# ---- block 1 ----
### Signal wires on met1, block 1

Supply wires on this layer in gray.
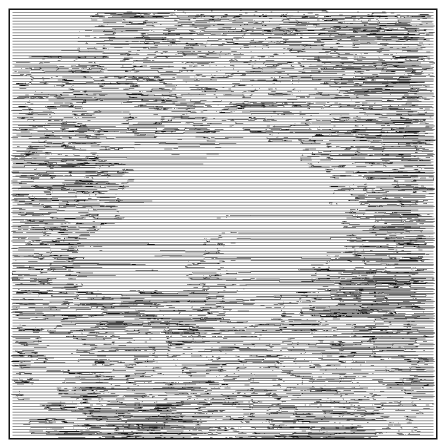
### M2 wires, block 1

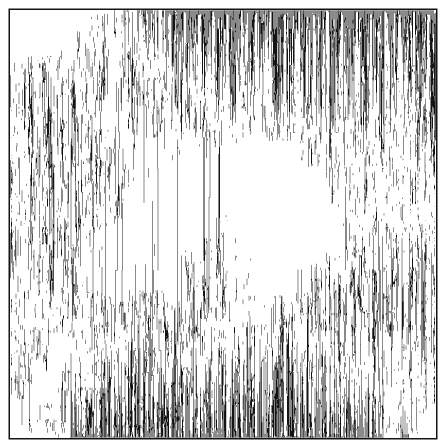
$ cat config.mk
export PLATFORM = sky130hd
export DESIGN_NAME = stage_memory
export DESIGN_NICKNAME = d
export VERILOG_FILES = /design/src/rtl/stage_memory.sv
export SDC_FILE = /design/constraint.sdc
export NUM_CORES = 1
export LEC_CHECK = 0
export ABC_AREA = 1
export CELL_PAD_IN_SITES_DETAIL_PLACEMENT = 0
export CELL_PAD_IN_SITES_GLOBAL_PLACEMENT = 2
export CORE_AREA = 2 2 401 403
export DETAILED_ROUTE_END_ITERATION = 10
export DIE_AREA = 0 0 403 405
export PLACE_DENSITY_LB_ADDON = 0.08
export SYNTH_ARGS = -nofsm -noshare
export SYNTH_HDL_FRONTEND = slang
export SYNTH_SLANG_ARGS = --single-unit
$ cat constraint.sdc
create_clock -name clk -period 2.24 [get_ports clk]
set_input_delay 0.56 -clock clk [delete_from_list [all_inputs] [get_ports clk]]
set_output_delay 0.56 -clock clk [all_outputs]
set_load 0.05 [all_outputs]
$ cat src/rtl/stage_memory.sv
`default_nettype none
// ============================================================================
// stage_memory : MEM stage - sequences scalar/vector loads and stores over a
//                32-bit req/ack data bus and owns the MEM/WB register.
// Revision     : 1.0
// ============================================================================
module stage_memory #(
  parameter int LANES      = 4,
  parameter int WORD_BYTES = 4
) (
  input  logic                  clk,
  input  logic                  reset,
  input  logic                  wb_clear,
  input  logic [31:0]           mem_instr,
  input  logic                  mem_reg_write,
  input  logic                  mem_mem_write,
  input  logic                  mem_mem_read,
  input  logic [1:0]            mem_result_src,
  input  logic                  mem_vector_op,
  input  logic [32*LANES-1:0]   mem_alu_result,
  input  logic [32*LANES-1:0]   mem_write_data,
  input  logic [31:0]           mem_pc_plus_4,
  input  logic [32*LANES-1:0]   mem_imm_ext,
  input  logic [4:0]            mem_rd,
  output logic                  dmem_req,
  output logic                  dmem_we,
  output logic [31:0]           dmem_addr,
  output logic [31:0]           dmem_wdata,
  input  logic [31:0]           dmem_rdata,
  input  logic                  dmem_ack,
  output logic                  mem_stall,
  output logic [31:0]           wb_instr,
  output logic                  wb_reg_write,
  output logic [1:0]            wb_result_src,
  output logic                  wb_vector_op,
  output logic [32*LANES-1:0]   wb_alu_result,
  output logic [32*LANES-1:0]   wb_read_data,
  output logic [31:0]           wb_pc_plus_4,
  output logic [32*LANES-1:0]   wb_imm_ext,
  output logic [4:0]            wb_rd
);

  localparam int BEAT_W = (LANES > 1) ? $clog2(LANES) : 1;
  localparam logic [BEAT_W-1:0] LAST_VEC_BEAT = BEAT_W'(LANES - 1);

  typedef enum logic [0:0] {
    IDLE   = 1'b0,
    ACCESS = 1'b1
  } state_t;

  state_t                state_q, state_d;
  logic [BEAT_W-1:0]     beat_q, beat_d;
  logic [32*LANES-1:0]   buf_q, buf_d;

  logic                  access;
  logic                  read_only;
  logic [BEAT_W-1:0]     cur_beat;
  logic                  last_beat;
  logic                  beat_done;
  logic                  done;
  logic [32*LANES-1:0]   rdata_asm;

  logic [31:0]           wb_instr_q, wb_instr_d;
  logic                  wb_reg_write_q, wb_reg_write_d;
  logic [1:0]            wb_result_src_q, wb_result_src_d;
  logic                  wb_vector_op_q, wb_vector_op_d;
  logic [32*LANES-1:0]   wb_alu_result_q, wb_alu_result_d;
  logic [32*LANES-1:0]   wb_read_data_q, wb_read_data_d;
  logic [31:0]           wb_pc_plus_4_q, wb_pc_plus_4_d;
  logic [32*LANES-1:0]   wb_imm_ext_q, wb_imm_ext_d;
  logic [4:0]            wb_rd_q, wb_rd_d;

  // A new access issues from IDLE in the same cycle, so IDLE always means beat 0.
  always_comb begin
    access    = mem_mem_read | mem_mem_write;
    read_only = mem_mem_read & ~mem_mem_write;
    cur_beat  = (state_q == IDLE) ? '0 : beat_q;
    last_beat = mem_vector_op ? (cur_beat == LAST_VEC_BEAT) : (cur_beat == '0);
    beat_done = access & dmem_ack;
    done      = beat_done & last_beat;

    dmem_req   = access;
    dmem_we    = mem_mem_write;
    dmem_addr  = mem_alu_result[31:0] + 32'(cur_beat) * 32'(WORD_BYTES);
    dmem_wdata = mem_write_data[32*cur_beat +: 32];
    mem_stall  = access & ~done;

    rdata_asm = '0;
    if (read_only) begin
      if (mem_vector_op) begin
        rdata_asm = buf_q;
        rdata_asm[32*(LANES-1) +: 32] = dmem_rdata;
      end else begin
        rdata_asm[31:0] = dmem_rdata;
      end
    end

    state_d = state_q;
    beat_d  = beat_q;
    buf_d   = buf_q;
    if (beat_done && read_only) begin
      buf_d[32*cur_beat +: 32] = dmem_rdata;
    end
    if (done) begin
      state_d = IDLE;
      beat_d  = '0;
    end else if (beat_done) begin
      state_d = ACCESS;
      beat_d  = cur_beat + 1'b1;
    end else if (access) begin
      state_d = ACCESS;
      beat_d  = cur_beat;
    end else begin
      state_d = IDLE;
      beat_d  = '0;
    end
  end

  // Stalled cycles load a bubble so a multi-cycle access reaches WB exactly once.
  always_comb begin
    wb_instr_d      = wb_instr_q;
    wb_reg_write_d  = 1'b0;
    wb_result_src_d = '0;
    wb_vector_op_d  = 1'b0;
    wb_alu_result_d = '0;
    wb_read_data_d  = '0;
    wb_pc_plus_4_d  = '0;
    wb_imm_ext_d    = '0;
    wb_rd_d         = '0;
    if (wb_clear) begin
      wb_instr_d = '0;
    end else if (!mem_stall) begin
      wb_instr_d      = mem_instr;
      wb_reg_write_d  = mem_reg_write;
      wb_result_src_d = mem_result_src;
      wb_vector_op_d  = mem_vector_op;
      wb_alu_result_d = mem_alu_result;
      wb_read_data_d  = rdata_asm;
      wb_pc_plus_4_d  = mem_pc_plus_4;
      wb_imm_ext_d    = mem_imm_ext;
      wb_rd_d         = mem_rd;
    end
  end

  always_ff @(posedge clk) begin
    if (reset) begin
      state_q         <= IDLE;
      beat_q          <= '0;
      buf_q           <= '0;
      wb_instr_q      <= '0;
      wb_reg_write_q  <= 1'b0;
      wb_result_src_q <= '0;
      wb_vector_op_q  <= 1'b0;
      wb_alu_result_q <= '0;
      wb_read_data_q  <= '0;
      wb_pc_plus_4_q  <= '0;
      wb_imm_ext_q    <= '0;
      wb_rd_q         <= '0;
    end else begin
      state_q         <= state_d;
      beat_q          <= beat_d;
      buf_q           <= buf_d;
      wb_instr_q      <= wb_instr_d;
      wb_reg_write_q  <= wb_reg_write_d;
      wb_result_src_q <= wb_result_src_d;
      wb_vector_op_q  <= wb_vector_op_d;
      wb_alu_result_q <= wb_alu_result_d;
      wb_read_data_q  <= wb_read_data_d;
      wb_pc_plus_4_q  <= wb_pc_plus_4_d;
      wb_imm_ext_q    <= wb_imm_ext_d;
      wb_rd_q         <= wb_rd_d;
    end
  end

  assign wb_instr      = wb_instr_q;
  assign wb_reg_write  = wb_reg_write_q;
  assign wb_result_src = wb_result_src_q;
  assign wb_vector_op  = wb_vector_op_q;
  assign wb_alu_result = wb_alu_result_q;
  assign wb_read_data  = wb_read_data_q;
  assign wb_pc_plus_4  = wb_pc_plus_4_q;
  assign wb_imm_ext    = wb_imm_ext_q;
  assign wb_rd         = wb_rd_q;

endmodule
`default_nettype wire
==> results_slide.txt <==
Synthesis and Place & Route Summary

Status
  • Status: finished, violations left
  • Failing checks: negative setup slack

Timing
  • Final hold vios: 0
  • Final WS setup: -0.6036 ns
  • Setup violators final: about 540
  • Worst-Margin Slew: 0.7337 ns

Place
  • Port Buffers: between 1000 and 1500

Die
  • Die height: roughly 400 um
  • FP Util: between 10% and 20%

Synth
  • Yosys chip area: between 15000 and 20000 um^2
  • Post-synth EDFFs: 0

Final layout
  • Top cell category: non-clock buffers
  • Post-layout instance area: about 37000 um^2

Worst setup path
  • R2r setup slk: -0.41 ns
  • CP required: between 1.5 and 2 ns

Pwr
  • NetSw: roughly 7.5 mW
  • Clock group: around 13 mW

Clocking
  • Post-CTS Setup Inserts: 20

Global route
  • GRT Total Usage: between 10% and 20%
  • Largest net degree at the start of global routing: approximately 99
  • Initial antenna violation count: 36
  • Met3 usage: 5.262%
  • Vias in the first global route: approximately 19000

Hold path
  • Hold path endpoint: wb_vector_op
About 'Signal wires on met1' of block 1:
The longest straight run is 145 um. 3763 nets have wire on it. The layer carries 51.5 mm of wire. The layer holds 41% of the routed length.
total wire length: 126.1 mm
via count: 18960
grt met1 use: 17.24%

About 'M2 wires' of block 1:
3238 nets have wire on it. The wires run mostly vertical. The longest straight run is 191 um.
met2 Usage GRT: 25.99%

[logic make-up after synthesis]
logic type	count (synthesis)	synth area share, %
compound gates	286	8.711
xor+xnor	13	0.6042
fa+ha+maj	6	0.3984
buf+inv	586	12.03
flops	556	59.07
simple gates	934	19.19
[state kept, by name, indices dropped and copies added, names as in the netlist]
signal         count
wb_alu_result    128
wb_imm_ext       128
wb_read_data     128
buf_q             96
wb_instr          32
wb_pc_plus_4      32
wb_rd              5
beat_q             2
wb_result_src      2
state_q            1
wb_reg_write       1
wb_vector_op       1

# ---- block 2 ----
### M2 wires, block 2

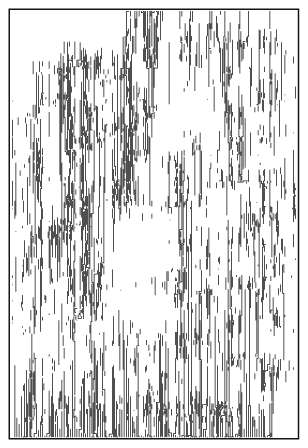
### Clock wiring as the flow saved it, block 2

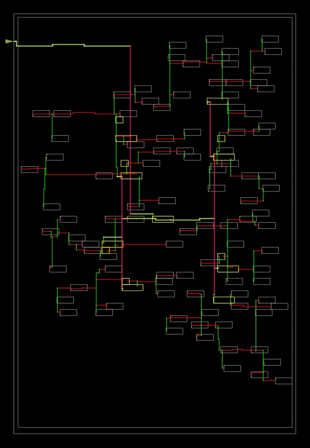
### M4 wires, block 2

Supply wires on this layer in gray.
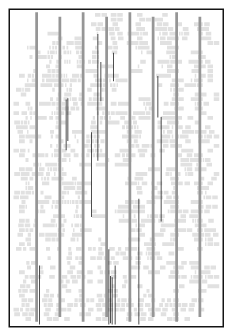
<file path="config.mk">
export PLATFORM = sky130hd
export DESIGN_NAME = pt_sort_sched
export DESIGN_NICKNAME = d
export VERILOG_FILES = /design/src/rtl/pt_sort_sched_pkg.sv /design/src/rtl/pt_drain_buf.sv /design/src/rtl/pt_sort_sched.sv
export SDC_FILE = /design/constraint.sdc
export NUM_CORES = 1
export LEC_CHECK = 0
export CAP_MARGIN = 10
export CORE_ASPECT_RATIO = 1.5
export CORE_MARGIN = 1.5
export CORE_UTILIZATION = 30
export CTS_CLUSTER_SIZE = 8
export DETAILED_ROUTE_END_ITERATION = 16
export HOLD_SLACK_MARGIN = 0.02
export PLACE_DENSITY_LB_ADDON = 0.05
export SYNTH_ARGS = -nofsm -noshare
export SYNTH_HDL_FRONTEND = slang
export SYNTH_HIERARCHICAL = 1
export SYNTH_SLANG_ARGS = --single-unit
</file>
<file path="constraint.sdc">
create_clock -name clk -period 4.1 [get_ports clk]
set_input_delay 0.82 -clock clk [delete_from_list [all_inputs] [get_ports clk]]
set_output_delay 0.82 -clock clk [all_outputs]
set_load 0.005 [all_outputs]
</file>
<file path="src/rtl/pt_sort_sched_pkg.sv">
// ============================================================================
// Module   : pt_sort_sched_pkg
// Purpose  : Shared phase encodings and default sizes for the sort scheduler.
// Revision : 1.0
// ============================================================================
`timescale 1ns/1ps
`default_nettype none

package pt_sort_sched_pkg;

  localparam int PT_RAM_ADDR_BITS  = 10;
  localparam int PT_RAM_DATA_WIDTH = 32;
  localparam int PT_LOG2_LEN_W     = 4;

  typedef enum logic [1:0] {
    PH_IDLE  = 2'd0,
    PH_LOAD  = 2'd1,
    PH_SORT  = 2'd2,
    PH_DRAIN = 2'd3
  } pt_phase_e;

endpackage

`default_nettype wire

</file>
<file path="src/rtl/pt_drain_buf.sv">
// ============================================================================
// Module   : pt_drain_buf
// Purpose  : 2-entry skid buffer plus read credit logic for the drain stream.
// Revision : 1.0
// ============================================================================
`timescale 1ns/1ps
`default_nettype none

module pt_drain_buf
  import pt_sort_sched_pkg::*;
#(
  parameter int DATA_WIDTH = PT_RAM_DATA_WIDTH
) (
  input  logic                  clk,
  input  logic                  rst,
  input  logic                  rd_more,
  input  logic                  rd_last,
  output logic                  rd_issue,
  input  logic [DATA_WIDTH-1:0] ram_dob,
  input  logic                  out_ready,
  output logic                  out_valid,
  output logic [DATA_WIDTH-1:0] out_data,
  output logic                  out_last
);

  logic [1:0]                 cnt_q, cnt_d, cnt_mid, occ;
  logic [1:0][DATA_WIDTH-1:0] data_q, data_d;
  logic [1:0]                 last_q, last_d;
  logic                       inflight_q, inflight_d;
  logic                       inflight_last_q, inflight_last_d;
  logic                       pop;

  assign out_valid = (cnt_q != 2'd0);
  assign out_data  = data_q[0];
  assign out_last  = out_valid & last_q[0];
  assign pop       = out_valid & out_ready;

  // Credit counts the slot freed by this cycle's pop so a steady stream
  // with out_ready high sustains one read per cycle.
  assign occ      = cnt_q + {1'b0, inflight_q} - {1'b0, pop};
  assign rd_issue = rd_more && (occ < 2'd2);

  always_comb begin
    data_d          = data_q;
    last_d          = last_q;
    cnt_mid         = cnt_q;
    inflight_d      = rd_issue;
    inflight_last_d = rd_issue & rd_last;
    if (pop) begin
      data_d[0] = data_q[1];
      last_d[0] = last_q[1];
      cnt_mid   = cnt_q - 2'd1;
    end
    cnt_d = cnt_mid;
    if (inflight_q) begin
      data_d[cnt_mid[0]] = ram_dob;
      last_d[cnt_mid[0]] = inflight_last_q;
      cnt_d              = cnt_mid + 2'd1;
    end
  end

  always_ff @(posedge clk) begin
    if (rst) begin
      cnt_q           <= 2'd0;
      data_q          <= '0;
      last_q          <= 2'b00;
      inflight_q      <= 1'b0;
      inflight_last_q <= 1'b0;
    end else begin
      cnt_q           <= cnt_d;
      data_q          <= data_d;
      last_q          <= last_d;
      inflight_q      <= inflight_d;
      inflight_last_q <= inflight_last_d;
    end
  end

endmodule

`default_nettype wire

</file>
<file path="src/rtl/pt_sort_sched.sv">
// ============================================================================
// Module   : pt_sort_sched
// Purpose  : LOAD/SORT/DRAIN job sequencer and point-RAM port owner.
//            Optional SORT watchdog enabled by PT_SCHED_TIMEOUT_EN.
// Revision : 1.0
// ============================================================================
`timescale 1ns/1ps
`default_nettype none

module pt_sort_sched
  import pt_sort_sched_pkg::*;
#(
  parameter int ADDR_BITS   = PT_RAM_ADDR_BITS,
  parameter int DATA_WIDTH  = PT_RAM_DATA_WIDTH,
  parameter int TIMEOUT_CYC = 65535
) (
  input  logic                     clk,
  input  logic                     rst,
  input  logic                     start,
  input  logic [PT_LOG2_LEN_W-1:0] log2_len,
  output logic                     busy,
  output logic                     err,
  input  logic                     in_valid,
  output logic                     in_ready,
  input  logic [DATA_WIDTH-1:0]    in_data,
  output logic                     out_valid,
  input  logic                     out_ready,
  output logic [DATA_WIDTH-1:0]    out_data,
  output logic                     out_last,
  output logic                     sort_start,
  output logic [PT_LOG2_LEN_W-1:0] sort_log2_len,
  input  logic                     sort_done,
  input  logic [ADDR_BITS-1:0]     s_addra,
  input  logic [ADDR_BITS-1:0]     s_addrb,
  input  logic [DATA_WIDTH-1:0]    s_dia,
  input  logic                     s_we,
  output logic [ADDR_BITS-1:0]     ram_addra,
  output logic [ADDR_BITS-1:0]     ram_addrb,
  output logic [DATA_WIDTH-1:0]    ram_dia,
  output logic                     ram_we,
  input  logic [DATA_WIDTH-1:0]    ram_dob,
  output logic [1:0]               phase
);

  // One extra bit lets a full 2^ADDR_BITS job reach its terminal count.
  localparam int CNT_W = ADDR_BITS + 1;

  pt_phase_e                state_q, state_d;
  logic [PT_LOG2_LEN_W-1:0] len_q, len_d;
  logic [CNT_W-1:0]         wr_cnt_q, wr_cnt_d;
  logic [CNT_W-1:0]         rd_cnt_q, rd_cnt_d;
  logic                     err_q, err_d;
  logic                     sort_start_q, sort_start_d;
  logic [CNT_W-1:0]         job_len, last_idx;
  logic                     len_ok;
  logic                     rd_more, rd_last, rd_issue;
  logic                     tmo_hit;

  assign job_len       = {{(CNT_W-1){1'b0}}, 1'b1} << len_q;
  assign last_idx      = job_len - {{(CNT_W-1){1'b0}}, 1'b1};
  assign len_ok        = (int'(log2_len) <= ADDR_BITS);
  assign busy          = (state_q != PH_IDLE);
  assign err           = err_q;
  assign sort_start    = sort_start_q;
  assign sort_log2_len = len_q;
  assign phase         = state_q;

  assign rd_more = (state_q == PH_DRAIN) && (rd_cnt_q < job_len);
  assign rd_last = (rd_cnt_q == last_idx);

`ifdef PT_SCHED_TIMEOUT_EN
  localparam int TMO_W = $clog2(TIMEOUT_CYC + 1);

  logic [TMO_W-1:0] tmo_cnt_q, tmo_cnt_d;

  always_comb begin
    tmo_cnt_d = '0;
    if (state_q == PH_SORT) begin
      tmo_cnt_d = tmo_cnt_q + {{(TMO_W-1){1'b0}}, 1'b1};
    end
  end

  always_ff @(posedge clk) begin
    if (rst) begin
      tmo_cnt_q <= '0;
    end else begin
      tmo_cnt_q <= tmo_cnt_d;
    end
  end

  assign tmo_hit = (state_q == PH_SORT) && (tmo_cnt_q == TMO_W'(TIMEOUT_CYC - 1));
`else
  assign tmo_hit = 1'b0;
`endif

  pt_drain_buf #(
    .DATA_WIDTH (DATA_WIDTH)
  ) u_drain_buf (
    .clk       (clk),
    .rst       (rst),
    .rd_more   (rd_more),
    .rd_last   (rd_last),
    .rd_issue  (rd_issue),
    .ram_dob   (ram_dob),
    .out_ready (out_ready),
    .out_valid (out_valid),
    .out_data  (out_data),
    .out_last  (out_last)
  );

  always_comb begin
    state_d      = state_q;
    len_d        = len_q;
    wr_cnt_d     = wr_cnt_q;
    rd_cnt_d     = rd_cnt_q;
    err_d        = 1'b0;
    sort_start_d = 1'b0;
    in_ready     = 1'b0;
    ram_we       = 1'b0;
    ram_addra    = '0;
    ram_addrb    = '0;
    ram_dia      = '0;

    case (state_q)
      PH_IDLE: begin
        if (start) begin
          if (len_ok) begin
            len_d    = log2_len;
            wr_cnt_d = '0;
            rd_cnt_d = '0;
            state_d  = PH_LOAD;
          end else begin
            err_d = 1'b1;
          end
        end
      end

      PH_LOAD: begin
        in_ready  = 1'b1;
        ram_addra = wr_cnt_q[ADDR_BITS-1:0];
        ram_dia   = in_data;
        if (in_valid) begin
          ram_we   = 1'b1;
          wr_cnt_d = wr_cnt_q + {{(CNT_W-1){1'b0}}, 1'b1};
          if (wr_cnt_q == last_idx) begin
            state_d      = PH_SORT;
            sort_start_d = 1'b1;
          end
        end
      end

      PH_SORT: begin
        ram_addra = s_addra;
        ram_addrb = s_addrb;
        ram_dia   = s_dia;
        ram_we    = s_we;
        if (sort_done) begin
          state_d  = PH_DRAIN;
          rd_cnt_d = '0;
        end else if (tmo_hit) begin
          err_d   = 1'b1;
          state_d = PH_IDLE;
        end
      end

      PH_DRAIN: begin
        ram_addrb = rd_cnt_q[ADDR_BITS-1:0];
        if (rd_issue) begin
          rd_cnt_d = rd_cnt_q + {{(CNT_W-1){1'b0}}, 1'b1};
        end
        if (out_valid && out_ready && out_last) begin
          state_d = PH_IDLE;
        end
      end

      default: state_d = PH_IDLE;
    endcase
  end

  always_ff @(posedge clk) begin
    if (rst) begin
      state_q      <= PH_IDLE;
      len_q        <= '0;
      wr_cnt_q     <= '0;
      rd_cnt_q     <= '0;
      err_q        <= 1'b0;
      sort_start_q <= 1'b0;
    end else begin
      state_q      <= state_d;
      len_q        <= len_d;
      wr_cnt_q     <= wr_cnt_d;
      rd_cnt_q     <= rd_cnt_d;
      err_q        <= err_d;
      sort_start_q <= sort_start_d;
    end
  end

endmodule

`default_nettype wire
</file>
==> results_slide.txt <==
Synthesis and Place & Route Summary

Hold path
  • Path type of the worst min-delay path: reg -> reg

Final layout
  • Signal buffers: between 200 and 250
  • Final clock-cell share: about 3.1%
  • Register area: approximately 2000 um^2
  • Clock buffers: 9

Worst setup path
  • Most used cell, CP: nor2b_1
  • R2r setup slk: roughly 0.45 ns
  • CP required: approximately 4.3 ns
  • Type of origin of the critical path: flip-flop
  • Top delay family on crit path: simple AND/OR/NAND/NOR gates

Die
  • Io pins: 224
  • Die X: 123.5 um
  • Chip area: between 20000 and 25000 um^2

Place
  • Gpl congestion: between 0.9 and 1
  • DP Worst Slack: about 0.46 ns

Timing
  • Setup violators final: 0
  • Sum Neg Setup Slack: 0 ns
  • Slew HR: roughly a third
  • Unrepaired setup endpoints after global routing: false
  • Max Slew Vio Count: 0

Clocking
  • CTS Buf Count: 9
  • CTS Hold Bufs: 0

Status
  • Status: finished clean

Detailed routing
  • Met2 routed WL: around 11 mm
About 'M2 wires' of block 2:
The wires run mostly vertical. 910 nets have wire on it.
met2 Usage GRT: 34.98%
total wire length: 21.31 mm

About 'Clock wiring as the flow saved it' of block 2:
insertion delay at the late pin of the worst-skew pair: 0.35 ns
flop count: 100
Sinks on Clock Net: 100

About 'M4 wires' of block 2:
The layer carries 538 um of wire. The wires run mostly vertical. The longest straight run is 73.4 um. 12 nets have wire on it. The layer holds 2.5% of the routed length.
via count: 5945

-- power by group --
group | switching [mW] | internal, mW
registers | 0.0443 | 1.01
clock network | 0.394 | 0.420
logic | 0.986 | 0.842
total | 1.42 | 2.27
-- state kept, by name, summed over array words and instances, names as in the netlist --
register and count:
u_drain_buf/inflight_q 1, rd_cnt_q 11, phase 2, u_drain_buf/cnt_q 2, sort_start 1, u_drain_buf/out_data 32
sort_log2_len 4, wr_cnt_q 11, u_drain_buf/data_q 32, u_drain_buf/inflight_last_q 1, u_drain_buf/last_q 2, err 1

# ---- block 3 ----
### Signal wires on met1, block 3

Supply wires on this layer in gray.
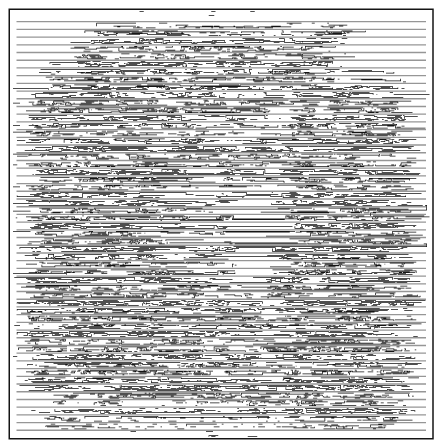
<file path="config.mk">
export PLATFORM = sky130hd
export DESIGN_NAME = alu_issue_stage_flat
export DESIGN_NICKNAME = d
export VERILOG_FILES = /design/src/rtl/alu_issue_stage_if.sv /design/src/rtl/alu_issue_stage.sv /design/src/flat_wrapper.sv
export SDC_FILE = /design/constraint.sdc
export NUM_CORES = 1
export LEC_CHECK = 0
export CORE_AREA = 2 2 147 149
export CTS_CLUSTER_DIAMETER = 100
export DETAILED_ROUTE_END_ITERATION = 6
export DIE_AREA = 0 0 149 151
export PLACE_DENSITY_LB_ADDON = 0.3
export RECOVER_POWER = 25
export REMOVE_ABC_BUFFERS = 1
export SLEW_MARGIN = 20
export SYNTH_ARGS = -nofsm -noshare
export SYNTH_HDL_FRONTEND = slang
export SYNTH_SLANG_ARGS = --single-unit
</file>
<file path="constraint.sdc">
create_clock -name clk -period 2.6 [get_ports clk]
set_input_delay 0.39 -clock clk [delete_from_list [all_inputs] [get_ports clk]]
set_output_delay 0.39 -clock clk [all_outputs]
set_load 0.01 [all_outputs]
</file>
<file path="src/rtl/alu_issue_stage_if.sv">
// Decoded-op input, external ALU connection and result output of alu_issue_stage.
// master = surrounding environment (decoder, ALU, writeback); slave = the issue stage.
interface alu_issue_stage_if #(
  parameter int RD_W = 5,
  parameter int OP_W = 4
);
  logic            in_valid;
  logic            in_ready;
  logic [OP_W-1:0] in_op;
  logic [RD_W-1:0] in_rs1;
  logic [RD_W-1:0] in_rs2;
  logic [RD_W-1:0] in_rd;
  logic [31:0]     in_rs1_val;
  logic [31:0]     in_rs2_val;
  logic            in_use_imm;
  logic [31:0]     in_imm;
  logic [31:0]     alu_a;
  logic [31:0]     alu_b;
  logic [OP_W-1:0] alu_sel;
  logic [31:0]     alu_y;
  logic            alu_zero;
  logic            alu_carry;
  logic            alu_overflow;
  logic            out_valid;
  logic            out_ready;
  logic [RD_W-1:0] out_rd;
  logic [31:0]     out_y;
  logic [2:0]      out_flags;

  modport master (
    output in_valid, in_op, in_rs1, in_rs2, in_rd, in_rs1_val, in_rs2_val, in_use_imm, in_imm,
    input  in_ready,
    input  alu_a, alu_b, alu_sel,
    output alu_y, alu_zero, alu_carry, alu_overflow,
    input  out_valid, out_rd, out_y, out_flags,
    output out_ready
  );

  modport slave (
    input  in_valid, in_op, in_rs1, in_rs2, in_rd, in_rs1_val, in_rs2_val, in_use_imm, in_imm,
    output in_ready,
    output alu_a, alu_b, alu_sel,
    input  alu_y, alu_zero, alu_carry, alu_overflow,
    output out_valid, out_rd, out_y, out_flags,
    input  out_ready
  );
endinterface

</file>
<file path="src/rtl/alu_issue_stage.sv">
// Two-stage operand-issue / result-capture pipeline in front of an external combinational ALU.
// Define ALU_ISSUE_PERF_EN to add the perf_issued / perf_stall counters.
module alu_issue_stage #(
  parameter int RD_W = 5,
  parameter int OP_W = 4
) (
  input  logic               clk,
  input  logic               rst,
  alu_issue_stage_if.slave   bus
`ifdef ALU_ISSUE_PERF_EN
  ,
  output logic [31:0]        perf_issued,
  output logic [31:0]        perf_stall
`endif
);

  logic            s1_valid_q, s1_valid_d;
  logic [OP_W-1:0] s1_op_q, s1_op_d;
  logic [RD_W-1:0] s1_rs1_q, s1_rs1_d;
  logic [RD_W-1:0] s1_rs2_q, s1_rs2_d;
  logic [RD_W-1:0] s1_rd_q, s1_rd_d;
  logic            s1_use_imm_q, s1_use_imm_d;
  logic [31:0]     s1_a_q, s1_a_d;
  logic [31:0]     s1_b_q, s1_b_d;
  logic [31:0]     alu_a_q, alu_a_d;
  logic [31:0]     alu_b_q, alu_b_d;
  logic            s2_valid_q, s2_valid_d;
  logic [RD_W-1:0] s2_rd_q, s2_rd_d;
  logic [31:0]     s2_y_q, s2_y_d;
  logic [2:0]      s2_flags_q, s2_flags_d;

  logic            s2_free, retire, advance, in_ready, s1_load;
  logic            fwd_a, fwd_b;
  logic [31:0]     drive_a, drive_b;

  // Register 0 is hard-zero, so it never matches a producer.
  function automatic logic hit(input logic [RD_W-1:0] dst, input logic [RD_W-1:0] src);
    return (dst == src) && (src != '0);
  endfunction

  always_comb begin
    s2_free  = !s2_valid_q || bus.out_ready;
    retire   = s2_valid_q && bus.out_ready;
    advance  = s1_valid_q && s2_free;
    in_ready = !s1_valid_q || s2_free;
    s1_load  = bus.in_valid && in_ready;
    fwd_a    = s2_valid_q && hit(s2_rd_q, s1_rs1_q);
    fwd_b    = s2_valid_q && !s1_use_imm_q && hit(s2_rd_q, s1_rs2_q);
    drive_a  = fwd_a ? s2_y_q : s1_a_q;
    drive_b  = fwd_b ? s2_y_q : s1_b_q;
  end

  always_comb begin
    s1_valid_d   = s1_load || (s1_valid_q && !advance);
    s1_op_d      = s1_op_q;
    s1_rs1_d     = s1_rs1_q;
    s1_rs2_d     = s1_rs2_q;
    s1_rd_d      = s1_rd_q;
    s1_use_imm_d = s1_use_imm_q;
    s1_a_d       = s1_a_q;
    s1_b_d       = s1_b_q;
    if (s1_load) begin
      s1_op_d      = bus.in_op;
      s1_rs1_d     = bus.in_rs1;
      s1_rs2_d     = bus.in_rs2;
      s1_rd_d      = bus.in_rd;
      s1_use_imm_d = bus.in_use_imm;
      // A producer leaving S2 this cycle is not yet visible in the register-file read.
      s1_a_d = (retire && hit(s2_rd_q, bus.in_rs1)) ? s2_y_q : bus.in_rs1_val;
      if (bus.in_use_imm)
        s1_b_d = bus.in_imm;
      else
        s1_b_d = (retire && hit(s2_rd_q, bus.in_rs2)) ? s2_y_q : bus.in_rs2_val;
    end else if (s1_valid_q && !advance && retire) begin
      if (hit(s2_rd_q, s1_rs1_q))
        s1_a_d = s2_y_q;
      if (!s1_use_imm_q && hit(s2_rd_q, s1_rs2_q))
        s1_b_d = s2_y_q;
    end
    // Remember the last operands driven so the ALU inputs stay put while S1 is empty.
    alu_a_d = s1_valid_q ? drive_a : alu_a_q;
    alu_b_d = s1_valid_q ? drive_b : alu_b_q;
  end

  always_comb begin
    s2_valid_d = advance || (s2_valid_q && !bus.out_ready);
    s2_rd_d    = s2_rd_q;
    s2_y_d     = s2_y_q;
    s2_flags_d = s2_flags_q;
    if (advance) begin
      s2_rd_d    = s1_rd_q;
      s2_y_d     = bus.alu_y;
      s2_flags_d = {bus.alu_overflow, bus.alu_carry, bus.alu_zero};
    end
  end

  always_ff @(posedge clk) begin
    if (rst) begin
      s1_valid_q   <= 1'b0;
      s1_op_q      <= '0;
      s1_rs1_q     <= '0;
      s1_rs2_q     <= '0;
      s1_rd_q      <= '0;
      s1_use_imm_q <= 1'b0;
      s1_a_q       <= '0;
      s1_b_q       <= '0;
      alu_a_q      <= '0;
      alu_b_q      <= '0;
      s2_valid_q   <= 1'b0;
      s2_rd_q      <= '0;
      s2_y_q       <= '0;
      s2_flags_q   <= '0;
    end else begin
      s1_valid_q   <= s1_valid_d;
      s1_op_q      <= s1_op_d;
      s1_rs1_q     <= s1_rs1_d;
      s1_rs2_q     <= s1_rs2_d;
      s1_rd_q      <= s1_rd_d;
      s1_use_imm_q <= s1_use_imm_d;
      s1_a_q       <= s1_a_d;
      s1_b_q       <= s1_b_d;
      alu_a_q      <= alu_a_d;
      alu_b_q      <= alu_b_d;
      s2_valid_q   <= s2_valid_d;
      s2_rd_q      <= s2_rd_d;
      s2_y_q       <= s2_y_d;
      s2_flags_q   <= s2_flags_d;
    end
  end

  assign bus.in_ready  = in_ready;
  assign bus.alu_a     = alu_a_d;
  assign bus.alu_b     = alu_b_d;
  assign bus.alu_sel   = s1_op_q;
  assign bus.out_valid = s2_valid_q;
  assign bus.out_rd    = s2_rd_q;
  assign bus.out_y     = s2_y_q;
  assign bus.out_flags = s2_flags_q;

`ifdef ALU_ISSUE_PERF_EN
  logic [31:0] perf_issued_q, perf_issued_d;
  logic [31:0] perf_stall_q, perf_stall_d;

  always_comb begin
    perf_issued_d = perf_issued_q + (advance ? 32'd1 : 32'd0);
    perf_stall_d  = perf_stall_q + ((bus.in_valid && !in_ready) ? 32'd1 : 32'd0);
  end

  always_ff @(posedge clk) begin
    if (rst) begin
      perf_issued_q <= '0;
      perf_stall_q  <= '0;
    end else begin
      perf_issued_q <= perf_issued_d;
      perf_stall_q  <= perf_stall_d;
    end
  end

  assign perf_issued = perf_issued_q;
  assign perf_stall  = perf_stall_q;
`endif

endmodule

</file>
<file path="src/flat_wrapper.sv">
// flat-port wrapper written by rule: the top's interface ports become plain ports
module alu_issue_stage_flat 
#(
  parameter int RD_W = 5,
  parameter int OP_W = 4
)
  (clk, rst, bus_in_valid, bus_in_op, bus_in_rs1, bus_in_rs2, bus_in_rd, bus_in_rs1_val, bus_in_rs2_val, bus_in_use_imm, bus_in_imm, bus_in_ready, bus_alu_a, bus_alu_b, bus_alu_sel, bus_alu_y, bus_alu_zero, bus_alu_carry, bus_alu_overflow, bus_out_valid, bus_out_rd, bus_out_y, bus_out_flags, bus_out_ready);
  alu_issue_stage_if #(.RD_W(RD_W), .OP_W(OP_W)) bus_i ();
  input  logic clk;
  input  logic rst;
  input wire logic [$bits(bus_i.in_valid)-1:0] bus_in_valid;
  input wire logic [$bits(bus_i.in_op)-1:0] bus_in_op;
  input wire logic [$bits(bus_i.in_rs1)-1:0] bus_in_rs1;
  input wire logic [$bits(bus_i.in_rs2)-1:0] bus_in_rs2;
  input wire logic [$bits(bus_i.in_rd)-1:0] bus_in_rd;
  input wire logic [$bits(bus_i.in_rs1_val)-1:0] bus_in_rs1_val;
  input wire logic [$bits(bus_i.in_rs2_val)-1:0] bus_in_rs2_val;
  input wire logic [$bits(bus_i.in_use_imm)-1:0] bus_in_use_imm;
  input wire logic [$bits(bus_i.in_imm)-1:0] bus_in_imm;
  output wire logic [$bits(bus_i.in_ready)-1:0] bus_in_ready;
  output wire logic [$bits(bus_i.alu_a)-1:0] bus_alu_a;
  output wire logic [$bits(bus_i.alu_b)-1:0] bus_alu_b;
  output wire logic [$bits(bus_i.alu_sel)-1:0] bus_alu_sel;
  input wire logic [$bits(bus_i.alu_y)-1:0] bus_alu_y;
  input wire logic [$bits(bus_i.alu_zero)-1:0] bus_alu_zero;
  input wire logic [$bits(bus_i.alu_carry)-1:0] bus_alu_carry;
  input wire logic [$bits(bus_i.alu_overflow)-1:0] bus_alu_overflow;
  output wire logic [$bits(bus_i.out_valid)-1:0] bus_out_valid;
  output wire logic [$bits(bus_i.out_rd)-1:0] bus_out_rd;
  output wire logic [$bits(bus_i.out_y)-1:0] bus_out_y;
  output wire logic [$bits(bus_i.out_flags)-1:0] bus_out_flags;
  input wire logic [$bits(bus_i.out_ready)-1:0] bus_out_ready;
  assign bus_i.in_valid = bus_in_valid;
  assign bus_i.in_op = bus_in_op;
  assign bus_i.in_rs1 = bus_in_rs1;
  assign bus_i.in_rs2 = bus_in_rs2;
  assign bus_i.in_rd = bus_in_rd;
  assign bus_i.in_rs1_val = bus_in_rs1_val;
  assign bus_i.in_rs2_val = bus_in_rs2_val;
  assign bus_i.in_use_imm = bus_in_use_imm;
  assign bus_i.in_imm = bus_in_imm;
  assign bus_in_ready = bus_i.in_ready;
  assign bus_alu_a = bus_i.alu_a;
  assign bus_alu_b = bus_i.alu_b;
  assign bus_alu_sel = bus_i.alu_sel;
  assign bus_i.alu_y = bus_alu_y;
  assign bus_i.alu_zero = bus_alu_zero;
  assign bus_i.alu_carry = bus_alu_carry;
  assign bus_i.alu_overflow = bus_alu_overflow;
  assign bus_out_valid = bus_i.out_valid;
  assign bus_out_rd = bus_i.out_rd;
  assign bus_out_y = bus_i.out_y;
  assign bus_out_flags = bus_i.out_flags;
  assign bus_i.out_ready = bus_out_ready;
  alu_issue_stage #(.RD_W(RD_W), .OP_W(OP_W)) u_core (.clk(clk), .rst(rst), .bus(bus_i));
endmodule
</file>
==> results_slide.txt <==
Synthesis and Place & Route Summary

Synth
  • Area leader, netlist: dfxtp_1
  • Adder Area Share: 0%
  • Gate Count Post-Synth: 1252
  • Simple-Gate Area Share: 15.20%
  • Top-area cell share: about 38%
  • Yosys chip area: a little over 10000 um^2

Worst setup path
  • Critical path's slowest cell: a2111o_2
  • Crit-path cells: xor2_1 -> a2111o_2 -> buf_12 -> buf_16 -> buf_4 -> o31ai_2 -> buf_4 -> a21oi_4 -> buf_6

Final layout
  • Layout area overhead: 59.82%
  • # diodes: 1
  • Register area: 3812 um^2
  • Sequential share of cell area: between 20% and 30%
  • Most instantiated logic cell after routing: clkdlybuf4s50_1
  • Signal buffers: ~480

Pwr
  • Switching Share: between 30% and 40%
  • Comb group: ~2.5 mW

Timing
  • Max Slew Vio Count: approximately 81
  • Clock Skew: between 0.015 and 0.02 ns
  • Final WS setup: -0.2891 ns
  • Setup violators final: about 97
  • Final hold vios: 0

Die
  • Chip area: 22500 um^2
  • Die height: about 150 um

Hold path
  • Path type of the worst min-delay path: reg -> reg

Global route
  • Initial antenna violation count: 1

Status
  • Status: finished, violations left
  • Failing checks: design-rule violations, max-capacitance violations, max-slew violations, negative setup slack

Clocking
  • Clk slew on worst S/H paths: ~0.08 ns
  • TritonCTS clock tree: built
  • Max Buffers Root-to-Sink: 2

Place
  • Placed Cells incl. Taps: 1784

Job
  • OpenROAD warning count: 27
  • Max_cap viols: 1

Detailed routing
  • DR DRC count: 1
About 'Signal wires on met1' of block 3:
The layer holds 37% of the routed length. The longest straight run is 53.4 um. The wires run mostly horizontal. The layer carries 17400 um of wire.
total wire length: 46.82 mm
grt met1 use: 48.72%
via count: 12720

## stage by stage
stage               setup TNS, ns  total power [mW]
global route               -16.38             8.656
detailed placement         -4.338             5.222
floorplan                 -312.69             4.059
CTS                        -10.20             8.106
global placement           -3.638             5.181
finish                     -10.09             8.459
## metal layers
metal  part of all wire (%)  vias up  wire length [um]
li1                       -     5469                 -
met1                     37     6004             17390
met2                     46     1029             21660
met3                     11      222              5246
met4                    5.4        0              2515
met5                      0        -                 0

# ---- block 4 ----
### M3 wires, block 4

The bar under the picture is 100 um long.
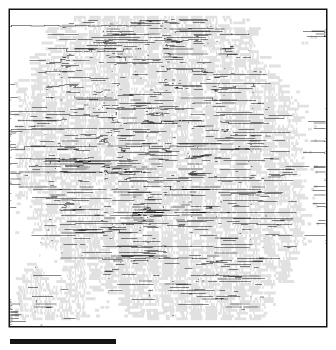
### Clock wiring as the flow saved it, block 4

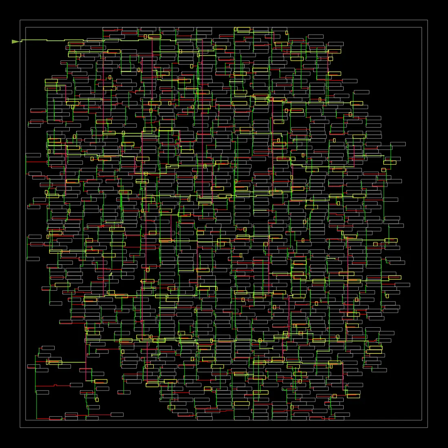
File: src/rtl/pc_trace_buffer.sv
// Trace FIFO of fetched PC/instruction pairs with stall filtering. Entries appear on rd_* one
// cycle after capture. Capture never stalls the pipeline: if the FIFO is full, entries are dropped and counted.
module pc_trace_buffer #(
  parameter int DEPTH = 16,
  parameter int AW    = 4,
  parameter int DCW   = 16
) (
  input  logic            clk,
  input  logic            rst,
  input  logic [31:0]     pc_in,
  input  logic [31:0]     instr_in,
  input  logic            capture_en,
  input  logic            clr,
  input  logic            rd_ready,
  output logic            rd_valid,
  output logic [31:0]     rd_pc,
  output logic [31:0]     rd_instr,
  output logic [AW:0]     count,
  output logic            overflow,
  output logic [DCW-1:0]  drop_cnt
);

  typedef struct packed {
    logic [31:0] pc;
    logic [31:0] instr;
  } entry_t;

  localparam logic [AW:0] DEPTH_V = (AW+1)'(DEPTH);

  entry_t          mem [DEPTH];
  logic [AW-1:0]   wr_ptr;
  logic [AW-1:0]   rd_ptr;
  logic [AW:0]     cnt;
  logic            ovf;
  logic [DCW-1:0]  drops;
  logic            have_last;
  logic [31:0]     last_pc;

  logic cand;
  logic pop;
  logic push;
  logic drop;

  // A repeated PC means the fetch stage stalled, so that sample is not a new fetch.
  assign cand     = capture_en & (~have_last | (pc_in != last_pc));
  assign rd_valid = (cnt != '0);
  assign pop      = rd_valid & rd_ready;
  assign push     = cand & ((cnt < DEPTH_V) | pop);
  assign drop     = cand & ~push;

  assign rd_pc    = rd_valid ? mem[rd_ptr].pc    : '0;
  assign rd_instr = rd_valid ? mem[rd_ptr].instr : '0;
  assign count    = cnt;
  assign overflow = ovf;
  assign drop_cnt = drops;

  // Storage carries no reset; rd_valid masks stale contents.
  always_ff @(posedge clk) begin
    if (push && !clr) begin
      mem[wr_ptr] <= '{pc: pc_in, instr: instr_in};
    end
  end

  always_ff @(posedge clk or negedge rst) begin
    if (!rst) begin
      wr_ptr    <= '0;
      rd_ptr    <= '0;
      cnt       <= '0;
      ovf       <= 1'b0;
      drops     <= '0;
      have_last <= 1'b0;
      last_pc   <= '0;
    end else if (clr) begin
      wr_ptr    <= '0;
      rd_ptr    <= '0;
      cnt       <= '0;
      ovf       <= 1'b0;
      drops     <= '0;
      have_last <= 1'b0;
      last_pc   <= '0;
    end else begin
      if (push) wr_ptr <= wr_ptr + 1'b1;
      if (pop)  rd_ptr <= rd_ptr + 1'b1;
      case ({push, pop})
        2'b10:   cnt <= cnt + 1'b1;
        2'b01:   cnt <= cnt - 1'b1;
        default: cnt <= cnt;
      endcase
      if (drop) begin
        ovf <= 1'b1;
        if (drops != '1) drops <= drops + 1'b1;
      end
      if (capture_en) begin
        last_pc   <= pc_in;
        have_last <= 1'b1;
      end else begin
        have_last <= 1'b0;
      end
    end
  end

endmodule

File: config.mk
export PLATFORM = sky130hd
export DESIGN_NAME = pc_trace_buffer
export DESIGN_NICKNAME = d
export VERILOG_FILES = /design/src/rtl/pc_trace_buffer.sv
export SDC_FILE = /design/constraint.sdc
export NUM_CORES = 1
export LEC_CHECK = 0
export ABC_AREA = 1
export CELL_PAD_IN_SITES_DETAIL_PLACEMENT = 1
export CELL_PAD_IN_SITES_GLOBAL_PLACEMENT = 1
export CORE_MARGIN = 4
export CORE_UTILIZATION = 51
export DETAILED_ROUTE_END_ITERATION = 8
export GPL_ROUTABILITY_DRIVEN = 0
export GPL_TIMING_DRIVEN = 1
export HOLD_SLACK_MARGIN = 0.02
export PLACE_DENSITY = 0.84
export SLEW_MARGIN = 20
export SYNTH_ARGS = -nofsm -noshare
export SYNTH_HDL_FRONTEND = slang
export SYNTH_SLANG_ARGS = --single-unit
File: constraint.sdc
create_clock -name clk -period 4.84 [get_ports clk]
set_input_delay 0.726 -clock clk [delete_from_list [all_inputs] [get_ports clk]]
set_output_delay 0.726 -clock clk [all_outputs]
set_load 0.05 [all_outputs]
==> results_slide.txt <==
Synthesis and Place & Route Summary

Status
  • Status: finished clean

Place
  • Placed Cells incl. Taps: 4370

Final layout
  • Flop count: about 1100
  • Area occupied by multi-input gates: around 9600 um^2
  • Layout cells sized above 1: between 10% and 20%
  • Post-layout instance area: around 50000 um^2

Die
  • Die height: 299.1 um
  • Die X: between 200 and 300 um

Timing
  • Worst-Margin Slew: approximately 1.1 ns
  • Fmax: around 0.21 GHz
  • Final Cycle Share: a little over nine tenths
  • Unrepaired setup endpoints after global routing: false
  • Final hold vios: 0

Clocking
  • Insertion delay at the late pin of the worst-skew pair: approximately 0.7 ns
  • Post-CTS Setup Inserts: 0

Pwr
  • Share of total power in combinational logic: ~29%
  • Leak: 16.29 nW
  • NetSw: approximately 10 mW

Global route
  • Largest net degree at the start of global routing: 190

Worst setup path
  • Crit path to: rd_pc[28]
  • Largest fanout on the critical path: between 150 and 200
  • R2r setup slk: between 1 and 1.5 ns
  • Most used cell, CP: buf_4
  • Critical path depth: 7

Detailed routing
  • DR DRC count: 0

Synth
  • Yosys chip area: roughly 43000 um^2
Notes on 'M3 wires' of block 4 above:
The wires run mostly horizontal. The longest straight run is 78.7 um.
via count: 29850
total wire length: 136.9 mm
met3 usage: 5.323%

Notes on 'Clock wiring as the flow saved it' of block 4 above:
Clock Skew: 0.04527 ns
Sinks on Clock Net: 1087
CTS Buf Count: 107
clock buffers: 130

==> cell families after synthesis <==
kind of cell    synth area share (%)
buf+inv                        3.239
flops                          74.79
compound gates                 13.45
simple gates                   7.813
fa+ha+maj                     0.3068
xor+xnor                      0.4053
==> layer usage <==
metal  vias up  wire length (um)  GRT usage [%]
met5         -                34              0
met4         6              5467          12.23
met3       367             11780          5.323
met2      1798             69290          51.51
met1     15260             50370          38.25
li1      12420                 -              -
==> flip-flops by register name (all words and copies together), names as in the netlist <==
register	cells
have_last	1
mem	1024
drop_cnt	16
rd_ptr	4
overflow	1
count	5
wr_ptr	4
last_pc	32

# ---- block 5 ----
### Signal wires on met1, block 5

Supply wires on this layer in gray.
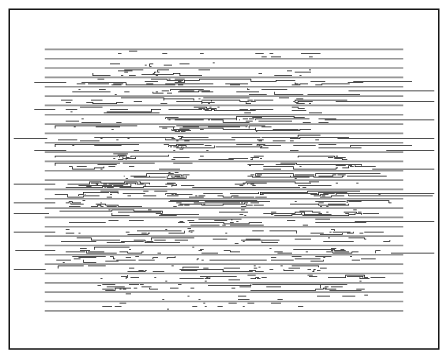
### M2 wires, block 5

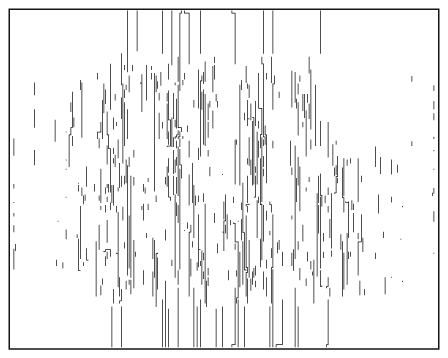
$ cat src/rtl/pc_controller.sv
`default_nettype none
// ============================================================================
// Module   : pc_controller
// Purpose  : Sequences the CR16 program counter. Requests an instruction,
//            decodes Bcond / Jcond / JAL against the flags captured with it,
//            and presents select/address values to the PC. It then fires a
//            one-cycle enable strobe so the PC increments, displaces or loads.
// Ports    : I_CLK, I_RESET (async, active-high)
//            I_INSTRUCTION / I_INSTRUCTION_VALID : instruction from fetch
//            I_FLAGS {C,L,F,Z,N}, I_TARGET (Rtarget value), I_STALL
//            O_FETCH_REQUEST, O_PC_ENABLE, O_PC_ADDRESS, O_PC_ADDRESS_SELECT,
//            O_PC_ADDRESS_SELECT_INCREMENT (tied 0), O_PC_ADDRESS_SELECT_DISPLACE,
//            O_LINK_WRITE, O_LINK_REGISTER, O_BRANCH_TAKEN
// Revision : 1.0  initial release
// ============================================================================
module pc_controller #(
  parameter int P_ADDRESS_WIDTH     = 16,
  parameter int P_INSTRUCTION_WIDTH = 16
) (
  input  logic                           I_CLK,
  input  logic                           I_RESET,
  input  logic [P_INSTRUCTION_WIDTH-1:0] I_INSTRUCTION,
  input  logic                           I_INSTRUCTION_VALID,
  input  logic [4:0]                     I_FLAGS,
  input  logic [P_ADDRESS_WIDTH-1:0]     I_TARGET,
  input  logic                           I_STALL,
  output logic                           O_FETCH_REQUEST,
  output logic                           O_PC_ENABLE,
  output logic [P_ADDRESS_WIDTH-1:0]     O_PC_ADDRESS,
  output logic                           O_PC_ADDRESS_SELECT,
  output logic                           O_PC_ADDRESS_SELECT_INCREMENT,
  output logic                           O_PC_ADDRESS_SELECT_DISPLACE,
  output logic                           O_LINK_WRITE,
  output logic [3:0]                     O_LINK_REGISTER,
  output logic                           O_BRANCH_TAKEN
);

  typedef enum logic [1:0] {
    S_IDLE   = 2'd0,
    S_FETCH  = 2'd1,
    S_DECODE = 2'd2,
    S_STROBE = 2'd3
  } state_t;

  state_t r_state;
  state_t w_next_state;

  logic [P_INSTRUCTION_WIDTH-1:0] r_instr;
  logic [4:0]                     r_flags;
  logic [P_ADDRESS_WIDTH-1:0]     r_target;
  logic                           r_select;
  logic                           r_displace;
  logic [P_ADDRESS_WIDTH-1:0]     r_address;
  logic                           r_link_write;
  logic [3:0]                     r_link_register;
  logic                           r_branch_taken;

  logic w_is_bcond;
  logic w_is_jcond;
  logic w_is_jal;
  logic w_cond_true;
  logic w_bcond_taken;
  logic w_jump_taken;
  logic w_unused_low;

  // Flag aliases, I_FLAGS = {C, L, F, Z, N}
  logic w_c, w_l, w_f, w_z, w_n;
  assign {w_c, w_l, w_f, w_z, w_n} = r_flags;

  // Rtarget index bits are resolved by the register file, not here
  assign w_unused_low = ^r_instr[3:0];

  assign w_is_bcond = (r_instr[15:12] == 4'b1100);
  assign w_is_jcond = (r_instr[15:12] == 4'b0100) && (r_instr[7:4] == 4'b1100);
  assign w_is_jal   = (r_instr[15:12] == 4'b0100) && (r_instr[7:4] == 4'b1000);

  always_comb begin
    w_cond_true = 1'b0;
    case (r_instr[11:8])
      4'b0000: w_cond_true = w_z;
      4'b0001: w_cond_true = !w_z;
      4'b0010: w_cond_true = w_c;
      4'b0011: w_cond_true = !w_c;
      4'b0100: w_cond_true = w_l;
      4'b0101: w_cond_true = !w_l;
      4'b0110: w_cond_true = w_n;
      4'b0111: w_cond_true = !w_n;
      4'b1000: w_cond_true = w_f;
      4'b1001: w_cond_true = !w_f;
      4'b1010: w_cond_true = !w_l && !w_z;
      4'b1011: w_cond_true = w_l || w_z;
      4'b1100: w_cond_true = !w_n && !w_z;
      4'b1101: w_cond_true = w_n || w_z;
      4'b1110: w_cond_true = 1'b1;
      default: w_cond_true = 1'b0;
    endcase
  end

  assign w_bcond_taken = w_is_bcond && w_cond_true;
  assign w_jump_taken  = (w_is_jcond && w_cond_true) || w_is_jal;

  always_comb begin
    w_next_state = r_state;
    case (r_state)
      S_IDLE:   w_next_state = S_FETCH;
      S_FETCH:  if (I_INSTRUCTION_VALID) w_next_state = S_DECODE;
      S_DECODE: if (!I_STALL) w_next_state = S_STROBE;
      S_STROBE: w_next_state = S_FETCH;
      default:  w_next_state = S_IDLE;
    endcase
  end

  always_ff @(posedge I_CLK or posedge I_RESET) begin
    if (I_RESET) begin
      r_state         <= S_IDLE;
      r_instr         <= '0;
      r_flags         <= '0;
      r_target        <= '0;
      r_select        <= 1'b0;
      r_displace      <= 1'b0;
      r_address       <= '0;
      r_link_write    <= 1'b0;
      r_link_register <= 4'd0;
      r_branch_taken  <= 1'b0;
    end else begin
      r_state <= w_next_state;

      // Flags and target are captured with the instruction only
      if (r_state == S_FETCH && I_INSTRUCTION_VALID) begin
        r_instr  <= I_INSTRUCTION;
        r_flags  <= I_FLAGS;
        r_target <= I_TARGET;
      end

      // Selects are registered on DECODE exit so they are settled for the
      // whole STROBE cycle in which the PC samples them
      if (r_state == S_DECODE && !I_STALL) begin
        r_select       <= w_bcond_taken || w_jump_taken;
        r_displace     <= w_bcond_taken;
        r_link_write   <= w_is_jal;
        r_branch_taken <= w_bcond_taken || w_jump_taken;
        if (w_is_jal) r_link_register <= r_instr[11:8];
        if (w_bcond_taken)
          r_address <= {{(P_ADDRESS_WIDTH-8){r_instr[7]}}, r_instr[7:0]};
        else if (w_jump_taken)
          r_address <= r_target;
        else
          r_address <= '0;
      end

      if (r_state == S_STROBE) begin
        r_select     <= 1'b0;
        r_displace   <= 1'b0;
        r_address    <= '0;
        r_link_write <= 1'b0;
      end
    end
  end

  assign O_FETCH_REQUEST               = (r_state == S_FETCH);
  assign O_PC_ENABLE                   = (r_state == S_STROBE);
  assign O_PC_ADDRESS                  = r_address;
  assign O_PC_ADDRESS_SELECT           = r_select;
  assign O_PC_ADDRESS_SELECT_INCREMENT = 1'b0;
  assign O_PC_ADDRESS_SELECT_DISPLACE  = r_displace;
  assign O_LINK_WRITE                  = r_link_write;
  assign O_LINK_REGISTER               = r_link_register;
  assign O_BRANCH_TAKEN                = r_branch_taken;

endmodule
`default_nettype wire
$ cat config.mk
export PLATFORM = sky130hd
export DESIGN_NAME = pc_controller
export DESIGN_NICKNAME = d
export VERILOG_FILES = /design/src/rtl/pc_controller.sv
export SDC_FILE = /design/constraint.sdc
export NUM_CORES = 1
export LEC_CHECK = 0
export CAP_MARGIN = 0
export CORE_ASPECT_RATIO = 0.75
export CORE_MARGIN = 10
export CORE_UTILIZATION = 35
export DETAILED_ROUTE_END_ITERATION = 10
export GPL_TIMING_DRIVEN = 1
export PLACE_DENSITY_LB_ADDON = 0.1
export RECOVER_POWER = 25
export SETUP_SLACK_MARGIN = 0.15
export SYNTH_ARGS = -nofsm -noshare
export SYNTH_HDL_FRONTEND = slang
export SYNTH_SLANG_ARGS = --single-unit
$ cat constraint.sdc
create_clock -name I_CLK -period 4 [get_ports I_CLK]
set_input_delay 0.8 -clock I_CLK [delete_from_list [all_inputs] [get_ports I_CLK]]
set_output_delay 0.8 -clock I_CLK [all_outputs]
set_load 0.005 [all_outputs]
==> results_slide.txt <==
Synthesis and Place & Route Summary

Status
  • Status: finished, violations left
  • Failing checks: max-capacitance violations, max-slew violations

Detailed routing
  • Met2 routed WL: ~2.8 mm
  • WL per Instance: roughly 16 um
  • WL met3: about 380 um
  • Routed Antenna Nets: 0

Synth
  • Biggest area cells: dfrtp_1 55%, mux2_2 16%, mux2i_1 6.3%
  • Synthesis-stage register bit count: 63
  • Simple-Gate Area Share: under 10%

Hold path
  • Min-delay src: O_PC_ADDRESS[15]

Timing
  • Max Slew Vio Count: around 45

Job
  • Max_cap viols: 1

Clocking
  • Sinks on Clock Net: between 60 and 70
  • Root Buffer: clkbuf_8
  • Post-CTS Setup Inserts: 0

Pwr
  • Switching Share: between 30% and 40%

Worst setup path
  • Crit path to: O_PC_ADDRESS[8]
  • Type of origin of the critical path: flip-flop
  • Critical Path Source: r_instr[8]
  • RR Startpoint: r_instr[8]
  • R2r setup slk: approximately 1.4 ns

Final layout
  • Area occupied by multi-input gates: roughly 1200 um^2

Die
  • FP Util: between 30 and 40%
## Picture notes: 'Signal wires on met1' of block 5
The layer holds 50% of the routed length. The layer carries 3310 um of wire.
via count: 1934
grt met1 use: 14.24%
total wire length: 6.631 mm

## Picture notes: 'M2 wires' of block 5
The layer holds 43% of the routed length. The longest straight run is 34.3 um. The wires run mostly vertical.
met2 Usage GRT: 16.42%

[power by group through the flow]
stage,combinational (mW),clock (mW),sequential (mW)
after floorplan,0.687,0,0.968
after global routing,0.879,0.665,1.09
after detailed placement,0.798,0,1.07
after CTS,0.803,0.638,1.06
final,0.789,0.619,1.06
after global placement,0.783,0,1.07
[critical path: stages (launching register included)]
cell	delay [ns]
dfrtp_1	0.56
nor2b_1	0.29
a221oi_2	0.12
o311ai_2	0.33
o211a_1	0.80
mux2i_1	0.31
o21ai_1	0.08

# ---- block 6 ----
$ cat src/rtl/uart_apb_pkg.sv
// rtl/uart_apb_pkg.sv - shared APB master state encoding and UART register map
//
// Purpose: types and constants shared by the UART APB master arbiter, the UART
//          register slave and their benches.
// Ports:   none (package).

package uart_apb_pkg;

   typedef enum logic [1:0] {
      APB_M_IDLE   = 2'd0,
      APB_M_SETUP  = 2'd1,
      APB_M_ACCESS = 2'd2
   } apb_mstate_e;

   // UART register offsets
   localparam logic [11:0] TX_DATA = 12'h000;
   localparam logic [11:0] RX_DATA = 12'h004;
   localparam logic [11:0] CFG     = 12'h008;
   localparam logic [11:0] CTRL    = 12'h00C;
   localparam logic [11:0] STT     = 12'h010;

endpackage

$ cat src/rtl/apb_uart_bus_arbiter_rr_arbiter.sv
// rtl/apb_uart_bus_arbiter_rr_arbiter.sv - round-robin arbiter with rotating priority pointer
//
// Purpose: picks the first active request starting at the priority pointer;
//          on advance the pointer moves to one past the granted requester.
// Ports:   pclk, presetn  clock, async active-low reset
//          req[N]         active requests
//          advance        the current grant has been taken
//          grant[N]       one-hot grant (all zero when no request)
//          grant_idx      index of the granted requester

module rr_arbiter
   import uart_apb_pkg::*;
#(
   parameter  int N     = 2,
   localparam int IDX_W = (N > 1) ? $clog2(N) : 1
) (
   input  logic             pclk,
   input  logic             presetn,
   input  logic [N-1:0]     req,
   input  logic             advance,
   output logic [N-1:0]     grant,
   output logic [IDX_W-1:0] grant_idx
);

   logic [IDX_W-1:0] ptr;
   logic [IDX_W-1:0] cand_idx;
   logic             found;
   int               cand;

   // Walk the requesters in circular order beginning at ptr.
   always_comb begin
      found     = 1'b0;
      grant_idx = '0;
      grant     = '0;
      cand      = 0;
      cand_idx  = '0;
      for (int k = 0; k < N; k++) begin
         cand = int'(ptr) + k;
         if (cand >= N) begin
            cand = cand - N;
         end
         cand_idx = IDX_W'(cand);
         if (!found && req[cand_idx]) begin
            found     = 1'b1;
            grant_idx = cand_idx;
         end
      end
      if (found) begin
         grant[grant_idx] = 1'b1;
      end
   end

   always_ff @(posedge pclk or negedge presetn) begin
      if (!presetn) begin
         ptr <= '0;
      end else if (advance) begin
         ptr <= (grant_idx == IDX_W'(N - 1)) ? '0 : grant_idx + 1'b1;
      end
   end

endmodule

$ cat src/rtl/apb_uart_bus_arbiter.sv
// rtl/apb_uart_bus_arbiter.sv - round-robin sharing of one APB master port to the UART slave
//
// Purpose: accepts one request at a time from NUM_REQ requesters, runs the APB
//          SETUP/ACCESS phases and returns rdata/err to the winner; stalled
//          transfers are aborted after TIMEOUT_CYC ACCESS cycles (0 = never).
// Ports:   pclk, presetn                           clock, async active-low reset
//          req_valid/write/addr/wdata/strb         flattened per-requester requests
//          req_ready                               one-hot accept pulse
//          rsp_valid/rsp_rdata/rsp_err/timeout_o   single-cycle response
//          psel/penable/pwrite/paddr/pstrb/pwdata  APB master outputs
//          pready/pslverr/prdata                   APB slave response

module apb_uart_bus_arbiter
   import uart_apb_pkg::*;
#(
   parameter int NUM_REQ     = 2,
   parameter int ADDR_W      = 12,
   parameter int DATA_W      = 32,
   parameter int TIMEOUT_CYC = 16
) (
   input  logic                  pclk,
   input  logic                  presetn,
   input  logic [NUM_REQ-1:0]    req_valid,
   input  logic [NUM_REQ-1:0]    req_write,
   input  logic [NUM_REQ*ADDR_W-1:0] req_addr,
   input  logic [NUM_REQ*DATA_W-1:0] req_wdata,
   input  logic [NUM_REQ*4-1:0]  req_strb,
   output logic [NUM_REQ-1:0]    req_ready,
   output logic [NUM_REQ-1:0]    rsp_valid,
   output logic [DATA_W-1:0]     rsp_rdata,
   output logic                  rsp_err,
   output logic                  timeout_o,
   output logic                  psel,
   output logic                  penable,
   output logic                  pwrite,
   output logic [ADDR_W-1:0]     paddr,
   output logic [3:0]            pstrb,
   output logic [DATA_W-1:0]     pwdata,
   input  logic                  pready,
   input  logic                  pslverr,
   input  logic [DATA_W-1:0]     prdata
);

   localparam int IDX_W = (NUM_REQ > 1) ? $clog2(NUM_REQ) : 1;
   localparam int CNT_W = (TIMEOUT_CYC > 1) ? $clog2(TIMEOUT_CYC) : 1;
   localparam logic [CNT_W-1:0] TO_LAST = (TIMEOUT_CYC > 0) ? CNT_W'(TIMEOUT_CYC - 1) : '0;

   apb_mstate_e        state, state_nxt;
   logic [NUM_REQ-1:0] grant;
   logic [IDX_W-1:0]   grant_idx;
   logic               accept, xfer_done, xfer_abort, to_expired;

   logic               sel_write;
   logic [ADDR_W-1:0]  sel_addr;
   logic [DATA_W-1:0]  sel_wdata;
   logic [3:0]         sel_strb;

   logic [IDX_W-1:0]   cap_idx;
   logic               cap_write;
   logic [ADDR_W-1:0]  cap_addr;
   logic [DATA_W-1:0]  cap_wdata;
   logic [3:0]         cap_strb;
   logic [CNT_W-1:0]   to_cnt;

   rr_arbiter #(.N(NUM_REQ)) u_rr (
      .pclk      (pclk),
      .presetn   (presetn),
      .req       (req_valid),
      .advance   (accept),
      .grant     (grant),
      .grant_idx (grant_idx)
   );

   assign to_expired = (TIMEOUT_CYC != 0) && (to_cnt == TO_LAST);

   always_ff @(posedge pclk or negedge presetn) begin
      if (!presetn) begin
         state <= APB_M_IDLE;
      end else begin
         state <= state_nxt;
      end
   end

   always_comb begin
      state_nxt  = state;
      req_ready  = '0;
      psel       = 1'b0;
      penable    = 1'b0;
      accept     = 1'b0;
      xfer_done  = 1'b0;
      xfer_abort = 1'b0;
      unique case (state)
         APB_M_IDLE: begin
            if (|req_valid) begin
               accept    = 1'b1;
               req_ready = grant;
               state_nxt = APB_M_SETUP;
            end
         end
         APB_M_SETUP: begin
            psel      = 1'b1;
            state_nxt = APB_M_ACCESS;
         end
         APB_M_ACCESS: begin
            psel    = 1'b1;
            penable = 1'b1;
            // a late pready on the final allowed cycle still completes normally
            if (pready) begin
               xfer_done = 1'b1;
               state_nxt = APB_M_IDLE;
            end else if (to_expired) begin
               xfer_abort = 1'b1;
               state_nxt  = APB_M_IDLE;
            end
         end
         default: state_nxt = APB_M_IDLE;
      endcase
   end

   always_comb begin
      sel_write = 1'b0;
      sel_addr  = '0;
      sel_wdata = '0;
      sel_strb  = '0;
      for (int i = 0; i < NUM_REQ; i++) begin
         if (grant_idx == IDX_W'(i)) begin
            sel_write = req_write[i];
            sel_addr  = req_addr[i*ADDR_W +: ADDR_W];
            sel_wdata = req_wdata[i*DATA_W +: DATA_W];
            sel_strb  = req_strb[i*4 +: 4];
         end
      end
   end

   always_ff @(posedge pclk or negedge presetn) begin
      if (!presetn) begin
         cap_idx   <= '0;
         cap_write <= 1'b0;
         cap_addr  <= '0;
         cap_wdata <= '0;
         cap_strb  <= '0;
      end else if (accept) begin
         cap_idx   <= grant_idx;
         cap_write <= sel_write;
         cap_addr  <= sel_addr;
         cap_wdata <= sel_wdata;
         cap_strb  <= sel_strb;
      end
   end

   // Counts ACCESS cycles spent waiting; zero outside ACCESS, so SETUP clears it.
   always_ff @(posedge pclk or negedge presetn) begin
      if (!presetn) begin
         to_cnt <= '0;
      end else if (state == APB_M_ACCESS && !pready) begin
         to_cnt <= to_cnt + 1'b1;
      end else begin
         to_cnt <= '0;
      end
   end

   always_ff @(posedge pclk or negedge presetn) begin
      if (!presetn) begin
         rsp_valid <= '0;
         rsp_rdata <= '0;
         rsp_err   <= 1'b0;
         timeout_o <= 1'b0;
      end else begin
         rsp_valid <= '0;
         rsp_rdata <= '0;
         rsp_err   <= 1'b0;
         timeout_o <= 1'b0;
         if (xfer_done) begin
            rsp_valid[cap_idx] <= 1'b1;
            rsp_rdata          <= cap_write ? '0 : prdata;
            rsp_err            <= pslverr;
         end else if (xfer_abort) begin
            rsp_valid[cap_idx] <= 1'b1;
            rsp_err            <= 1'b1;
            timeout_o          <= 1'b1;
         end
      end
   end

   // APB bus is driven only while selected, idle (all zero) otherwise.
   assign pwrite = psel & cap_write;
   assign paddr  = psel ? cap_addr  : '0;
   assign pwdata = psel ? cap_wdata : '0;
   assign pstrb  = psel ? cap_strb  : '0;

endmodule

$ cat config.mk
export PLATFORM = sky130hd
export DESIGN_NAME = apb_uart_bus_arbiter
export DESIGN_NICKNAME = d
export VERILOG_FILES = /design/src/rtl/uart_apb_pkg.sv /design/src/rtl/apb_uart_bus_arbiter_rr_arbiter.sv /design/src/rtl/apb_uart_bus_arbiter.sv
export SDC_FILE = /design/constraint.sdc
export NUM_CORES = 1
export LEC_CHECK = 0
export CAP_MARGIN = 10
export CORE_UTILIZATION = 43
export CTS_CLUSTER_SIZE = 8
export DETAILED_ROUTE_END_ITERATION = 12
export PLACE_DENSITY = 0.87
export SYNTH_ARGS = -nofsm -noshare
export SYNTH_HDL_FRONTEND = slang
export SYNTH_SLANG_ARGS = --single-unit
$ cat constraint.sdc
create_clock -name pclk -period 4.37 [get_ports pclk]
set_input_delay 0.437 -clock pclk [delete_from_list [all_inputs] [get_ports pclk]]
set_output_delay 0.437 -clock pclk [all_outputs]
set_load 0.02 [all_outputs]
### Signal wires on met1, block 6

Supply wires on this layer in gray.
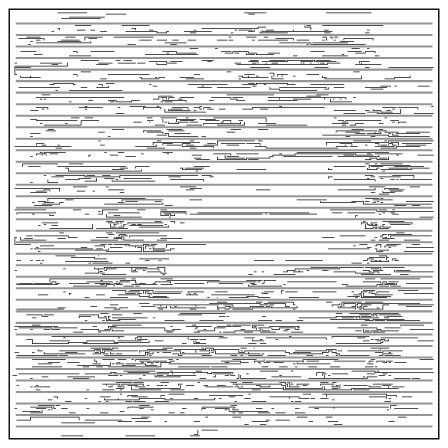
The longest straight run is 26.2 um. 679 nets have wire on it.
via count: 4059
grt met1 use: 29.19%
total wire length: 12.84 mm

==> results_slide.txt <==
Synthesis and Place & Route Summary

Status
  • Status: finished clean

Synth
  • Synthesis-stage register bit count: roughly 93
  • Seq share, synth: between 50% and 60%
  • Biggest area cells: dfrtp_1 55%, and2_1 13%, a31oi_1 6.1%
  • Distinct lib cells: 29
  • Mux frac, synth: less than 1%
  • Asr flop ratio synth: 100.0%
  • # Cells Yosys: 432
  • Synth Flop Type: dfrtp_1
  • Gate Count Post-Synth: between 400 and 500

Timing
  • Final hold vios: 0
  • Period minus WS final: 3.061 ns
  • Hold WS: about 0.0064 ns
  • Final Cycle Share: between 70% and 80%
  • Worst-Margin Slew: ~0.74 ns
  • Setup violators final: 0

Detailed routing
  • Met1 WL: between 4 and 5 mm
  • Vias/cell: ~5.3
  • DRT Pass-1 Iters: 5
  • Met2 routed WL: 6.156 mm
  • Uppermost layer routed: met4

Place
  • Gpl congestion: a little over 0.8
  • Placed Cells incl. Taps: 754
  • DP Worst Slack: between 1 and 1.5 ns
  • Post-detail-place hpwl: around 9.1 mm
  • Port Buffers: roughly 220

Worst setup path
  • RR Startpoint: state[1]
  • Crit path to: req_ready[1]
  • Critical path's slowest cell: clkdlybuf4s50_1
  • Critical path class: in -> out
  • Critical path depth: 5
  • Largest fanout on the critical path: roughly 42
  • R2R cell count: 6
  • Critical Path Source: req_valid[0]
  • Buf/Inv on CP: 3
  • Top delay family on crit path: buffers and inverters
  • Crit-path cells: clkdlybuf4s50_1 -> nand2b_2 -> buf_4 -> and3_1 -> clkdlybuf4s50_1
  • Worst Setup End Kind: primary output

Clocking
  • Root Buffer: clkbuf_8
  • CTS resizes: 0
  • Clk slew on worst S/H paths: around 0.10 ns
  • Max Buffers Root-to-Sink: 2

Pwr
  • Power Total: between 4 and 5 mW
  • Share of total power in combinational logic: 57.6%

Final layout
  • FILL cells: around 680
  • Register area: roughly 2300 um^2
  • Top cells excl fill/tap: 222 x clkdlybuf4s50_1, 93 x dfrtp_1, 90 x and2_1, 50 x nor2_1
  • # nets final: approximately 780
  • Layout Cells excl Fill: roughly 770
  • Layout Utilization: between 70% and 80%
  • Area occupied by multi-input gates: around 1700 um^2

Global route
  • GRT Total Usage: about a quarter
  • Initial antenna violation count: 0
  • Layer with the highest usage: met2
  • Total grt overflow: 0
  • Largest net degree at the start of global routing: slightly below 60
  • Global-route wire length before repair: ~20 mm

Die
  • Rows: 35
  • Io pins: 225
  • Die height: just over 100 um

Hold path
  • Path type of the worst min-delay path: in -> async

Job
  • OpenROAD warning count: 29
### M2 wires, block 6

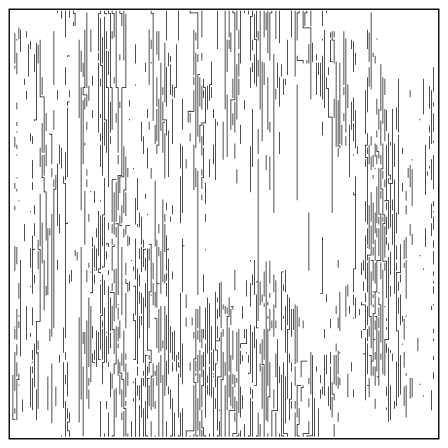
The layer holds 48% of the routed length. 654 nets have wire on it. The layer carries 6160 um of wire. The longest straight run is 38.1 um. The wires run mostly vertical.
met2 Usage GRT: 41.86%

## area by class of cell
cell class	count	share of cell area, %
clock buffers	9	1.831
clock inverters	7	1.331
inverters	5	0.2774
multi-input cells	298	25.50
flip-flops and latches	93	34.39
well taps	129	2.385
repair buffers	231	34.28
## power groups by stage
stage                     combinational (mW)  clock (mW)  sequential [mW]
after floorplan                         1.43           0             1.27
after global placement                  2.47           0             1.28
after detailed placement                2.53           0             1.29
after CTS                               2.54       0.629             1.28
after global routing                    2.74       0.664             1.31
final                                   2.56       0.613             1.28

# ---- block 7 ----
### Signal wires on met1, block 7

Supply wires on this layer in gray.
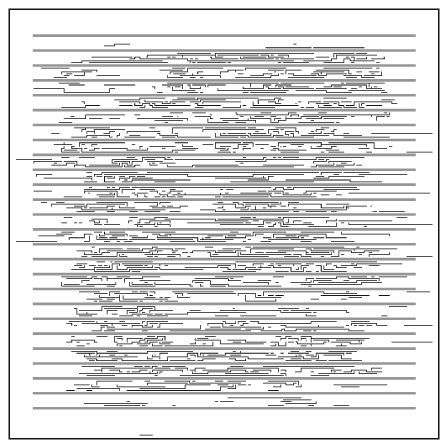
--- config.mk ---
export PLATFORM = sky130hd
export DESIGN_NAME = enc_rr_onehot_arb_flat
export DESIGN_NICKNAME = d
export VERILOG_FILES = /design/src/rtl/enc_arb_pkg.sv /design/src/rtl/enc_rr_onehot_arb_if.sv /design/src/rtl/enc_idx_onehot_dec.sv /design/src/rtl/enc_rr_onehot_arb.sv /design/src/flat_wrapper.sv
export SDC_FILE = /design/constraint.sdc
export NUM_CORES = 1
export LEC_CHECK = 0
export ABC_CLOCK_PERIOD_IN_PS = 6700
export CAP_MARGIN = 0
export CORE_MARGIN = 4
export CORE_UTILIZATION = 50
export CTS_CLUSTER_SIZE = 8
export DETAILED_ROUTE_END_ITERATION = 6
export PLACE_DENSITY = 0.71
export SLEW_MARGIN = 0
export SYNTH_ARGS = -nofsm -noshare
export SYNTH_HDL_FRONTEND = slang
export SYNTH_SLANG_ARGS = --single-unit
--- constraint.sdc ---
create_clock -name clk -period 6.7 [get_ports clk]
set_input_delay 1.34 -clock clk [delete_from_list [all_inputs] [get_ports clk]]
set_output_delay 1.34 -clock clk [all_outputs]
set_load 0.01 [all_outputs]
--- src/rtl/enc_arb_pkg.sv ---
// Shared types and defaults for the enc_* round-robin access arbiter.
//   arb_state_e  : arbiter FSM state (IDLE, GRANT)
//   DEF_NUM_REQ  : default requester count
//   DEF_MAX_HOLD : default grant-cycle limit before a forced rotation
//   idx_w()      : binary index width needed for n requesters
package enc_arb_pkg;

  typedef enum logic {
    IDLE  = 1'b0,
    GRANT = 1'b1
  } arb_state_e;

  localparam int DEF_NUM_REQ  = 15;
  localparam int DEF_MAX_HOLD = 16;

  function automatic int idx_w(input int n);
    return $clog2(n + 1);
  endfunction

endpackage

--- src/rtl/enc_rr_onehot_arb_if.sv ---
// Request/grant bundle between the requesters and the round-robin arbiter.
//   req        : level request per requester
//   done       : current grantee finishes this cycle
//   gnt_valid  : a grant is active
//   gnt_idx    : binary index of the grantee (0 when idle)
//   gnt_onehot : one-hot of gnt_idx (0 when idle)
//   timeout    : one-cycle pulse on a forced rotation
// Modports: master = requester side, slave = arbiter side.
interface enc_rr_onehot_arb_if
  import enc_arb_pkg::*;
#(
  parameter int NUM_REQ = DEF_NUM_REQ,
  parameter int IDX_W   = idx_w(NUM_REQ)
);

  logic [NUM_REQ-1:0] req;
  logic               done;
  logic               gnt_valid;
  logic [IDX_W-1:0]   gnt_idx;
  logic [NUM_REQ-1:0] gnt_onehot;
  logic               timeout;

  modport master (
    output req, done,
    input  gnt_valid, gnt_idx, gnt_onehot, timeout
  );

  modport slave (
    input  req, done,
    output gnt_valid, gnt_idx, gnt_onehot, timeout
  );

endinterface

--- src/rtl/enc_idx_onehot_dec.sv ---
// Binary index + valid to one-hot expansion (purely combinational).
//   idx    : binary index
//   valid  : qualifies idx; output is all-zero when low
//   onehot : NUM_REQ-wide one-hot of idx
module enc_idx_onehot_dec
  import enc_arb_pkg::*;
#(
  parameter int NUM_REQ = DEF_NUM_REQ,
  parameter int IDX_W   = idx_w(NUM_REQ)
) (
  input  logic [IDX_W-1:0]   idx,
  input  logic               valid,
  output logic [NUM_REQ-1:0] onehot
);

  always_comb begin
    onehot = '0;
    for (int i = 0; i < NUM_REQ; i++) begin
      onehot[i] = valid && (idx == IDX_W'(i));
    end
  end

endmodule

--- src/rtl/enc_rr_onehot_arb.sv ---
// Round-robin arbiter scheduling the enc_* encoder datapaths onto one shared
// resource. The winner keeps the grant until it signals done or drops its
// request; priority then rotates to the requester after it.
// Ports:
//   clk : rising-edge clock
//   rst : asynchronous, active-low reset
//   bus : enc_rr_onehot_arb_if.slave (req, done in; gnt_* and timeout out)
// Optional feature: define ARB_TIMEOUT_EN to force a rotation after MAX_HOLD
// grant cycles whenever another requester is waiting (timeout pulses once).
//
// state | meaning
// IDLE  | no grant active, waiting for any request
// GRANT | gnt_idx owns the resource
module enc_rr_onehot_arb
  import enc_arb_pkg::*;
#(
  parameter int NUM_REQ  = DEF_NUM_REQ,
  parameter int IDX_W    = idx_w(NUM_REQ),
  parameter int MAX_HOLD = DEF_MAX_HOLD
) (
  input logic                  clk,
  input logic                  rst,
  enc_rr_onehot_arb_if.slave   bus
);

  if (NUM_REQ < 2 || NUM_REQ > 15 || MAX_HOLD < 2 || IDX_W < idx_w(NUM_REQ)) begin : g_bad_cfg
    $error("enc_rr_onehot_arb: unsupported parameter set");
  end

  arb_state_e         state_q, state_d;
  logic [IDX_W-1:0]   ptr_q, ptr_d;
  logic [IDX_W-1:0]   gnt_idx_q, gnt_idx_d;
  logic               gnt_valid_q, gnt_valid_d;
  logic [NUM_REQ-1:0] gnt_onehot;
  logic [NUM_REQ-1:0] others;
  logic [IDX_W-1:0]   ptr_next;
  logic               release_nat, release_any;

`ifdef ARB_TIMEOUT_EN
  localparam int HOLD_W = $clog2(MAX_HOLD);
  logic [HOLD_W-1:0]  hold_cnt_q, hold_cnt_d;
  logic               hold_max, forced;
  logic               timeout_q, timeout_d;
`endif

  // Lowest set bit at or above start; if none, lowest set bit overall (wrap).
  function automatic logic [IDX_W-1:0] rr_pick(input logic [NUM_REQ-1:0] mask,
                                               input logic [IDX_W-1:0]   start);
    logic [NUM_REQ-1:0] upper;
    logic [IDX_W-1:0]   win;
    upper = '0;
    win   = '0;
    for (int i = 0; i < NUM_REQ; i++) begin
      upper[i] = mask[i] && (IDX_W'(i) >= start);
    end
    for (int i = NUM_REQ - 1; i >= 0; i--) begin
      if ((upper != '0) ? upper[i] : mask[i]) win = IDX_W'(i);
    end
    return win;
  endfunction

  enc_idx_onehot_dec #(
    .NUM_REQ (NUM_REQ),
    .IDX_W   (IDX_W)
  ) u_dec (
    .idx    (gnt_idx_q),
    .valid  (gnt_valid_q),
    .onehot (gnt_onehot)
  );

  always_comb begin
    state_d     = state_q;
    ptr_d       = ptr_q;
    gnt_idx_d   = gnt_idx_q;
    gnt_valid_d = gnt_valid_q;
    // The releasing grantee never competes in the back-to-back search.
    others      = bus.req & ~gnt_onehot;
    release_nat = bus.done || ((bus.req & gnt_onehot) == '0);
    ptr_next    = (gnt_idx_q == IDX_W'(NUM_REQ - 1)) ? '0 : gnt_idx_q + 1'b1;
`ifdef ARB_TIMEOUT_EN
    hold_cnt_d  = hold_cnt_q;
    timeout_d   = 1'b0;
    hold_max    = (hold_cnt_q == HOLD_W'(MAX_HOLD - 1));
    forced      = hold_max && (others != '0) && !release_nat;
    release_any = release_nat || forced;
`else
    release_any = release_nat;
`endif

    case (state_q)
      IDLE: begin
        if (bus.req != '0) begin
          state_d     = GRANT;
          gnt_valid_d = 1'b1;
          gnt_idx_d   = rr_pick(bus.req, ptr_q);
`ifdef ARB_TIMEOUT_EN
          hold_cnt_d  = '0;
`endif
        end
      end
      GRANT: begin
        if (release_any) begin
          ptr_d = ptr_next;
          if (others != '0) begin
            gnt_idx_d = rr_pick(others, ptr_next);
          end else begin
            state_d     = IDLE;
            gnt_valid_d = 1'b0;
            gnt_idx_d   = '0;
          end
`ifdef ARB_TIMEOUT_EN
          hold_cnt_d = '0;
          timeout_d  = forced;
`endif
        end else begin
`ifdef ARB_TIMEOUT_EN
          // Saturate when nobody else is waiting so the grant can continue.
          if (!hold_max) hold_cnt_d = hold_cnt_q + 1'b1;
`endif
        end
      end
      default: begin
        state_d     = IDLE;
        gnt_valid_d = 1'b0;
        gnt_idx_d   = '0;
      end
    endcase
  end

  always_ff @(posedge clk or negedge rst) begin
    if (!rst) begin
      state_q     <= IDLE;
      ptr_q       <= '0;
      gnt_idx_q   <= '0;
      gnt_valid_q <= 1'b0;
`ifdef ARB_TIMEOUT_EN
      hold_cnt_q  <= '0;
      timeout_q   <= 1'b0;
`endif
    end else begin
      state_q     <= state_d;
      ptr_q       <= ptr_d;
      gnt_idx_q   <= gnt_idx_d;
      gnt_valid_q <= gnt_valid_d;
`ifdef ARB_TIMEOUT_EN
      hold_cnt_q  <= hold_cnt_d;
      timeout_q   <= timeout_d;
`endif
    end
  end

  assign bus.gnt_valid  = gnt_valid_q;
  assign bus.gnt_idx    = gnt_idx_q;
  assign bus.gnt_onehot = gnt_onehot;
`ifdef ARB_TIMEOUT_EN
  assign bus.timeout    = timeout_q;
`else
  assign bus.timeout    = 1'b0;
`endif

endmodule
--- src/flat_wrapper.sv ---
// flat-port wrapper written by rule: the top's interface ports become plain ports
module enc_rr_onehot_arb_flat import enc_arb_pkg::*;
#(
  parameter int NUM_REQ  = DEF_NUM_REQ,
  parameter int IDX_W    = idx_w(NUM_REQ),
  parameter int MAX_HOLD = DEF_MAX_HOLD
)
  (clk, rst, bus_req, bus_done, bus_gnt_valid, bus_gnt_idx, bus_gnt_onehot, bus_timeout);
  enc_rr_onehot_arb_if #(.NUM_REQ(NUM_REQ), .IDX_W(IDX_W)) bus_i ();
  input logic clk;
  input logic rst;
  input wire logic [$bits(bus_i.req)-1:0] bus_req;
  input wire logic [$bits(bus_i.done)-1:0] bus_done;
  output wire logic [$bits(bus_i.gnt_valid)-1:0] bus_gnt_valid;
  output wire logic [$bits(bus_i.gnt_idx)-1:0] bus_gnt_idx;
  output wire logic [$bits(bus_i.gnt_onehot)-1:0] bus_gnt_onehot;
  output wire logic [$bits(bus_i.timeout)-1:0] bus_timeout;
  assign bus_i.req = bus_req;
  assign bus_i.done = bus_done;
  assign bus_gnt_valid = bus_i.gnt_valid;
  assign bus_gnt_idx = bus_i.gnt_idx;
  assign bus_gnt_onehot = bus_i.gnt_onehot;
  assign bus_timeout = bus_i.timeout;
  enc_rr_onehot_arb #(.NUM_REQ(NUM_REQ), .IDX_W(IDX_W), .MAX_HOLD(MAX_HOLD)) u_core (.clk(clk), .rst(rst), .bus(bus_i));
endmodule
==> results_slide.txt <==
Synthesis and Place & Route Summary

Status
  • Status: finished clean

Synth
  • Asr flop ratio synth: 100.0%
  • Top cells by count, synth: 41 x nor2_1, 37 x o21ai_0, 36 x a21oi_1, 27 x nand2_1, 20 x clkbuf_1
  • Synth logic family: AND-OR/OR-AND gates
  • Distinct lib cells: about 71
  • Synth Flop Type: dfrtp_1
  • Seq share, synth: 10.18%
  • Synthesis warning total: 0
  • # Cells Yosys: ~390
  • Avg Inst Size Synth: between 6 and 7 um^2
  • Adder Area Share: 0.4580%
  • Synthesis-stage register bit count: 10
  • Synthesized area: 2459 um^2
  • Yosys chip area: about 2500 um^2
  • Top-area cell share: between 10% and 20%
  • Post-synth EDFFs: 0
  • Biggest area cells: dfrtp_1 10%, o21ai_0 7.5%, a21oi_1 7.3%

Final layout
  • Register area: ~250 um^2
  • Non-clk invs: 14
  • Sequential share of cell area: approximately 8.8%
  • Flop count: 10
  • # nets final: 415
  • Final clock-cell share: 1.936%

Worst setup path
  • Most used cell, CP: a21oi_1
  • Critical path's slowest cell: nor4_4
  • CP required: 6.81 ns
  • RR Startpoint: u_core.bus.gnt_valid
  • Critical path arrival: 4.56 ns
  • R2r setup slk: approximately 3.3 ns
  • R2R cell count: 9
  • Buf/Inv on CP: 1
  • CP peak stage delay: 0.71 ns

Place
  • Placed Cells incl. Taps: ~460
  • Post-detail-place hpwl: 6.801 mm
  • Port Buffers: 37
  • Gpl congestion: a little over 1

Global route
  • Largest net degree at the start of global routing: 37
  • Global-route wire length before repair: about 15 mm
  • GRT Total Usage: between 30% and 40%

Detailed routing
  • WL per Instance: roughly 20 um
  • DRT Pass-1 Iters: 7

Pwr
  • Clk pwr share: about 6%
  • NetSw: around 700 uW
  • Top power group: combinational logic
  • Power Total: between 1 and 1.5 mW
  • Internal Power: 515.4 uW
  • Leak: slightly below 1 nW

Clocking
  • Post-CTS Setup Inserts: 0
  • Max Buffers Root-to-Sink: 2
  • CTS resizes: 0
  • CTS Hold Bufs: 0

Timing
  • Slew HR: about half
  • Final Cycle Share: about two thirds
  • Unrepaired setup endpoints after global routing: false
  • Setup violators final: 0

Die
  • Core footprint: roughly 4800 um^2
  • TAP cells: 67

Hold path
  • WHS Path Cells: 2
Notes on 'Signal wires on met1' of block 7 above:
The wires run mostly horizontal. The longest straight run is 31.3 um. The layer holds 41% of the routed length.
total wire length: 9.526 mm
via count: 3252
grt met1 use: 44.51%

==> placed cells by master (no fill, tap or decap), types with 10 or more instances in the layout <==
cell type and instances:
a21oi_1 36, clkdlybuf4s50_1 37, inv_1 12, dfrtp_1 10, nor3_1 12, nand2_1 27
nor2b_1 12, o211ai_1 11, o21ai_0 37, nor2_1 41, a31oi_1 10
==> metal layers <==
| metal | part of all wire [%] | track usage (%) |
|---|---|---|
| met1 | 41 | 44.51 |
| met2 | 43 | 45.63 |
| met3 | 13 | 6.307 |
| met4 | 2.5 | 9.790 |
| met5 | 0 | 0 |

# ---- block 8 ----
### Signal wires on met1, block 8

Supply wires on this layer in gray.
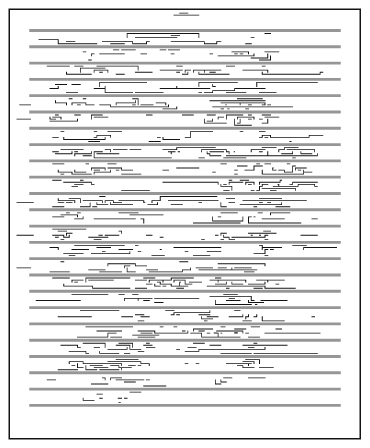
### src/rtl/dig_ct_arb.sv
// Round-robin arbiter sharing one DigCt block among three requesters.
// Each grant issues the latched operand, waits WAIT_CYC cycles, then captures the result.
module dig_ct_arb #(
  parameter int unsigned WAIT_CYC = 1
) (
  input  logic       CLK,
  input  logic       RST,
  input  logic [2:0] REQ,
  input  logic [4:0] DATA0,
  input  logic [4:0] DATA1,
  input  logic [4:0] DATA2,
  output logic [4:0] IN_BUS,
  input  logic [2:0] RES_IN,
  output logic [2:0] GNT,
  output logic [2:0] DONE,
  output logic [2:0] RESULT,
  output logic       BUSY,
  output logic [7:0] TXN_CNT
);

  localparam logic [1:0] S_IDLE  = 2'd0;
  localparam logic [1:0] S_ISSUE = 2'd1;
  localparam logic [1:0] S_WAIT  = 2'd2;
  localparam logic [1:0] S_DONE  = 2'd3;

  localparam logic [3:0] CNT_LOAD = 4'(WAIT_CYC - 1);

  logic [1:0] state_q, state_d;
  logic [2:0] gnt_q, gnt_d;
  logic [2:0] done_q, done_d;
  logic [4:0] in_bus_q, in_bus_d;
  logic [2:0] result_q, result_d;
  logic       busy_q, busy_d;
  logic [7:0] txn_q, txn_d;
  logic [1:0] last_q, last_d;
  logic [3:0] cnt_q, cnt_d;

  logic [1:0] win;
  logic [2:0] win_oh;
  logic [4:0] win_data;

  // Search starts just after the last winner, so it ends up lowest priority.
  always_comb begin
    win = 2'd0;
    unique case (last_q)
      2'd0: win = REQ[1] ? 2'd1 : (REQ[2] ? 2'd2 : 2'd0);
      2'd1: win = REQ[2] ? 2'd2 : (REQ[0] ? 2'd0 : 2'd1);
      default: win = REQ[0] ? 2'd0 : (REQ[1] ? 2'd1 : 2'd2);
    endcase
  end

  always_comb begin
    win_oh   = 3'b001;
    win_data = DATA0;
    unique case (win)
      2'd1: begin
        win_oh   = 3'b010;
        win_data = DATA1;
      end
      2'd2: begin
        win_oh   = 3'b100;
        win_data = DATA2;
      end
      default: begin
        win_oh   = 3'b001;
        win_data = DATA0;
      end
    endcase
  end

  always_comb begin
    state_d  = state_q;
    gnt_d    = gnt_q;
    done_d   = 3'b000;
    in_bus_d = in_bus_q;
    result_d = result_q;
    busy_d   = busy_q;
    txn_d    = txn_q;
    last_d   = last_q;
    cnt_d    = cnt_q;
    unique case (state_q)
      S_IDLE: begin
        if (|REQ) begin
          state_d  = S_ISSUE;
          gnt_d    = win_oh;
          in_bus_d = win_data;
          last_d   = win;
          busy_d   = 1'b1;
        end
      end
      S_ISSUE: begin
        state_d = S_WAIT;
        cnt_d   = CNT_LOAD;
      end
      S_WAIT: begin
        if (cnt_q == 4'd0) begin
          state_d  = S_DONE;
          result_d = RES_IN;
          done_d   = gnt_q;
          txn_d    = txn_q + 8'd1;
        end else begin
          cnt_d = cnt_q - 4'd1;
        end
      end
      default: begin
        state_d  = S_IDLE;
        gnt_d    = 3'b000;
        in_bus_d = 5'b00000;
        busy_d   = 1'b0;
      end
    endcase
  end

  always_ff @(posedge CLK or posedge RST) begin
    if (RST) begin
      state_q  <= S_IDLE;
      gnt_q    <= 3'b000;
      done_q   <= 3'b000;
      in_bus_q <= 5'b00000;
      result_q <= 3'b000;
      busy_q   <= 1'b0;
      txn_q    <= 8'd0;
      last_q   <= 2'd2;
      cnt_q    <= 4'd0;
    end else begin
      state_q  <= state_d;
      gnt_q    <= gnt_d;
      done_q   <= done_d;
      in_bus_q <= in_bus_d;
      result_q <= result_d;
      busy_q   <= busy_d;
      txn_q    <= txn_d;
      last_q   <= last_d;
      cnt_q    <= cnt_d;
    end
  end

  assign GNT     = gnt_q;
  assign DONE    = done_q;
  assign IN_BUS  = in_bus_q;
  assign RESULT  = result_q;
  assign BUSY    = busy_q;
  assign TXN_CNT = txn_q;

endmodule

### config.mk
export PLATFORM = sky130hd
export DESIGN_NAME = dig_ct_arb
export DESIGN_NICKNAME = d
export VERILOG_FILES = /design/src/rtl/dig_ct_arb.sv
export SDC_FILE = /design/constraint.sdc
export NUM_CORES = 1
export LEC_CHECK = 0
export ABC_AREA = 1
export CORE_ASPECT_RATIO = 1.25
export CORE_MARGIN = 3
export CORE_UTILIZATION = 47
export DETAILED_ROUTE_END_ITERATION = 8
export GPL_TIMING_DRIVEN = 0
export PLACE_DENSITY = 0.89
export RECOVER_POWER = 50
export SLEW_MARGIN = 20
export SYNTH_ARGS = -nofsm -noshare
export SYNTH_HDL_FRONTEND = slang
export SYNTH_SLANG_ARGS = --single-unit
export TNS_END_PERCENT = 50
### constraint.sdc
create_clock -name CLK -period 1.7 [get_ports CLK]
set_input_delay 0.425 -clock CLK [delete_from_list [all_inputs] [get_ports CLK]]
set_output_delay 0.425 -clock CLK [all_outputs]
set_load 0.02 [all_outputs]
==> results_slide.txt <==
Synthesis and Place & Route Summary

Status
  • Status: finished clean

Worst setup path
  • Type of origin of the critical path: flip-flop
  • Critical Path Source: DONE[0]
  • Worst Setup End Kind: primary output

Job
  • Max_cap viols: 0

Synth
  • AND-OR/OR-AND share of the synthesized area: about 7.4%
  • Synthesis-stage register bit count: 31
  • Synthesized area: 1609 um^2
  • Synth Area in XOR/XNOR: 1.089%
  • Distinct lib cells: 20
  • Synth logic family: simple AND/OR/NAND/NOR gates
  • Simple-Gate Area Share: a little under a third
  • Mux frac, synth: 0%
  • Top cells by count, synth: 83 x nand2_1, 30 x dfrtp_1, 26 x inv_1, 18 x nor2_1

Global route
  • GRT Total Usage: 19.01%

Clocking
  • TritonCTS clock tree: built
  • Max Buffers Root-to-Sink: 2
  • Insertion delay at the late pin of the worst-skew pair: around 0.28 ns
  • Root Buffer: clkbuf_8

Hold path
  • Hold path endpoint: IN_BUS[3]
  • Path type of the worst min-delay path: reg -> reg

Final layout
  • Layout cells sized above 1: roughly a tenth
  • Layout Utilization: between 60% and 70%
  • Final non-clock buffer share: 19.51%
  • Flop count: 31
  • Number of logic gates: 152
  • # nets final: between 200 and 300

Detailed routing
  • DRT iter0 DRCs: approximately 50
  • Routed Antenna Nets: 0
  • Uppermost layer routed: met4
  • Met2 routed WL: between 1.5 and 2 mm
  • WL met3: 265 um

Die
  • TAP cells: 37

Timing
  • Worst-Margin Slew: ~0.63 ns
  • Period minus WS final: 1.662 ns
  • Unrepaired setup endpoints after global routing: false
  • Hold WS: ~0.48 ns

Pwr
  • Worst vdd ir: 1.129 mV
  • Switching Share: ~44%
  • P_seq: 1.16 mW

Place
  • DP Worst Slack: -0.5657 ns
Notes on 'Signal wires on met1' of block 8 above:
The layer holds 38% of the routed length. 257 nets have wire on it.
total wire length: 3.619 mm
via count: 1533
grt met1 use: 20.16%

[stage by stage]
step	area (um^2)	setup TNS, ns
2_1_floorplan	1609	0
6_report	2206	0
5_1_grt	2206	0
3_5_place_dp	2106	-3.578
4_1_cts	2212	0
3_3_place_gp	2106	-6.629
[state kept, by name, indices dropped and copies added, names as in the netlist]
name and cells:
TXN_CNT 8, IN_BUS 5, cnt_q 4, DONE 3
GNT 3, RESULT 3, last_q 2, state_q 2
BUSY 1
[repair_timing]
action | in CTS | in global routing
setup endpoints to repair | 16 | 13
pin swaps | 2 | 2
resized | 21 | 13
setup buffers | 1 | 1

# ---- block 9 ----
### Signal wires on met1, block 9

Supply wires on this layer in gray.
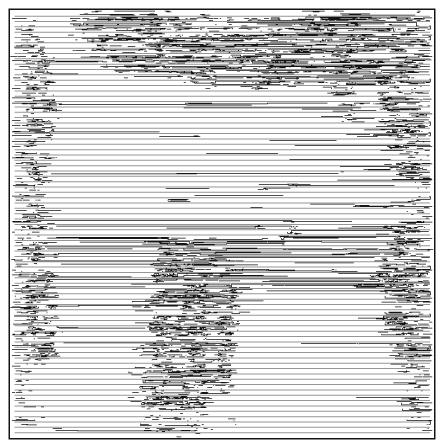
==> src/rtl/dplca_txop_select.sv <==
// ============================================================================
// dplca_txop_select
// ----------------------------------------------------------------------------
// DPLCA local TXOP-ID selector. After every aging epoch it walks the TXOP
// claim table kept by the aging machine, claims the first unclaimed ID in
// 1..max_id as the local node ID, and holds it until a duplicate transmitter
// is reported or the ID drops out of range.
//
// Optional feature macro: DPLCA_SCAN_ROTATE_EN
//   defined   : each scan starts just after the last claimed ID (wrapped into
//               1..max_id), spreading re-selection after a duplicate.
//   undefined : each scan starts at ID 1 (lowest free ID wins).
//
// Ports
//   clk                        in   block clock
//   reset                      in   asynchronous, active-high reset
//   dplca_en                   in   DPLCA enable (level); 0 forces DISABLED
//   dplca_new_age              in   pulse: aging epoch complete, start a scan
//   dplca_txop_table_upd       in   pulse: table changed, restart a running scan
//   dplca_dup_det              in   pulse: another node used our TXOP
//   max_id                     in   highest TXOP ID eligible for selection
//   txop_claim_table_unpacked  in   flattened table, entry i at [2i+1:2i]
//   sel_state                  out  DISABLED=0 IDLE=1 SCAN=2 CLAIM=3 HELD=4
//   scan_idx                   out  table index being examined
//   dplca_local_id             out  selected TXOP ID
//   dplca_id_valid             out  dplca_local_id is owned by this node
//   dplca_table_full           out  last scan found no free ID in 1..max_id
//
// Handshake: there is no valid/ready pair; all inputs are single-cycle pulses
// or levels sampled on the rising clock edge, and every output is a flop.
// ============================================================================
module dplca_txop_select #(
    parameter int          ID_W      = 8,
    parameter int          NUM_IDS   = 256,
    parameter logic [1:0]  UNCLAIMED = 2'b00
) (
    input  logic                   clk,
    input  logic                   reset,
    input  logic                   dplca_en,
    input  logic                   dplca_new_age,
    input  logic                   dplca_txop_table_upd,
    input  logic                   dplca_dup_det,
    input  logic [ID_W-1:0]        max_id,
    input  logic [2*NUM_IDS-1:0]   txop_claim_table_unpacked,
    output logic [2:0]             sel_state,
    output logic [ID_W-1:0]        scan_idx,
    output logic [ID_W-1:0]        dplca_local_id,
    output logic                   dplca_id_valid,
    output logic                   dplca_table_full
);

    typedef enum logic [2:0] {
        ST_DISABLED = 3'd0,
        ST_IDLE     = 3'd1,
        ST_SCAN     = 3'd2,
        ST_CLAIM    = 3'd3,
        ST_HELD     = 3'd4
    } sel_state_e;

    // One extra bit so max_id = 2^ID_W-1 can be counted to without wrapping.
    localparam int CNT_W = ID_W + 1;
    localparam logic [ID_W-1:0]  ONE_ID  = 1;
    localparam logic [CNT_W-1:0] ONE_CNT = 1;

    sel_state_e        state_q, state_d;
    logic [ID_W-1:0]   scan_idx_q, scan_idx_d;
    logic [ID_W-1:0]   local_id_q, local_id_d;
    logic              id_valid_q, id_valid_d;
    logic              table_full_q, table_full_d;
    logic [CNT_W-1:0]  visit_cnt_q, visit_cnt_d;

    logic [ID_W-1:0]   start_idx;
    logic [ID_W-1:0]   next_idx;
    logic [CNT_W-1:0]  visit_inc;
    logic [1:0]        cur_entry;
    logic              entry_free;

    // Scan origin.
    always_comb begin
`ifdef DPLCA_SCAN_ROTATE_EN
        // local_id is zero until the first claim, which also maps to 1.
        if (local_id_q == '0 || local_id_q >= max_id) begin
            start_idx = ONE_ID;
        end else begin
            start_idx = local_id_q + ONE_ID;
        end
`else
        start_idx = ONE_ID;
`endif
    end

    // Wrap back to 1 (never 0, the coordinator) past max_id; this also
    // covers the 8-bit 255 -> 1 wrap.
    always_comb begin
        if (scan_idx_q >= max_id) begin
            next_idx = ONE_ID;
        end else begin
            next_idx = scan_idx_q + ONE_ID;
        end
    end

    assign visit_inc  = visit_cnt_q + ONE_CNT;
    // The table is read live at scan_idx; no snapshot is taken.
    assign cur_entry  = txop_claim_table_unpacked[{scan_idx_q, 1'b0} +: 2];
    assign entry_free = (cur_entry == UNCLAIMED) && (scan_idx_q != '0);

    always_comb begin
        state_d      = state_q;
        scan_idx_d   = scan_idx_q;
        local_id_d   = local_id_q;
        id_valid_d   = id_valid_q;
        table_full_d = table_full_q;
        visit_cnt_d  = visit_cnt_q;

        if (!dplca_en) begin
            state_d      = ST_DISABLED;
            scan_idx_d   = '0;
            local_id_d   = '0;
            id_valid_d   = 1'b0;
            table_full_d = 1'b0;
            visit_cnt_d  = '0;
        end else begin
            case (state_q)
                ST_DISABLED: begin
                    state_d = ST_IDLE;
                end
                ST_IDLE: begin
                    // A table_upd in the same cycle is irrelevant: the scan
                    // has not started yet.
                    if (dplca_new_age) begin
                        if (max_id == '0) begin
                            table_full_d = 1'b1;
                        end else begin
                            state_d      = ST_SCAN;
                            scan_idx_d   = start_idx;
                            visit_cnt_d  = '0;
                            table_full_d = 1'b0;
                        end
                    end
                end
                ST_SCAN: begin
                    if (dplca_txop_table_upd) begin
                        // Entry read this cycle may be stale: drop it, restart.
                        scan_idx_d  = start_idx;
                        visit_cnt_d = '0;
                    end else if (entry_free) begin
                        state_d    = ST_CLAIM;
                        local_id_d = scan_idx_q;
                    end else if (visit_inc >= {1'b0, max_id}) begin
                        state_d      = ST_IDLE;
                        table_full_d = 1'b1;
                    end else begin
                        scan_idx_d  = next_idx;
                        visit_cnt_d = visit_inc;
                    end
                end
                ST_CLAIM: begin
                    state_d    = ST_HELD;
                    id_valid_d = 1'b1;
                end
                ST_HELD: begin
                    // new_age is deliberately ignored while holding an ID.
                    if (dplca_dup_det || (max_id < local_id_q)) begin
                        state_d    = ST_IDLE;
                        id_valid_d = 1'b0;
                    end
                end
                default: begin
                    state_d = ST_DISABLED;
                end
            endcase
        end
    end

    always_ff @(posedge clk or posedge reset) begin
        if (reset) begin
            state_q      <= ST_DISABLED;
            scan_idx_q   <= '0;
            local_id_q   <= '0;
            id_valid_q   <= 1'b0;
            table_full_q <= 1'b0;
            visit_cnt_q  <= '0;
        end else begin
            state_q      <= state_d;
            scan_idx_q   <= scan_idx_d;
            local_id_q   <= local_id_d;
            id_valid_q   <= id_valid_d;
            table_full_q <= table_full_d;
            visit_cnt_q  <= visit_cnt_d;
        end
    end

    assign sel_state        = state_q;
    assign scan_idx         = scan_idx_q;
    assign dplca_local_id   = local_id_q;
    assign dplca_id_valid   = id_valid_q;
    assign dplca_table_full = table_full_q;

endmodule

==> config.mk <==
export PLATFORM = sky130hd
export DESIGN_NAME = dplca_txop_select
export DESIGN_NICKNAME = d
export VERILOG_FILES = /design/src/rtl/dplca_txop_select.sv
export SDC_FILE = /design/constraint.sdc
export NUM_CORES = 1
export LEC_CHECK = 0
export CAP_MARGIN = 10
export CORE_AREA = 2 2 214 216
export CTS_CLUSTER_DIAMETER = 80
export DETAILED_ROUTE_END_ITERATION = 8
export DIE_AREA = 0 0 216 218
export RECOVER_POWER = 100
export SYNTH_ARGS = -nofsm -noshare
export SYNTH_HDL_FRONTEND = slang
export SYNTH_SLANG_ARGS = --single-unit
export TNS_END_PERCENT = 50
==> constraint.sdc <==
create_clock -name clk -period 7.08 [get_ports clk]
set_input_delay 1.416 -clock clk [delete_from_list [all_inputs] [get_ports clk]]
set_output_delay 1.416 -clock clk [all_outputs]
set_load 0.005 [all_outputs]
==> results_slide.txt <==
Synthesis and Place & Route Summary

Status
  • Status: finished, violations left
  • Failing checks: max-capacitance violations, max-slew violations

Place
  • Port Buffers: ~550
  • DP Worst Slack: 2.105 ns

Final layout
  • Area occupied by multi-input gates: about 4600 um^2
  • FILL cells: around 5000
  • # diodes: 0
  • Layout Utilization: between 20% and 30%
  • Layout cells sized above 1: ~6%
  • Most instantiated logic cell after routing: clkdlybuf4s50_1

Job
  • Max_cap viols: 5
  • OpenROAD warning count: 27

Timing
  • Max Slew Vio Count: about 160

Die
  • Io pins: between 500 and 600
  • Rows: around 78

Clocking
  • H-tree depth: 2
  • Max Buffers Root-to-Sink: 2

Detailed routing
  • WL per Instance: about 23 um

Synth
  • Gate Count Post-Synth: around 750
  • AND-OR/OR-AND share of the synthesized area: approximately 30%
  • Seq share, synth: 12.86%
  • # Cells Yosys: about 750

Worst setup path
  • Buf/Inv on CP: 1
  • Critical path depth: 10
  • Worst Setup End Kind: flip-flop
  • CP required: 7.25 ns
  • RR Startpoint: scan_idx[1]
  • R2R cell count: 10
  • Most used cell, CP: a21oi_4

Pwr
  • Top power group: combinational logic
  • Clock group: between 200 and 250 uW

Hold path
  • Path type of the worst min-delay path: reg -> reg
Notes on 'Signal wires on met1' of block 9 above:
The layer holds 39% of the routed length. The wires run mostly horizontal. The longest straight run is 135 um. The layer carries 16500 um of wire.
via count: 8624
total wire length: 41.82 mm
grt met1 use: 18.94%

## area by class of cell
cell class,count,area share (%)
Inverter,34,1.090
Timing Repair Buffer,556,46.43
Tap cell,600,6.290
Sequential cell,30,6.300
Clock buffer,6,1.164
Clock inverter,2,0.1048
Multi-Input combinational cell,629,38.62
## per-layer routing
| metal | vias to the layer above | global-route usage, % | part of all wire [%] |
|---|---|---|---|
| li1 | 3971 | - | - |
| met1 | 4096 | 18.94 | 39 |
| met2 | 501 | 31.19 | 51 |
| met3 | 54 | 2.636 | 6.7 |
| met4 | 2 | 4.429 | 2.8 |
| met5 | - | 0 | 0.022 |

# ---- block 10 ----
### src/rtl/riscv_pkg.sv
// Shared core definitions: instruction constants, exception width and
// memory-stage enums used by the load/store path.
package riscv_pkg;

    localparam int ILEN           = 32;
    localparam int EXCEPTION_SIZE = 16;

    localparam logic [ILEN-1:0] INSTR_NOP = 32'h0000_0013;
    localparam logic [6:0]      OPC_LOAD  = 7'b000_0011;
    localparam logic [6:0]      OPC_STORE = 7'b010_0011;

    typedef enum logic [1:0] {
        BYTE  = 2'd0,
        HWORD = 2'd1,
        WORD  = 2'd2,
        DWORD = 2'd3
    } mem_size_e;

    typedef enum logic [1:0] {
        IDLE  = 2'd0,
        BUSY  = 2'd1,
        DRAIN = 2'd2
    } mem_state_e;

endpackage

### src/rtl/riscv_mem_ctrl.sv
// Data-memory request controller: owns the bus FSM and the registered
// request fields, and tells the stage when it may capture from EX.
module riscv_mem_ctrl
    import riscv_pkg::*;
#(
    parameter int XLEN = 32
) (
    input  logic                      clk_i,
    input  logic                      rst_ni,
    input  logic                      flush_i,
    input  logic                      wb_stall_i,
    input  logic                      ex_bubble_i,
    input  logic [EXCEPTION_SIZE-1:0] ex_exception_i,
    input  logic [6:0]                ex_opcode_i,
    input  logic [1:0]                ex_size_i,
    input  logic [XLEN-1:0]           ex_memadr_i,
    input  logic [XLEN-1:0]           ex_opb_i,
    input  logic                      dmem_ack_i,
    input  logic                      dmem_err_i,
    input  logic                      dmem_misaligned_i,
    input  logic                      dmem_page_fault_i,
    output logic                      capture_o,
    output logic                      drain_enter_o,
    output logic                      drain_o,
    output logic                      dmem_req_o,
    output logic [XLEN-1:0]           dmem_adr_o,
    output logic [2:0]                dmem_size_o,
    output logic                      dmem_we_o,
    output logic [XLEN-1:0]           dmem_d_o
);

    mem_state_e state_r;
    mem_state_e state_nxt_s;
    logic       resp_s;
    logic       memop_s;
    logic       capture_s;
    logic       load_req_s;
    logic       drain_enter_s;

    function automatic logic [XLEN-1:0] lane_replicate(input mem_size_e sz, input logic [XLEN-1:0] d);
        logic [XLEN-1:0] r;
        r = d;
        case (sz)
            BYTE:    r = {(XLEN/8){d[7:0]}};
            HWORD:   r = {(XLEN/16){d[15:0]}};
            WORD:    r = {(XLEN/32){d[31:0]}};
            default: r = d;
        endcase
        return r;
    endfunction

    assign resp_s    = dmem_ack_i | dmem_err_i | dmem_misaligned_i | dmem_page_fault_i;
    assign memop_s   = ~ex_bubble_i & ~(|ex_exception_i) & ~flush_i &
                       ((ex_opcode_i == OPC_LOAD) | (ex_opcode_i == OPC_STORE));
    assign capture_s = ~wb_stall_i & (state_r != DRAIN);

    // Next-state logic and request-field load enable
    always_comb begin
        state_nxt_s   = state_r;
        load_req_s    = 1'b0;
        drain_enter_s = 1'b0;
        case (state_r)
            IDLE: begin
                load_req_s = capture_s;
                if (capture_s && memop_s) state_nxt_s = BUSY;
                else                      state_nxt_s = IDLE;
            end
            BUSY: begin
                if (resp_s) begin
                    load_req_s = capture_s;
                    if (capture_s && memop_s) state_nxt_s = BUSY;
                    else                      state_nxt_s = IDLE;
                end else if (flush_i) begin
                    // the outstanding access must stay on the bus until it answers
                    drain_enter_s = 1'b1;
                    state_nxt_s   = DRAIN;
                end else begin
                    state_nxt_s = BUSY;
                end
            end
            DRAIN: begin
                if (resp_s) state_nxt_s = IDLE;
                else        state_nxt_s = DRAIN;
            end
            default: state_nxt_s = IDLE;
        endcase
    end

    // State register and request-valid flop
    always_ff @(posedge clk_i or negedge rst_ni) begin
        if (!rst_ni) begin
            state_r    <= IDLE;
            dmem_req_o <= 1'b0;
        end else begin
            state_r    <= state_nxt_s;
            dmem_req_o <= (state_nxt_s != IDLE);
        end
    end

    // Request payload, only reloaded when the bus is free to take a new access
    always_ff @(posedge clk_i or negedge rst_ni) begin
        if (!rst_ni) begin
            dmem_adr_o  <= '0;
            dmem_size_o <= 3'd0;
            dmem_we_o   <= 1'b0;
            dmem_d_o    <= '0;
        end else if (load_req_s) begin
            dmem_adr_o  <= ex_memadr_i;
            dmem_size_o <= {1'b0, ex_size_i};
            dmem_we_o   <= (ex_opcode_i == OPC_STORE);
            dmem_d_o    <= lane_replicate(mem_size_e'(ex_size_i), ex_opb_i);
        end
    end

    assign capture_o     = capture_s;
    assign drain_enter_o = drain_enter_s;
    assign drain_o       = (state_r == DRAIN);

endmodule

### src/rtl/riscv_mem.sv
// Memory-access pipeline stage: registers EX results for write-back and
// drives the data-memory request through riscv_mem_ctrl.
module riscv_mem
    import riscv_pkg::*;
#(
    parameter int              XLEN    = 32,
    parameter logic [XLEN-1:0] PC_INIT = 32'h0000_0200
) (
    input  logic                      clk_i,
    input  logic                      rst_ni,
    output logic                      mem_stall_o,
    input  logic                      flush_i,
    input  logic                      wb_stall_i,
    input  logic [XLEN-1:0]           ex_pc_i,
    input  logic [ILEN-1:0]           ex_instr_i,
    input  logic                      ex_bubble_i,
    input  logic [EXCEPTION_SIZE-1:0] ex_exception_i,
    input  logic [XLEN-1:0]           ex_r_i,
    input  logic [XLEN-1:0]           ex_memadr_i,
    input  logic [XLEN-1:0]           ex_opb_i,
    output logic [XLEN-1:0]           mem_pc_o,
    output logic [ILEN-1:0]           mem_instr_o,
    output logic                      mem_bubble_o,
    output logic [EXCEPTION_SIZE-1:0] mem_exception_o,
    output logic [XLEN-1:0]           mem_r_o,
    output logic [XLEN-1:0]           mem_memadr_o,
    output logic                      dmem_req_o,
    output logic [XLEN-1:0]           dmem_adr_o,
    output logic [2:0]                dmem_size_o,
    output logic                      dmem_we_o,
    output logic [XLEN-1:0]           dmem_d_o,
    input  logic                      dmem_ack_i,
    input  logic                      dmem_err_i,
    input  logic                      dmem_misaligned_i,
    input  logic                      dmem_page_fault_i
);

    logic capture_s;
    logic drain_enter_s;
    logic drain_s;

    riscv_mem_ctrl #(
        .XLEN (XLEN)
    ) u_ctrl (
        .clk_i             (clk_i),
        .rst_ni            (rst_ni),
        .flush_i           (flush_i),
        .wb_stall_i        (wb_stall_i),
        .ex_bubble_i       (ex_bubble_i),
        .ex_exception_i    (ex_exception_i),
        .ex_opcode_i       (ex_instr_i[6:0]),
        .ex_size_i         (ex_instr_i[13:12]),
        .ex_memadr_i       (ex_memadr_i),
        .ex_opb_i          (ex_opb_i),
        .dmem_ack_i        (dmem_ack_i),
        .dmem_err_i        (dmem_err_i),
        .dmem_misaligned_i (dmem_misaligned_i),
        .dmem_page_fault_i (dmem_page_fault_i),
        .capture_o         (capture_s),
        .drain_enter_o     (drain_enter_s),
        .drain_o           (drain_s),
        .dmem_req_o        (dmem_req_o),
        .dmem_adr_o        (dmem_adr_o),
        .dmem_size_o       (dmem_size_o),
        .dmem_we_o         (dmem_we_o),
        .dmem_d_o          (dmem_d_o)
    );

    assign mem_stall_o = wb_stall_i | drain_s;

    // EX-to-WB pipeline registers; a flushed or drained slot becomes a bubble
    always_ff @(posedge clk_i or negedge rst_ni) begin
        if (!rst_ni) begin
            mem_pc_o        <= PC_INIT;
            mem_instr_o     <= INSTR_NOP;
            mem_bubble_o    <= 1'b1;
            mem_exception_o <= '0;
            mem_r_o         <= '0;
            mem_memadr_o    <= '0;
        end else begin
            if (capture_s) begin
                mem_pc_o        <= ex_pc_i;
                mem_instr_o     <= flush_i ? INSTR_NOP : ex_instr_i;
                mem_bubble_o    <= ex_bubble_i | flush_i;
                mem_exception_o <= ex_exception_i;
                mem_r_o         <= ex_r_i;
                mem_memadr_o    <= ex_memadr_i;
            end
            if (drain_enter_s) begin
                mem_bubble_o <= 1'b1;
            end
        end
    end

endmodule

### config.mk
export PLATFORM = sky130hd
export DESIGN_NAME = riscv_mem
export DESIGN_NICKNAME = d
export VERILOG_FILES = /design/src/rtl/riscv_pkg.sv /design/src/rtl/riscv_mem_ctrl.sv /design/src/rtl/riscv_mem.sv
export SDC_FILE = /design/constraint.sdc
export NUM_CORES = 1
export LEC_CHECK = 0
export CAP_MARGIN = 10
export CORE_MARGIN = 2
export CORE_UTILIZATION = 39
export CTS_BUF_LIST = sky130_fd_sc_hd__clkbuf_2
export DETAILED_ROUTE_END_ITERATION = 10
export HOLD_SLACK_MARGIN = 0.15
export PLACE_DENSITY = 0.79
export SYNTH_ARGS = -nofsm -noshare
export SYNTH_HDL_FRONTEND = slang
export SYNTH_HIERARCHICAL = 1
export SYNTH_SLANG_ARGS = --single-unit
### constraint.sdc
create_clock -name clk_i -period 2.02 [get_ports clk_i]
set_clock_uncertainty 0.2 [all_clocks]
set_input_delay 0.404 -clock clk_i [delete_from_list [all_inputs] [get_ports clk_i]]
set_output_delay 0.404 -clock clk_i [all_outputs]
set_load 0.05 [all_outputs]
### Signal wires on met1, block 10

Supply wires on this layer in gray.
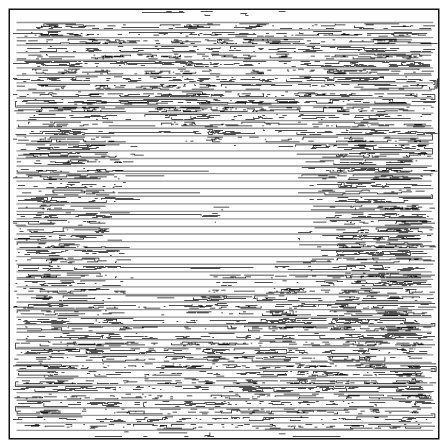
The longest straight run is 47.8 um. The layer carries 12800 um of wire. 1373 nets have wire on it. The layer holds 35% of the routed length. The wires run mostly horizontal.
via count: 8300
grt met1 use: 30.48%
total wire length: 36.00 mm

==> results_slide.txt <==
Synthesis and Place & Route Summary

Worst setup path
  • Top delay family on crit path: flip-flops
  • Crit path to: mem_stall_o
  • Crit-path cells: nor2b_4 -> or2_4 -> buf_12
  • Critical path's slowest cell: dfrtp_1
  • Critical path depth: 3
  • CP required: between 1 and 1.5 ns
  • Worst flop-to-flop path endpoint: u_ctrl/dmem_d_o[28]
  • R2R cell count: 6
  • Critical Path Source: u_ctrl/state_r[1]

Final layout
  • # diodes: 1
  • Top cells excl fill/tap: 210 x dfrtp_1, 209 x buf_6, 185 x dlygate4sd3_1, 182 x clkdlybuf4s50_1, 123 x buf_4
  • Non-clk invs: 31
  • Clock buffers: about 80
  • Multi-input gate share of total cell area: 18.53%
  • Number of logic gates: between 300 and 400
  • Post-layout instance area: 16800 um^2

Synth
  • Synth logic family: multiplexers
  • Top cells by count, synth: 210 x dfrtp_1, 100 x mux2_2, 54 x mux2_4, 54 x o21ai_0, 31 x inv_1
  • Adder Area Share: 0%
  • Synthesis-stage register bit count: about 220
  • Synth Area in XOR/XNOR: 0%
  • Distinct lib cells: 32
  • Top-area cell share: roughly 60%
  • Asr flop ratio synth: 100.0%
  • Post-Syn Nets: roughly 800
  • Post-synth EDFFs: 0
  • Avg Inst Size Synth: around 14 um^2

Timing
  • Final WS setup: -0.2738 ns
  • Setup violators final: 10
  • Final Cycle Share: 113.6%
  • Worst-Margin Slew: 0.5795 ns

Clocking
  • CTS Buf Count: between 50 and 60
  • TritonCTS clock tree: built

Global route
  • GRT Total Usage: 28.14%
  • Total grt overflow: 0

Pwr
  • P_seq: ~5.1 mW
  • Comb group: 4.51 mW

Job
  • OpenROAD warning count: 29
  • Max_cap viols: 0

Status
  • Status: finished, violations left
  • Failing checks: negative setup slack

Detailed routing
  • Met2 routed WL: between 15 and 20 mm
  • DRT iter0 DRCs: 398
  • WL met3: around 3.2 mm
  • Met1 WL: around 13 mm
  • WL per Instance: 21.39 um
### M2 wires, block 10

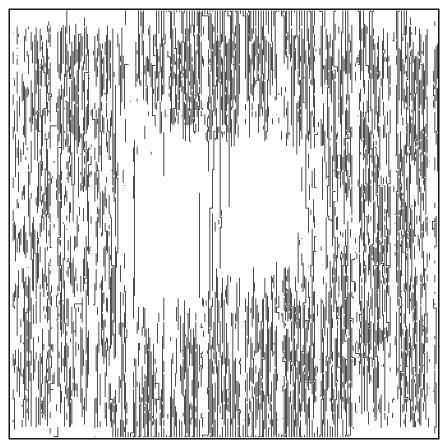
The longest straight run is 56.4 um. The layer holds 52% of the routed length. 1452 nets have wire on it. The layer carries 18600 um of wire. The wires run mostly vertical.
met2 Usage GRT: 50.52%

==> timing repair <==
| action | 4_1_cts | 5_1_grt |
|---|---|---|
| setup endpoints to repair | 207 | 219 |
| hold endpoints to repair | 423 | 0 |
| resized | 204 | 12 |
| buffers inserted | 27 | 57 |
| hold buffers | 185 | 0 |
| pin swaps | 1 | 0 |
==> per-stage QoR <==
step / hold slack [ns] / TNS (ns)
global route: 0.1684 / -15.31
CTS: 0.1550 / -4.844
floorplan: -0.09159 / -0.05166
finish: 0.2339 / -0.8686
detailed placement: 0.1728 / -43.35
global placement: 0.1736 / -41.47

# ---- block 11 ----
### Signal wires on met1, block 11

Supply wires on this layer in gray.
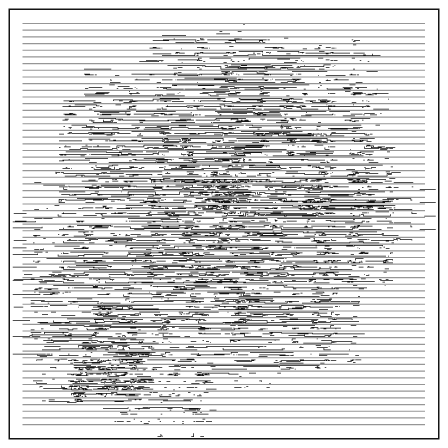
### M2 wires, block 11

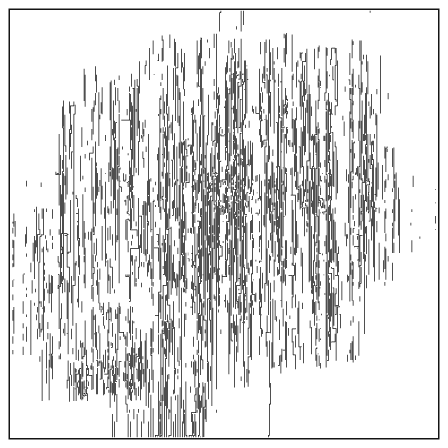
===== src/rtl/mem_arbiter.sv =====
// Round-robin arbiter and sequencer sharing one register array among up to four
// requesters, with optional locked bursts and tagged read responses.
module mem_arbiter #(
    parameter int NREQ     = 4,
    parameter int WIDTH    = 8,
    parameter int DEPTH    = 32,
    parameter int AWIDTH   = 5,
    parameter int MAXBURST = 4
) (
    input  logic                     clk,
    input  logic                     rst_n,
    input  logic [NREQ-1:0]          req,
    input  logic [NREQ-1:0]          lock,
    input  logic [NREQ-1:0]          we,
    input  logic [NREQ*AWIDTH-1:0]   addr,
    input  logic [NREQ*WIDTH-1:0]    wdata,
    output logic [NREQ-1:0]          gnt,
    output logic                     rvalid,
    output logic [WIDTH-1:0]         rdata,
    output logic [1:0]               rid
);

    localparam int CW = (MAXBURST > 1) ? $clog2(MAXBURST) : 1;
    localparam logic [CW-1:0]     BLAST   = CW'(MAXBURST - 1);
    localparam logic [1:0]        LASTREQ = 2'(NREQ - 1);
    localparam logic [AWIDTH:0]   DEPTH_W = (AWIDTH + 1)'(DEPTH);
    localparam logic [NREQ-1:0]   ONE_HOT = NREQ'(1);

    typedef enum logic [0:0] {IDLE = 1'b0, GRANT = 1'b1} state_t;

    state_t               state_r, state_next_s;
    logic [1:0]           w_r, w_next_s;
    logic [1:0]           ptr_r, ptr_next_s, ptr_inc_s;
    logic [CW-1:0]        cnt_r, cnt_next_s;
    logic [NREQ-1:0]      gnt_r, gnt_next_s;
    logic                 rst_done_r;
    logic                 acc_s, rd_s, wr_s, in_range_s;
    logic [AWIDTH-1:0]    addr_w_s;
    logic [WIDTH-1:0]     wdata_w_s;
    logic [AWIDTH-1:0]    addr_a [NREQ];
    logic [WIDTH-1:0]     wdata_a [NREQ];
    logic                 rvalid_r;
    logic [WIDTH-1:0]     rdata_r;
    logic [1:0]           rid_r;
    logic [WIDTH-1:0]     mem [DEPTH];

    // First requester at or after position p, wrapping modulo NREQ.
    function automatic logic [1:0] pick(input logic [NREQ-1:0] r, input logic [1:0] p);
        logic [1:0] res;
        logic       found;
        int         j;
        res   = p;
        found = 1'b0;
        for (int i = 0; i < NREQ; i++) begin
            j = (int'(p) + i) % NREQ;
            if (!found && r[j]) begin
                res   = 2'(j);
                found = 1'b1;
            end else begin
                found = found;
            end
        end
        return res;
    endfunction

    // Unpack the per-requester address and data buses.
    always_comb begin
        for (int k = 0; k < NREQ; k++) begin
            addr_a[k]  = addr[k*AWIDTH +: AWIDTH];
            wdata_a[k] = wdata[k*WIDTH +: WIDTH];
        end
    end

    // Access decode for the requester currently holding the grant.
    always_comb begin
        addr_w_s   = addr_a[w_r];
        wdata_w_s  = wdata_a[w_r];
        in_range_s = ({1'b0, addr_w_s} < DEPTH_W);
        acc_s      = (state_r == GRANT) && req[w_r];
        rd_s       = acc_s && !we[w_r];
        wr_s       = acc_s && we[w_r] && in_range_s;
        ptr_inc_s  = (w_r == LASTREQ) ? 2'd0 : w_r + 2'd1;
    end

    // Next-state, burst and arbitration logic.
    always_comb begin
        state_next_s = state_r;
        w_next_s     = w_r;
        ptr_next_s   = ptr_r;
        cnt_next_s   = cnt_r;
        case (state_r)
            IDLE: begin
                if (rst_done_r && (|req)) begin
                    state_next_s = GRANT;
                    w_next_s     = pick(req, ptr_r);
                    cnt_next_s   = {CW{1'b0}};
                end else begin
                    state_next_s = IDLE;
                end
            end
            GRANT: begin
                if (req[w_r] && lock[w_r] && (cnt_r < BLAST)) begin
                    cnt_next_s = cnt_r + CW'(1);
                end else begin
                    // Burst over: the winner drops to lowest priority for the re-arbitration.
                    ptr_next_s = ptr_inc_s;
                    cnt_next_s = {CW{1'b0}};
                    if (|req) begin
                        w_next_s = pick(req, ptr_inc_s);
                    end else begin
                        state_next_s = IDLE;
                    end
                end
            end
            default: begin
                state_next_s = IDLE;
            end
        endcase
        if (state_next_s == GRANT) begin
            gnt_next_s = ONE_HOT << w_next_s;
        end else begin
            gnt_next_s = {NREQ{1'b0}};
        end
    end

    // Control state, grant and read-response registers.
    always_ff @(posedge clk or negedge rst_n) begin
        if (!rst_n) begin
            state_r    <= IDLE;
            w_r        <= 2'd0;
            ptr_r      <= 2'd0;
            cnt_r      <= {CW{1'b0}};
            gnt_r      <= {NREQ{1'b0}};
            rst_done_r <= 1'b0;
            rvalid_r   <= 1'b0;
            rdata_r    <= {WIDTH{1'b0}};
            rid_r      <= 2'd0;
        end else begin
            state_r    <= state_next_s;
            w_r        <= w_next_s;
            ptr_r      <= ptr_next_s;
            cnt_r      <= cnt_next_s;
            gnt_r      <= gnt_next_s;
            rst_done_r <= 1'b1;
            rvalid_r   <= rd_s;
            if (rd_s) begin
                rdata_r <= in_range_s ? mem[addr_w_s] : {WIDTH{1'b0}};
                rid_r   <= w_r;
            end else begin
                rdata_r <= rdata_r;
                rid_r   <= rid_r;
            end
        end
    end

    // Storage array write port; contents survive reset.
    always_ff @(posedge clk) begin
        if (wr_s) begin
            mem[addr_w_s] <= wdata_w_s;
        end
    end

    assign gnt    = gnt_r;
    assign rvalid = rvalid_r;
    assign rdata  = rdata_r;
    assign rid    = rid_r;

endmodule


===== config.mk =====
export PLATFORM = sky130hd
export DESIGN_NAME = mem_arbiter
export DESIGN_NICKNAME = d
export VERILOG_FILES = /design/src/rtl/mem_arbiter.sv
export SDC_FILE = /design/constraint.sdc
export NUM_CORES = 1
export LEC_CHECK = 0
export CAP_MARGIN = 0
export CELL_PAD_IN_SITES_DETAIL_PLACEMENT = 0
export CELL_PAD_IN_SITES_GLOBAL_PLACEMENT = 1
export CORE_MARGIN = 5
export CORE_UTILIZATION = 45
export DETAILED_ROUTE_END_ITERATION = 10
export GPL_TIMING_DRIVEN = 0
export PLACE_DENSITY = 0.85
export SLEW_MARGIN = 10
export SYNTH_ARGS = -nofsm -noshare
export SYNTH_HDL_FRONTEND = slang
export SYNTH_SLANG_ARGS = --single-unit

===== constraint.sdc =====
create_clock -name clk -period 2.9 [get_ports clk]
set_clock_uncertainty 0.1 [all_clocks]
set_input_delay 0.435 -clock clk [delete_from_list [all_inputs] [get_ports clk]]
set_output_delay 0.435 -clock clk [all_outputs]
set_load 0.02 [all_outputs]

==> results_slide.txt <==
Synthesis and Place & Route Summary

Status
  • Status: finished clean

Die
  • FP Util: 45.36%
  • Die height: approximately 170 um
  • Io pins: 81
  • Core footprint: around 27000 um^2

Timing
  • Worst-Margin Slew: around 0.80 ns
  • Final WS setup: 0.03862 ns
  • Period minus WS final: approximately 2.9 ns
  • Sum Neg Setup Slack: 0 ns

Synth
  • Mux frac, synth: between 15 and 20%
  • Area leader, netlist: edfxtp_1
  • Top-area cell share: 63.42%
  • Post-synth EDFFs: 256
  • Asr flop ratio synth: 8.244%
  • Synthesis warning total: 0
  • Synth Area in XOR/XNOR: less than 1%
  • Synthesis-stage register bit count: roughly 280

Pwr
  • Leak: roughly 5.3 nW
  • Comb group: between 7 and 8 mW
  • Power density over the cells: roughly 1100 nW/um^2
  • Internal Power: 9.870 mW
  • Share of total power in combinational logic: 44.9%
  • P_seq: 5.44 mW
  • Clk pwr share: a little over a fifth
  • Power Total: between 15 and 20 mW

Worst setup path
  • Largest fanout on the critical path: 10
  • Critical Path Source: w_r[0]
  • Worst flop-to-flop path endpoint: gnt[1]
  • Crit-path cells: buf_6 -> buf_12 -> buf_8 -> clkinvlp_4 -> ha_4 -> clkbuf_16 -> mux4_2 -> o31ai_2 -> nand2_1 -> a31o_4 -> nor3b_1

Clocking
  • CTS Hold Bufs: 1
  • H-tree depth: 1
  • Sinks on Clock Net: ~280

Hold path
  • Path type of the worst min-delay path: in -> async

Place
  • Port Buffers: ~80
  • DP Worst Slack: -1.024 ns
  • Post-detail-place hpwl: around 20 mm

Detailed routing
  • Routed Antenna Nets: 0
  • DRT Pass-1 Iters: 7

Job
  • Max_cap viols: 0
  • OpenROAD warning count: 30

Final layout
  • Top cell category: registers
  • Sequential share of cell area: a little over half
  • Layout Utilization: between 50% and 60%
  • Multi-input gate share of total cell area: 26.63%
  • Final clock-cell share: under 10%
  • Layout area overhead: 24.35%

Global route
  • Global-route wire length before repair: roughly 46 mm
## Picture notes: 'Signal wires on met1' of block 11
The longest straight run is 58.9 um. The wires run mostly horizontal.
grt met1 use: 27.38%
total wire length: 31.25 mm
via count: 7573

## Picture notes: 'M2 wires' of block 11
The layer holds 47% of the routed length. 855 nets have wire on it. The longest straight run is 83.5 um. The layer carries 14700 um of wire.
met2 Usage GRT: 31.89%

-- metal layers --
metal | vias up | track usage, % | wire, um
li1 | 3311 | - | -
met1 | 3755 | 27.38 | 12520
met2 | 427 | 31.89 | 14650
met3 | 80 | 3.480 | 2858
met4 | 0 | 7.720 | 1219
met5 | - | 0 | 0
-- sequential cells by signal (all words and copies together), names as in the netlist --
| register | cells |
|---|---|
| gnt | 4 |
| mem | 256 |
| rid | 2 |
| rst_done_r | 1 |
| w_r | 2 |
| rdata | 8 |
| cnt_r | 2 |
| state_r | 1 |
| rvalid | 1 |
| ptr_r | 2 |


==> notes/layouts.md <==
Pictures saved along the way, in no particular order.

M4 wires.
Supply wires on this layer in gray.
picture 1
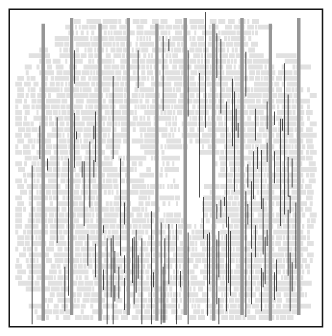
picture 2
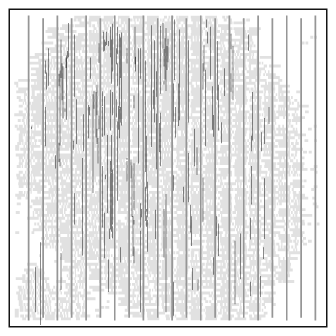
picture 3
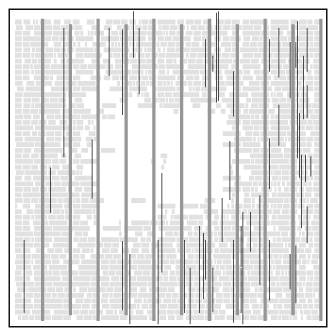
picture 4
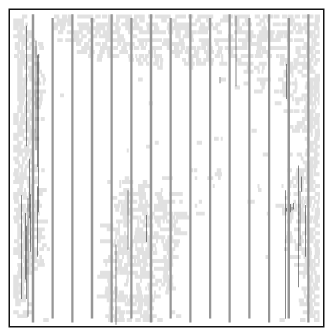
picture 5
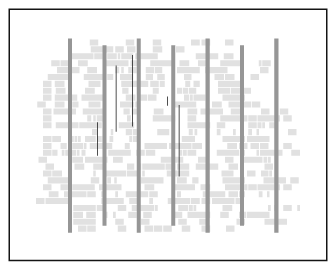
picture 6
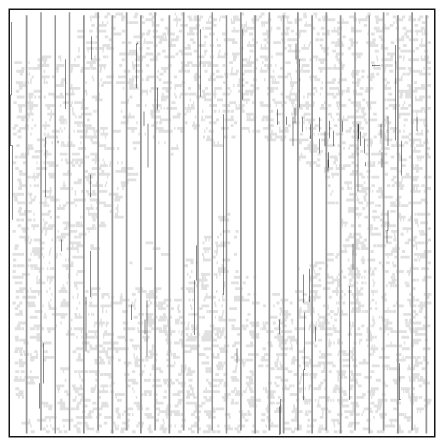
picture 3 -> block 10
picture 4 -> block 9
picture 6 -> block 1
picture 5 -> block 5
picture 2 -> block 4
picture 1 -> block 3


==> notes/layouts.md <==
Pictures saved along the way, in no particular order.

Clock wiring as the flow saved it.
Plate I
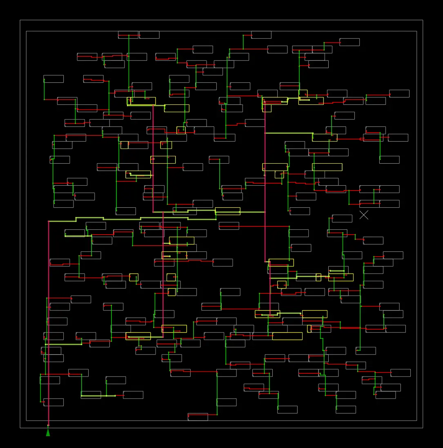
Plate II
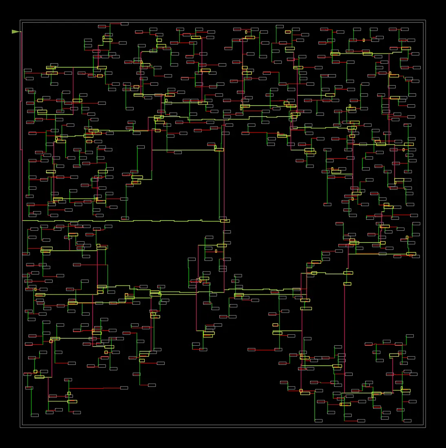
Plate III
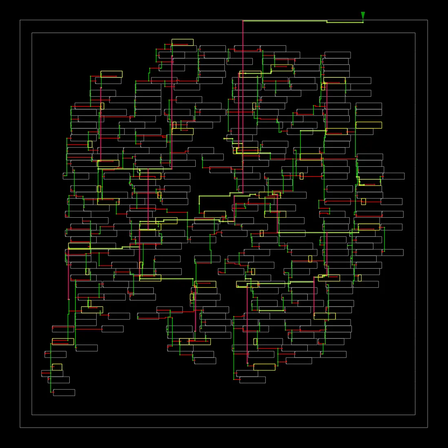
Plate IV
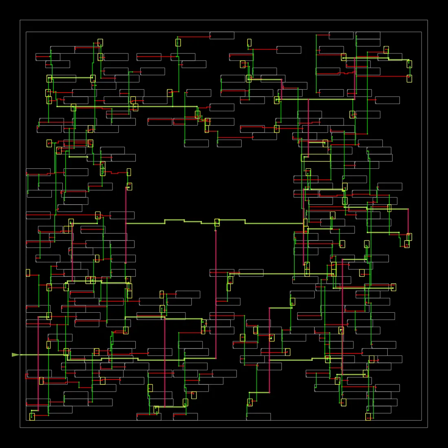
Plate V
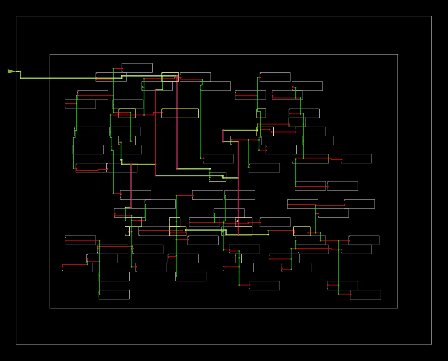
Plate VI
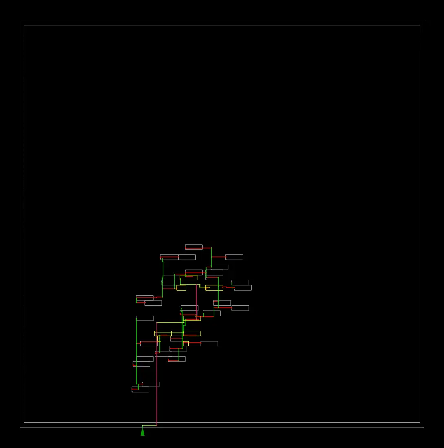
- Plate V = block 5
- Plate VI = block 9
- Plate II = block 1
- Plate III = block 11
- Plate I = block 3
- Plate IV = block 10
The one with the most clock buffers is Plate II.
The one with the most sequential cells is Plate II.

Power figures rest on the tool's default switching activity, not on a simulated workload.
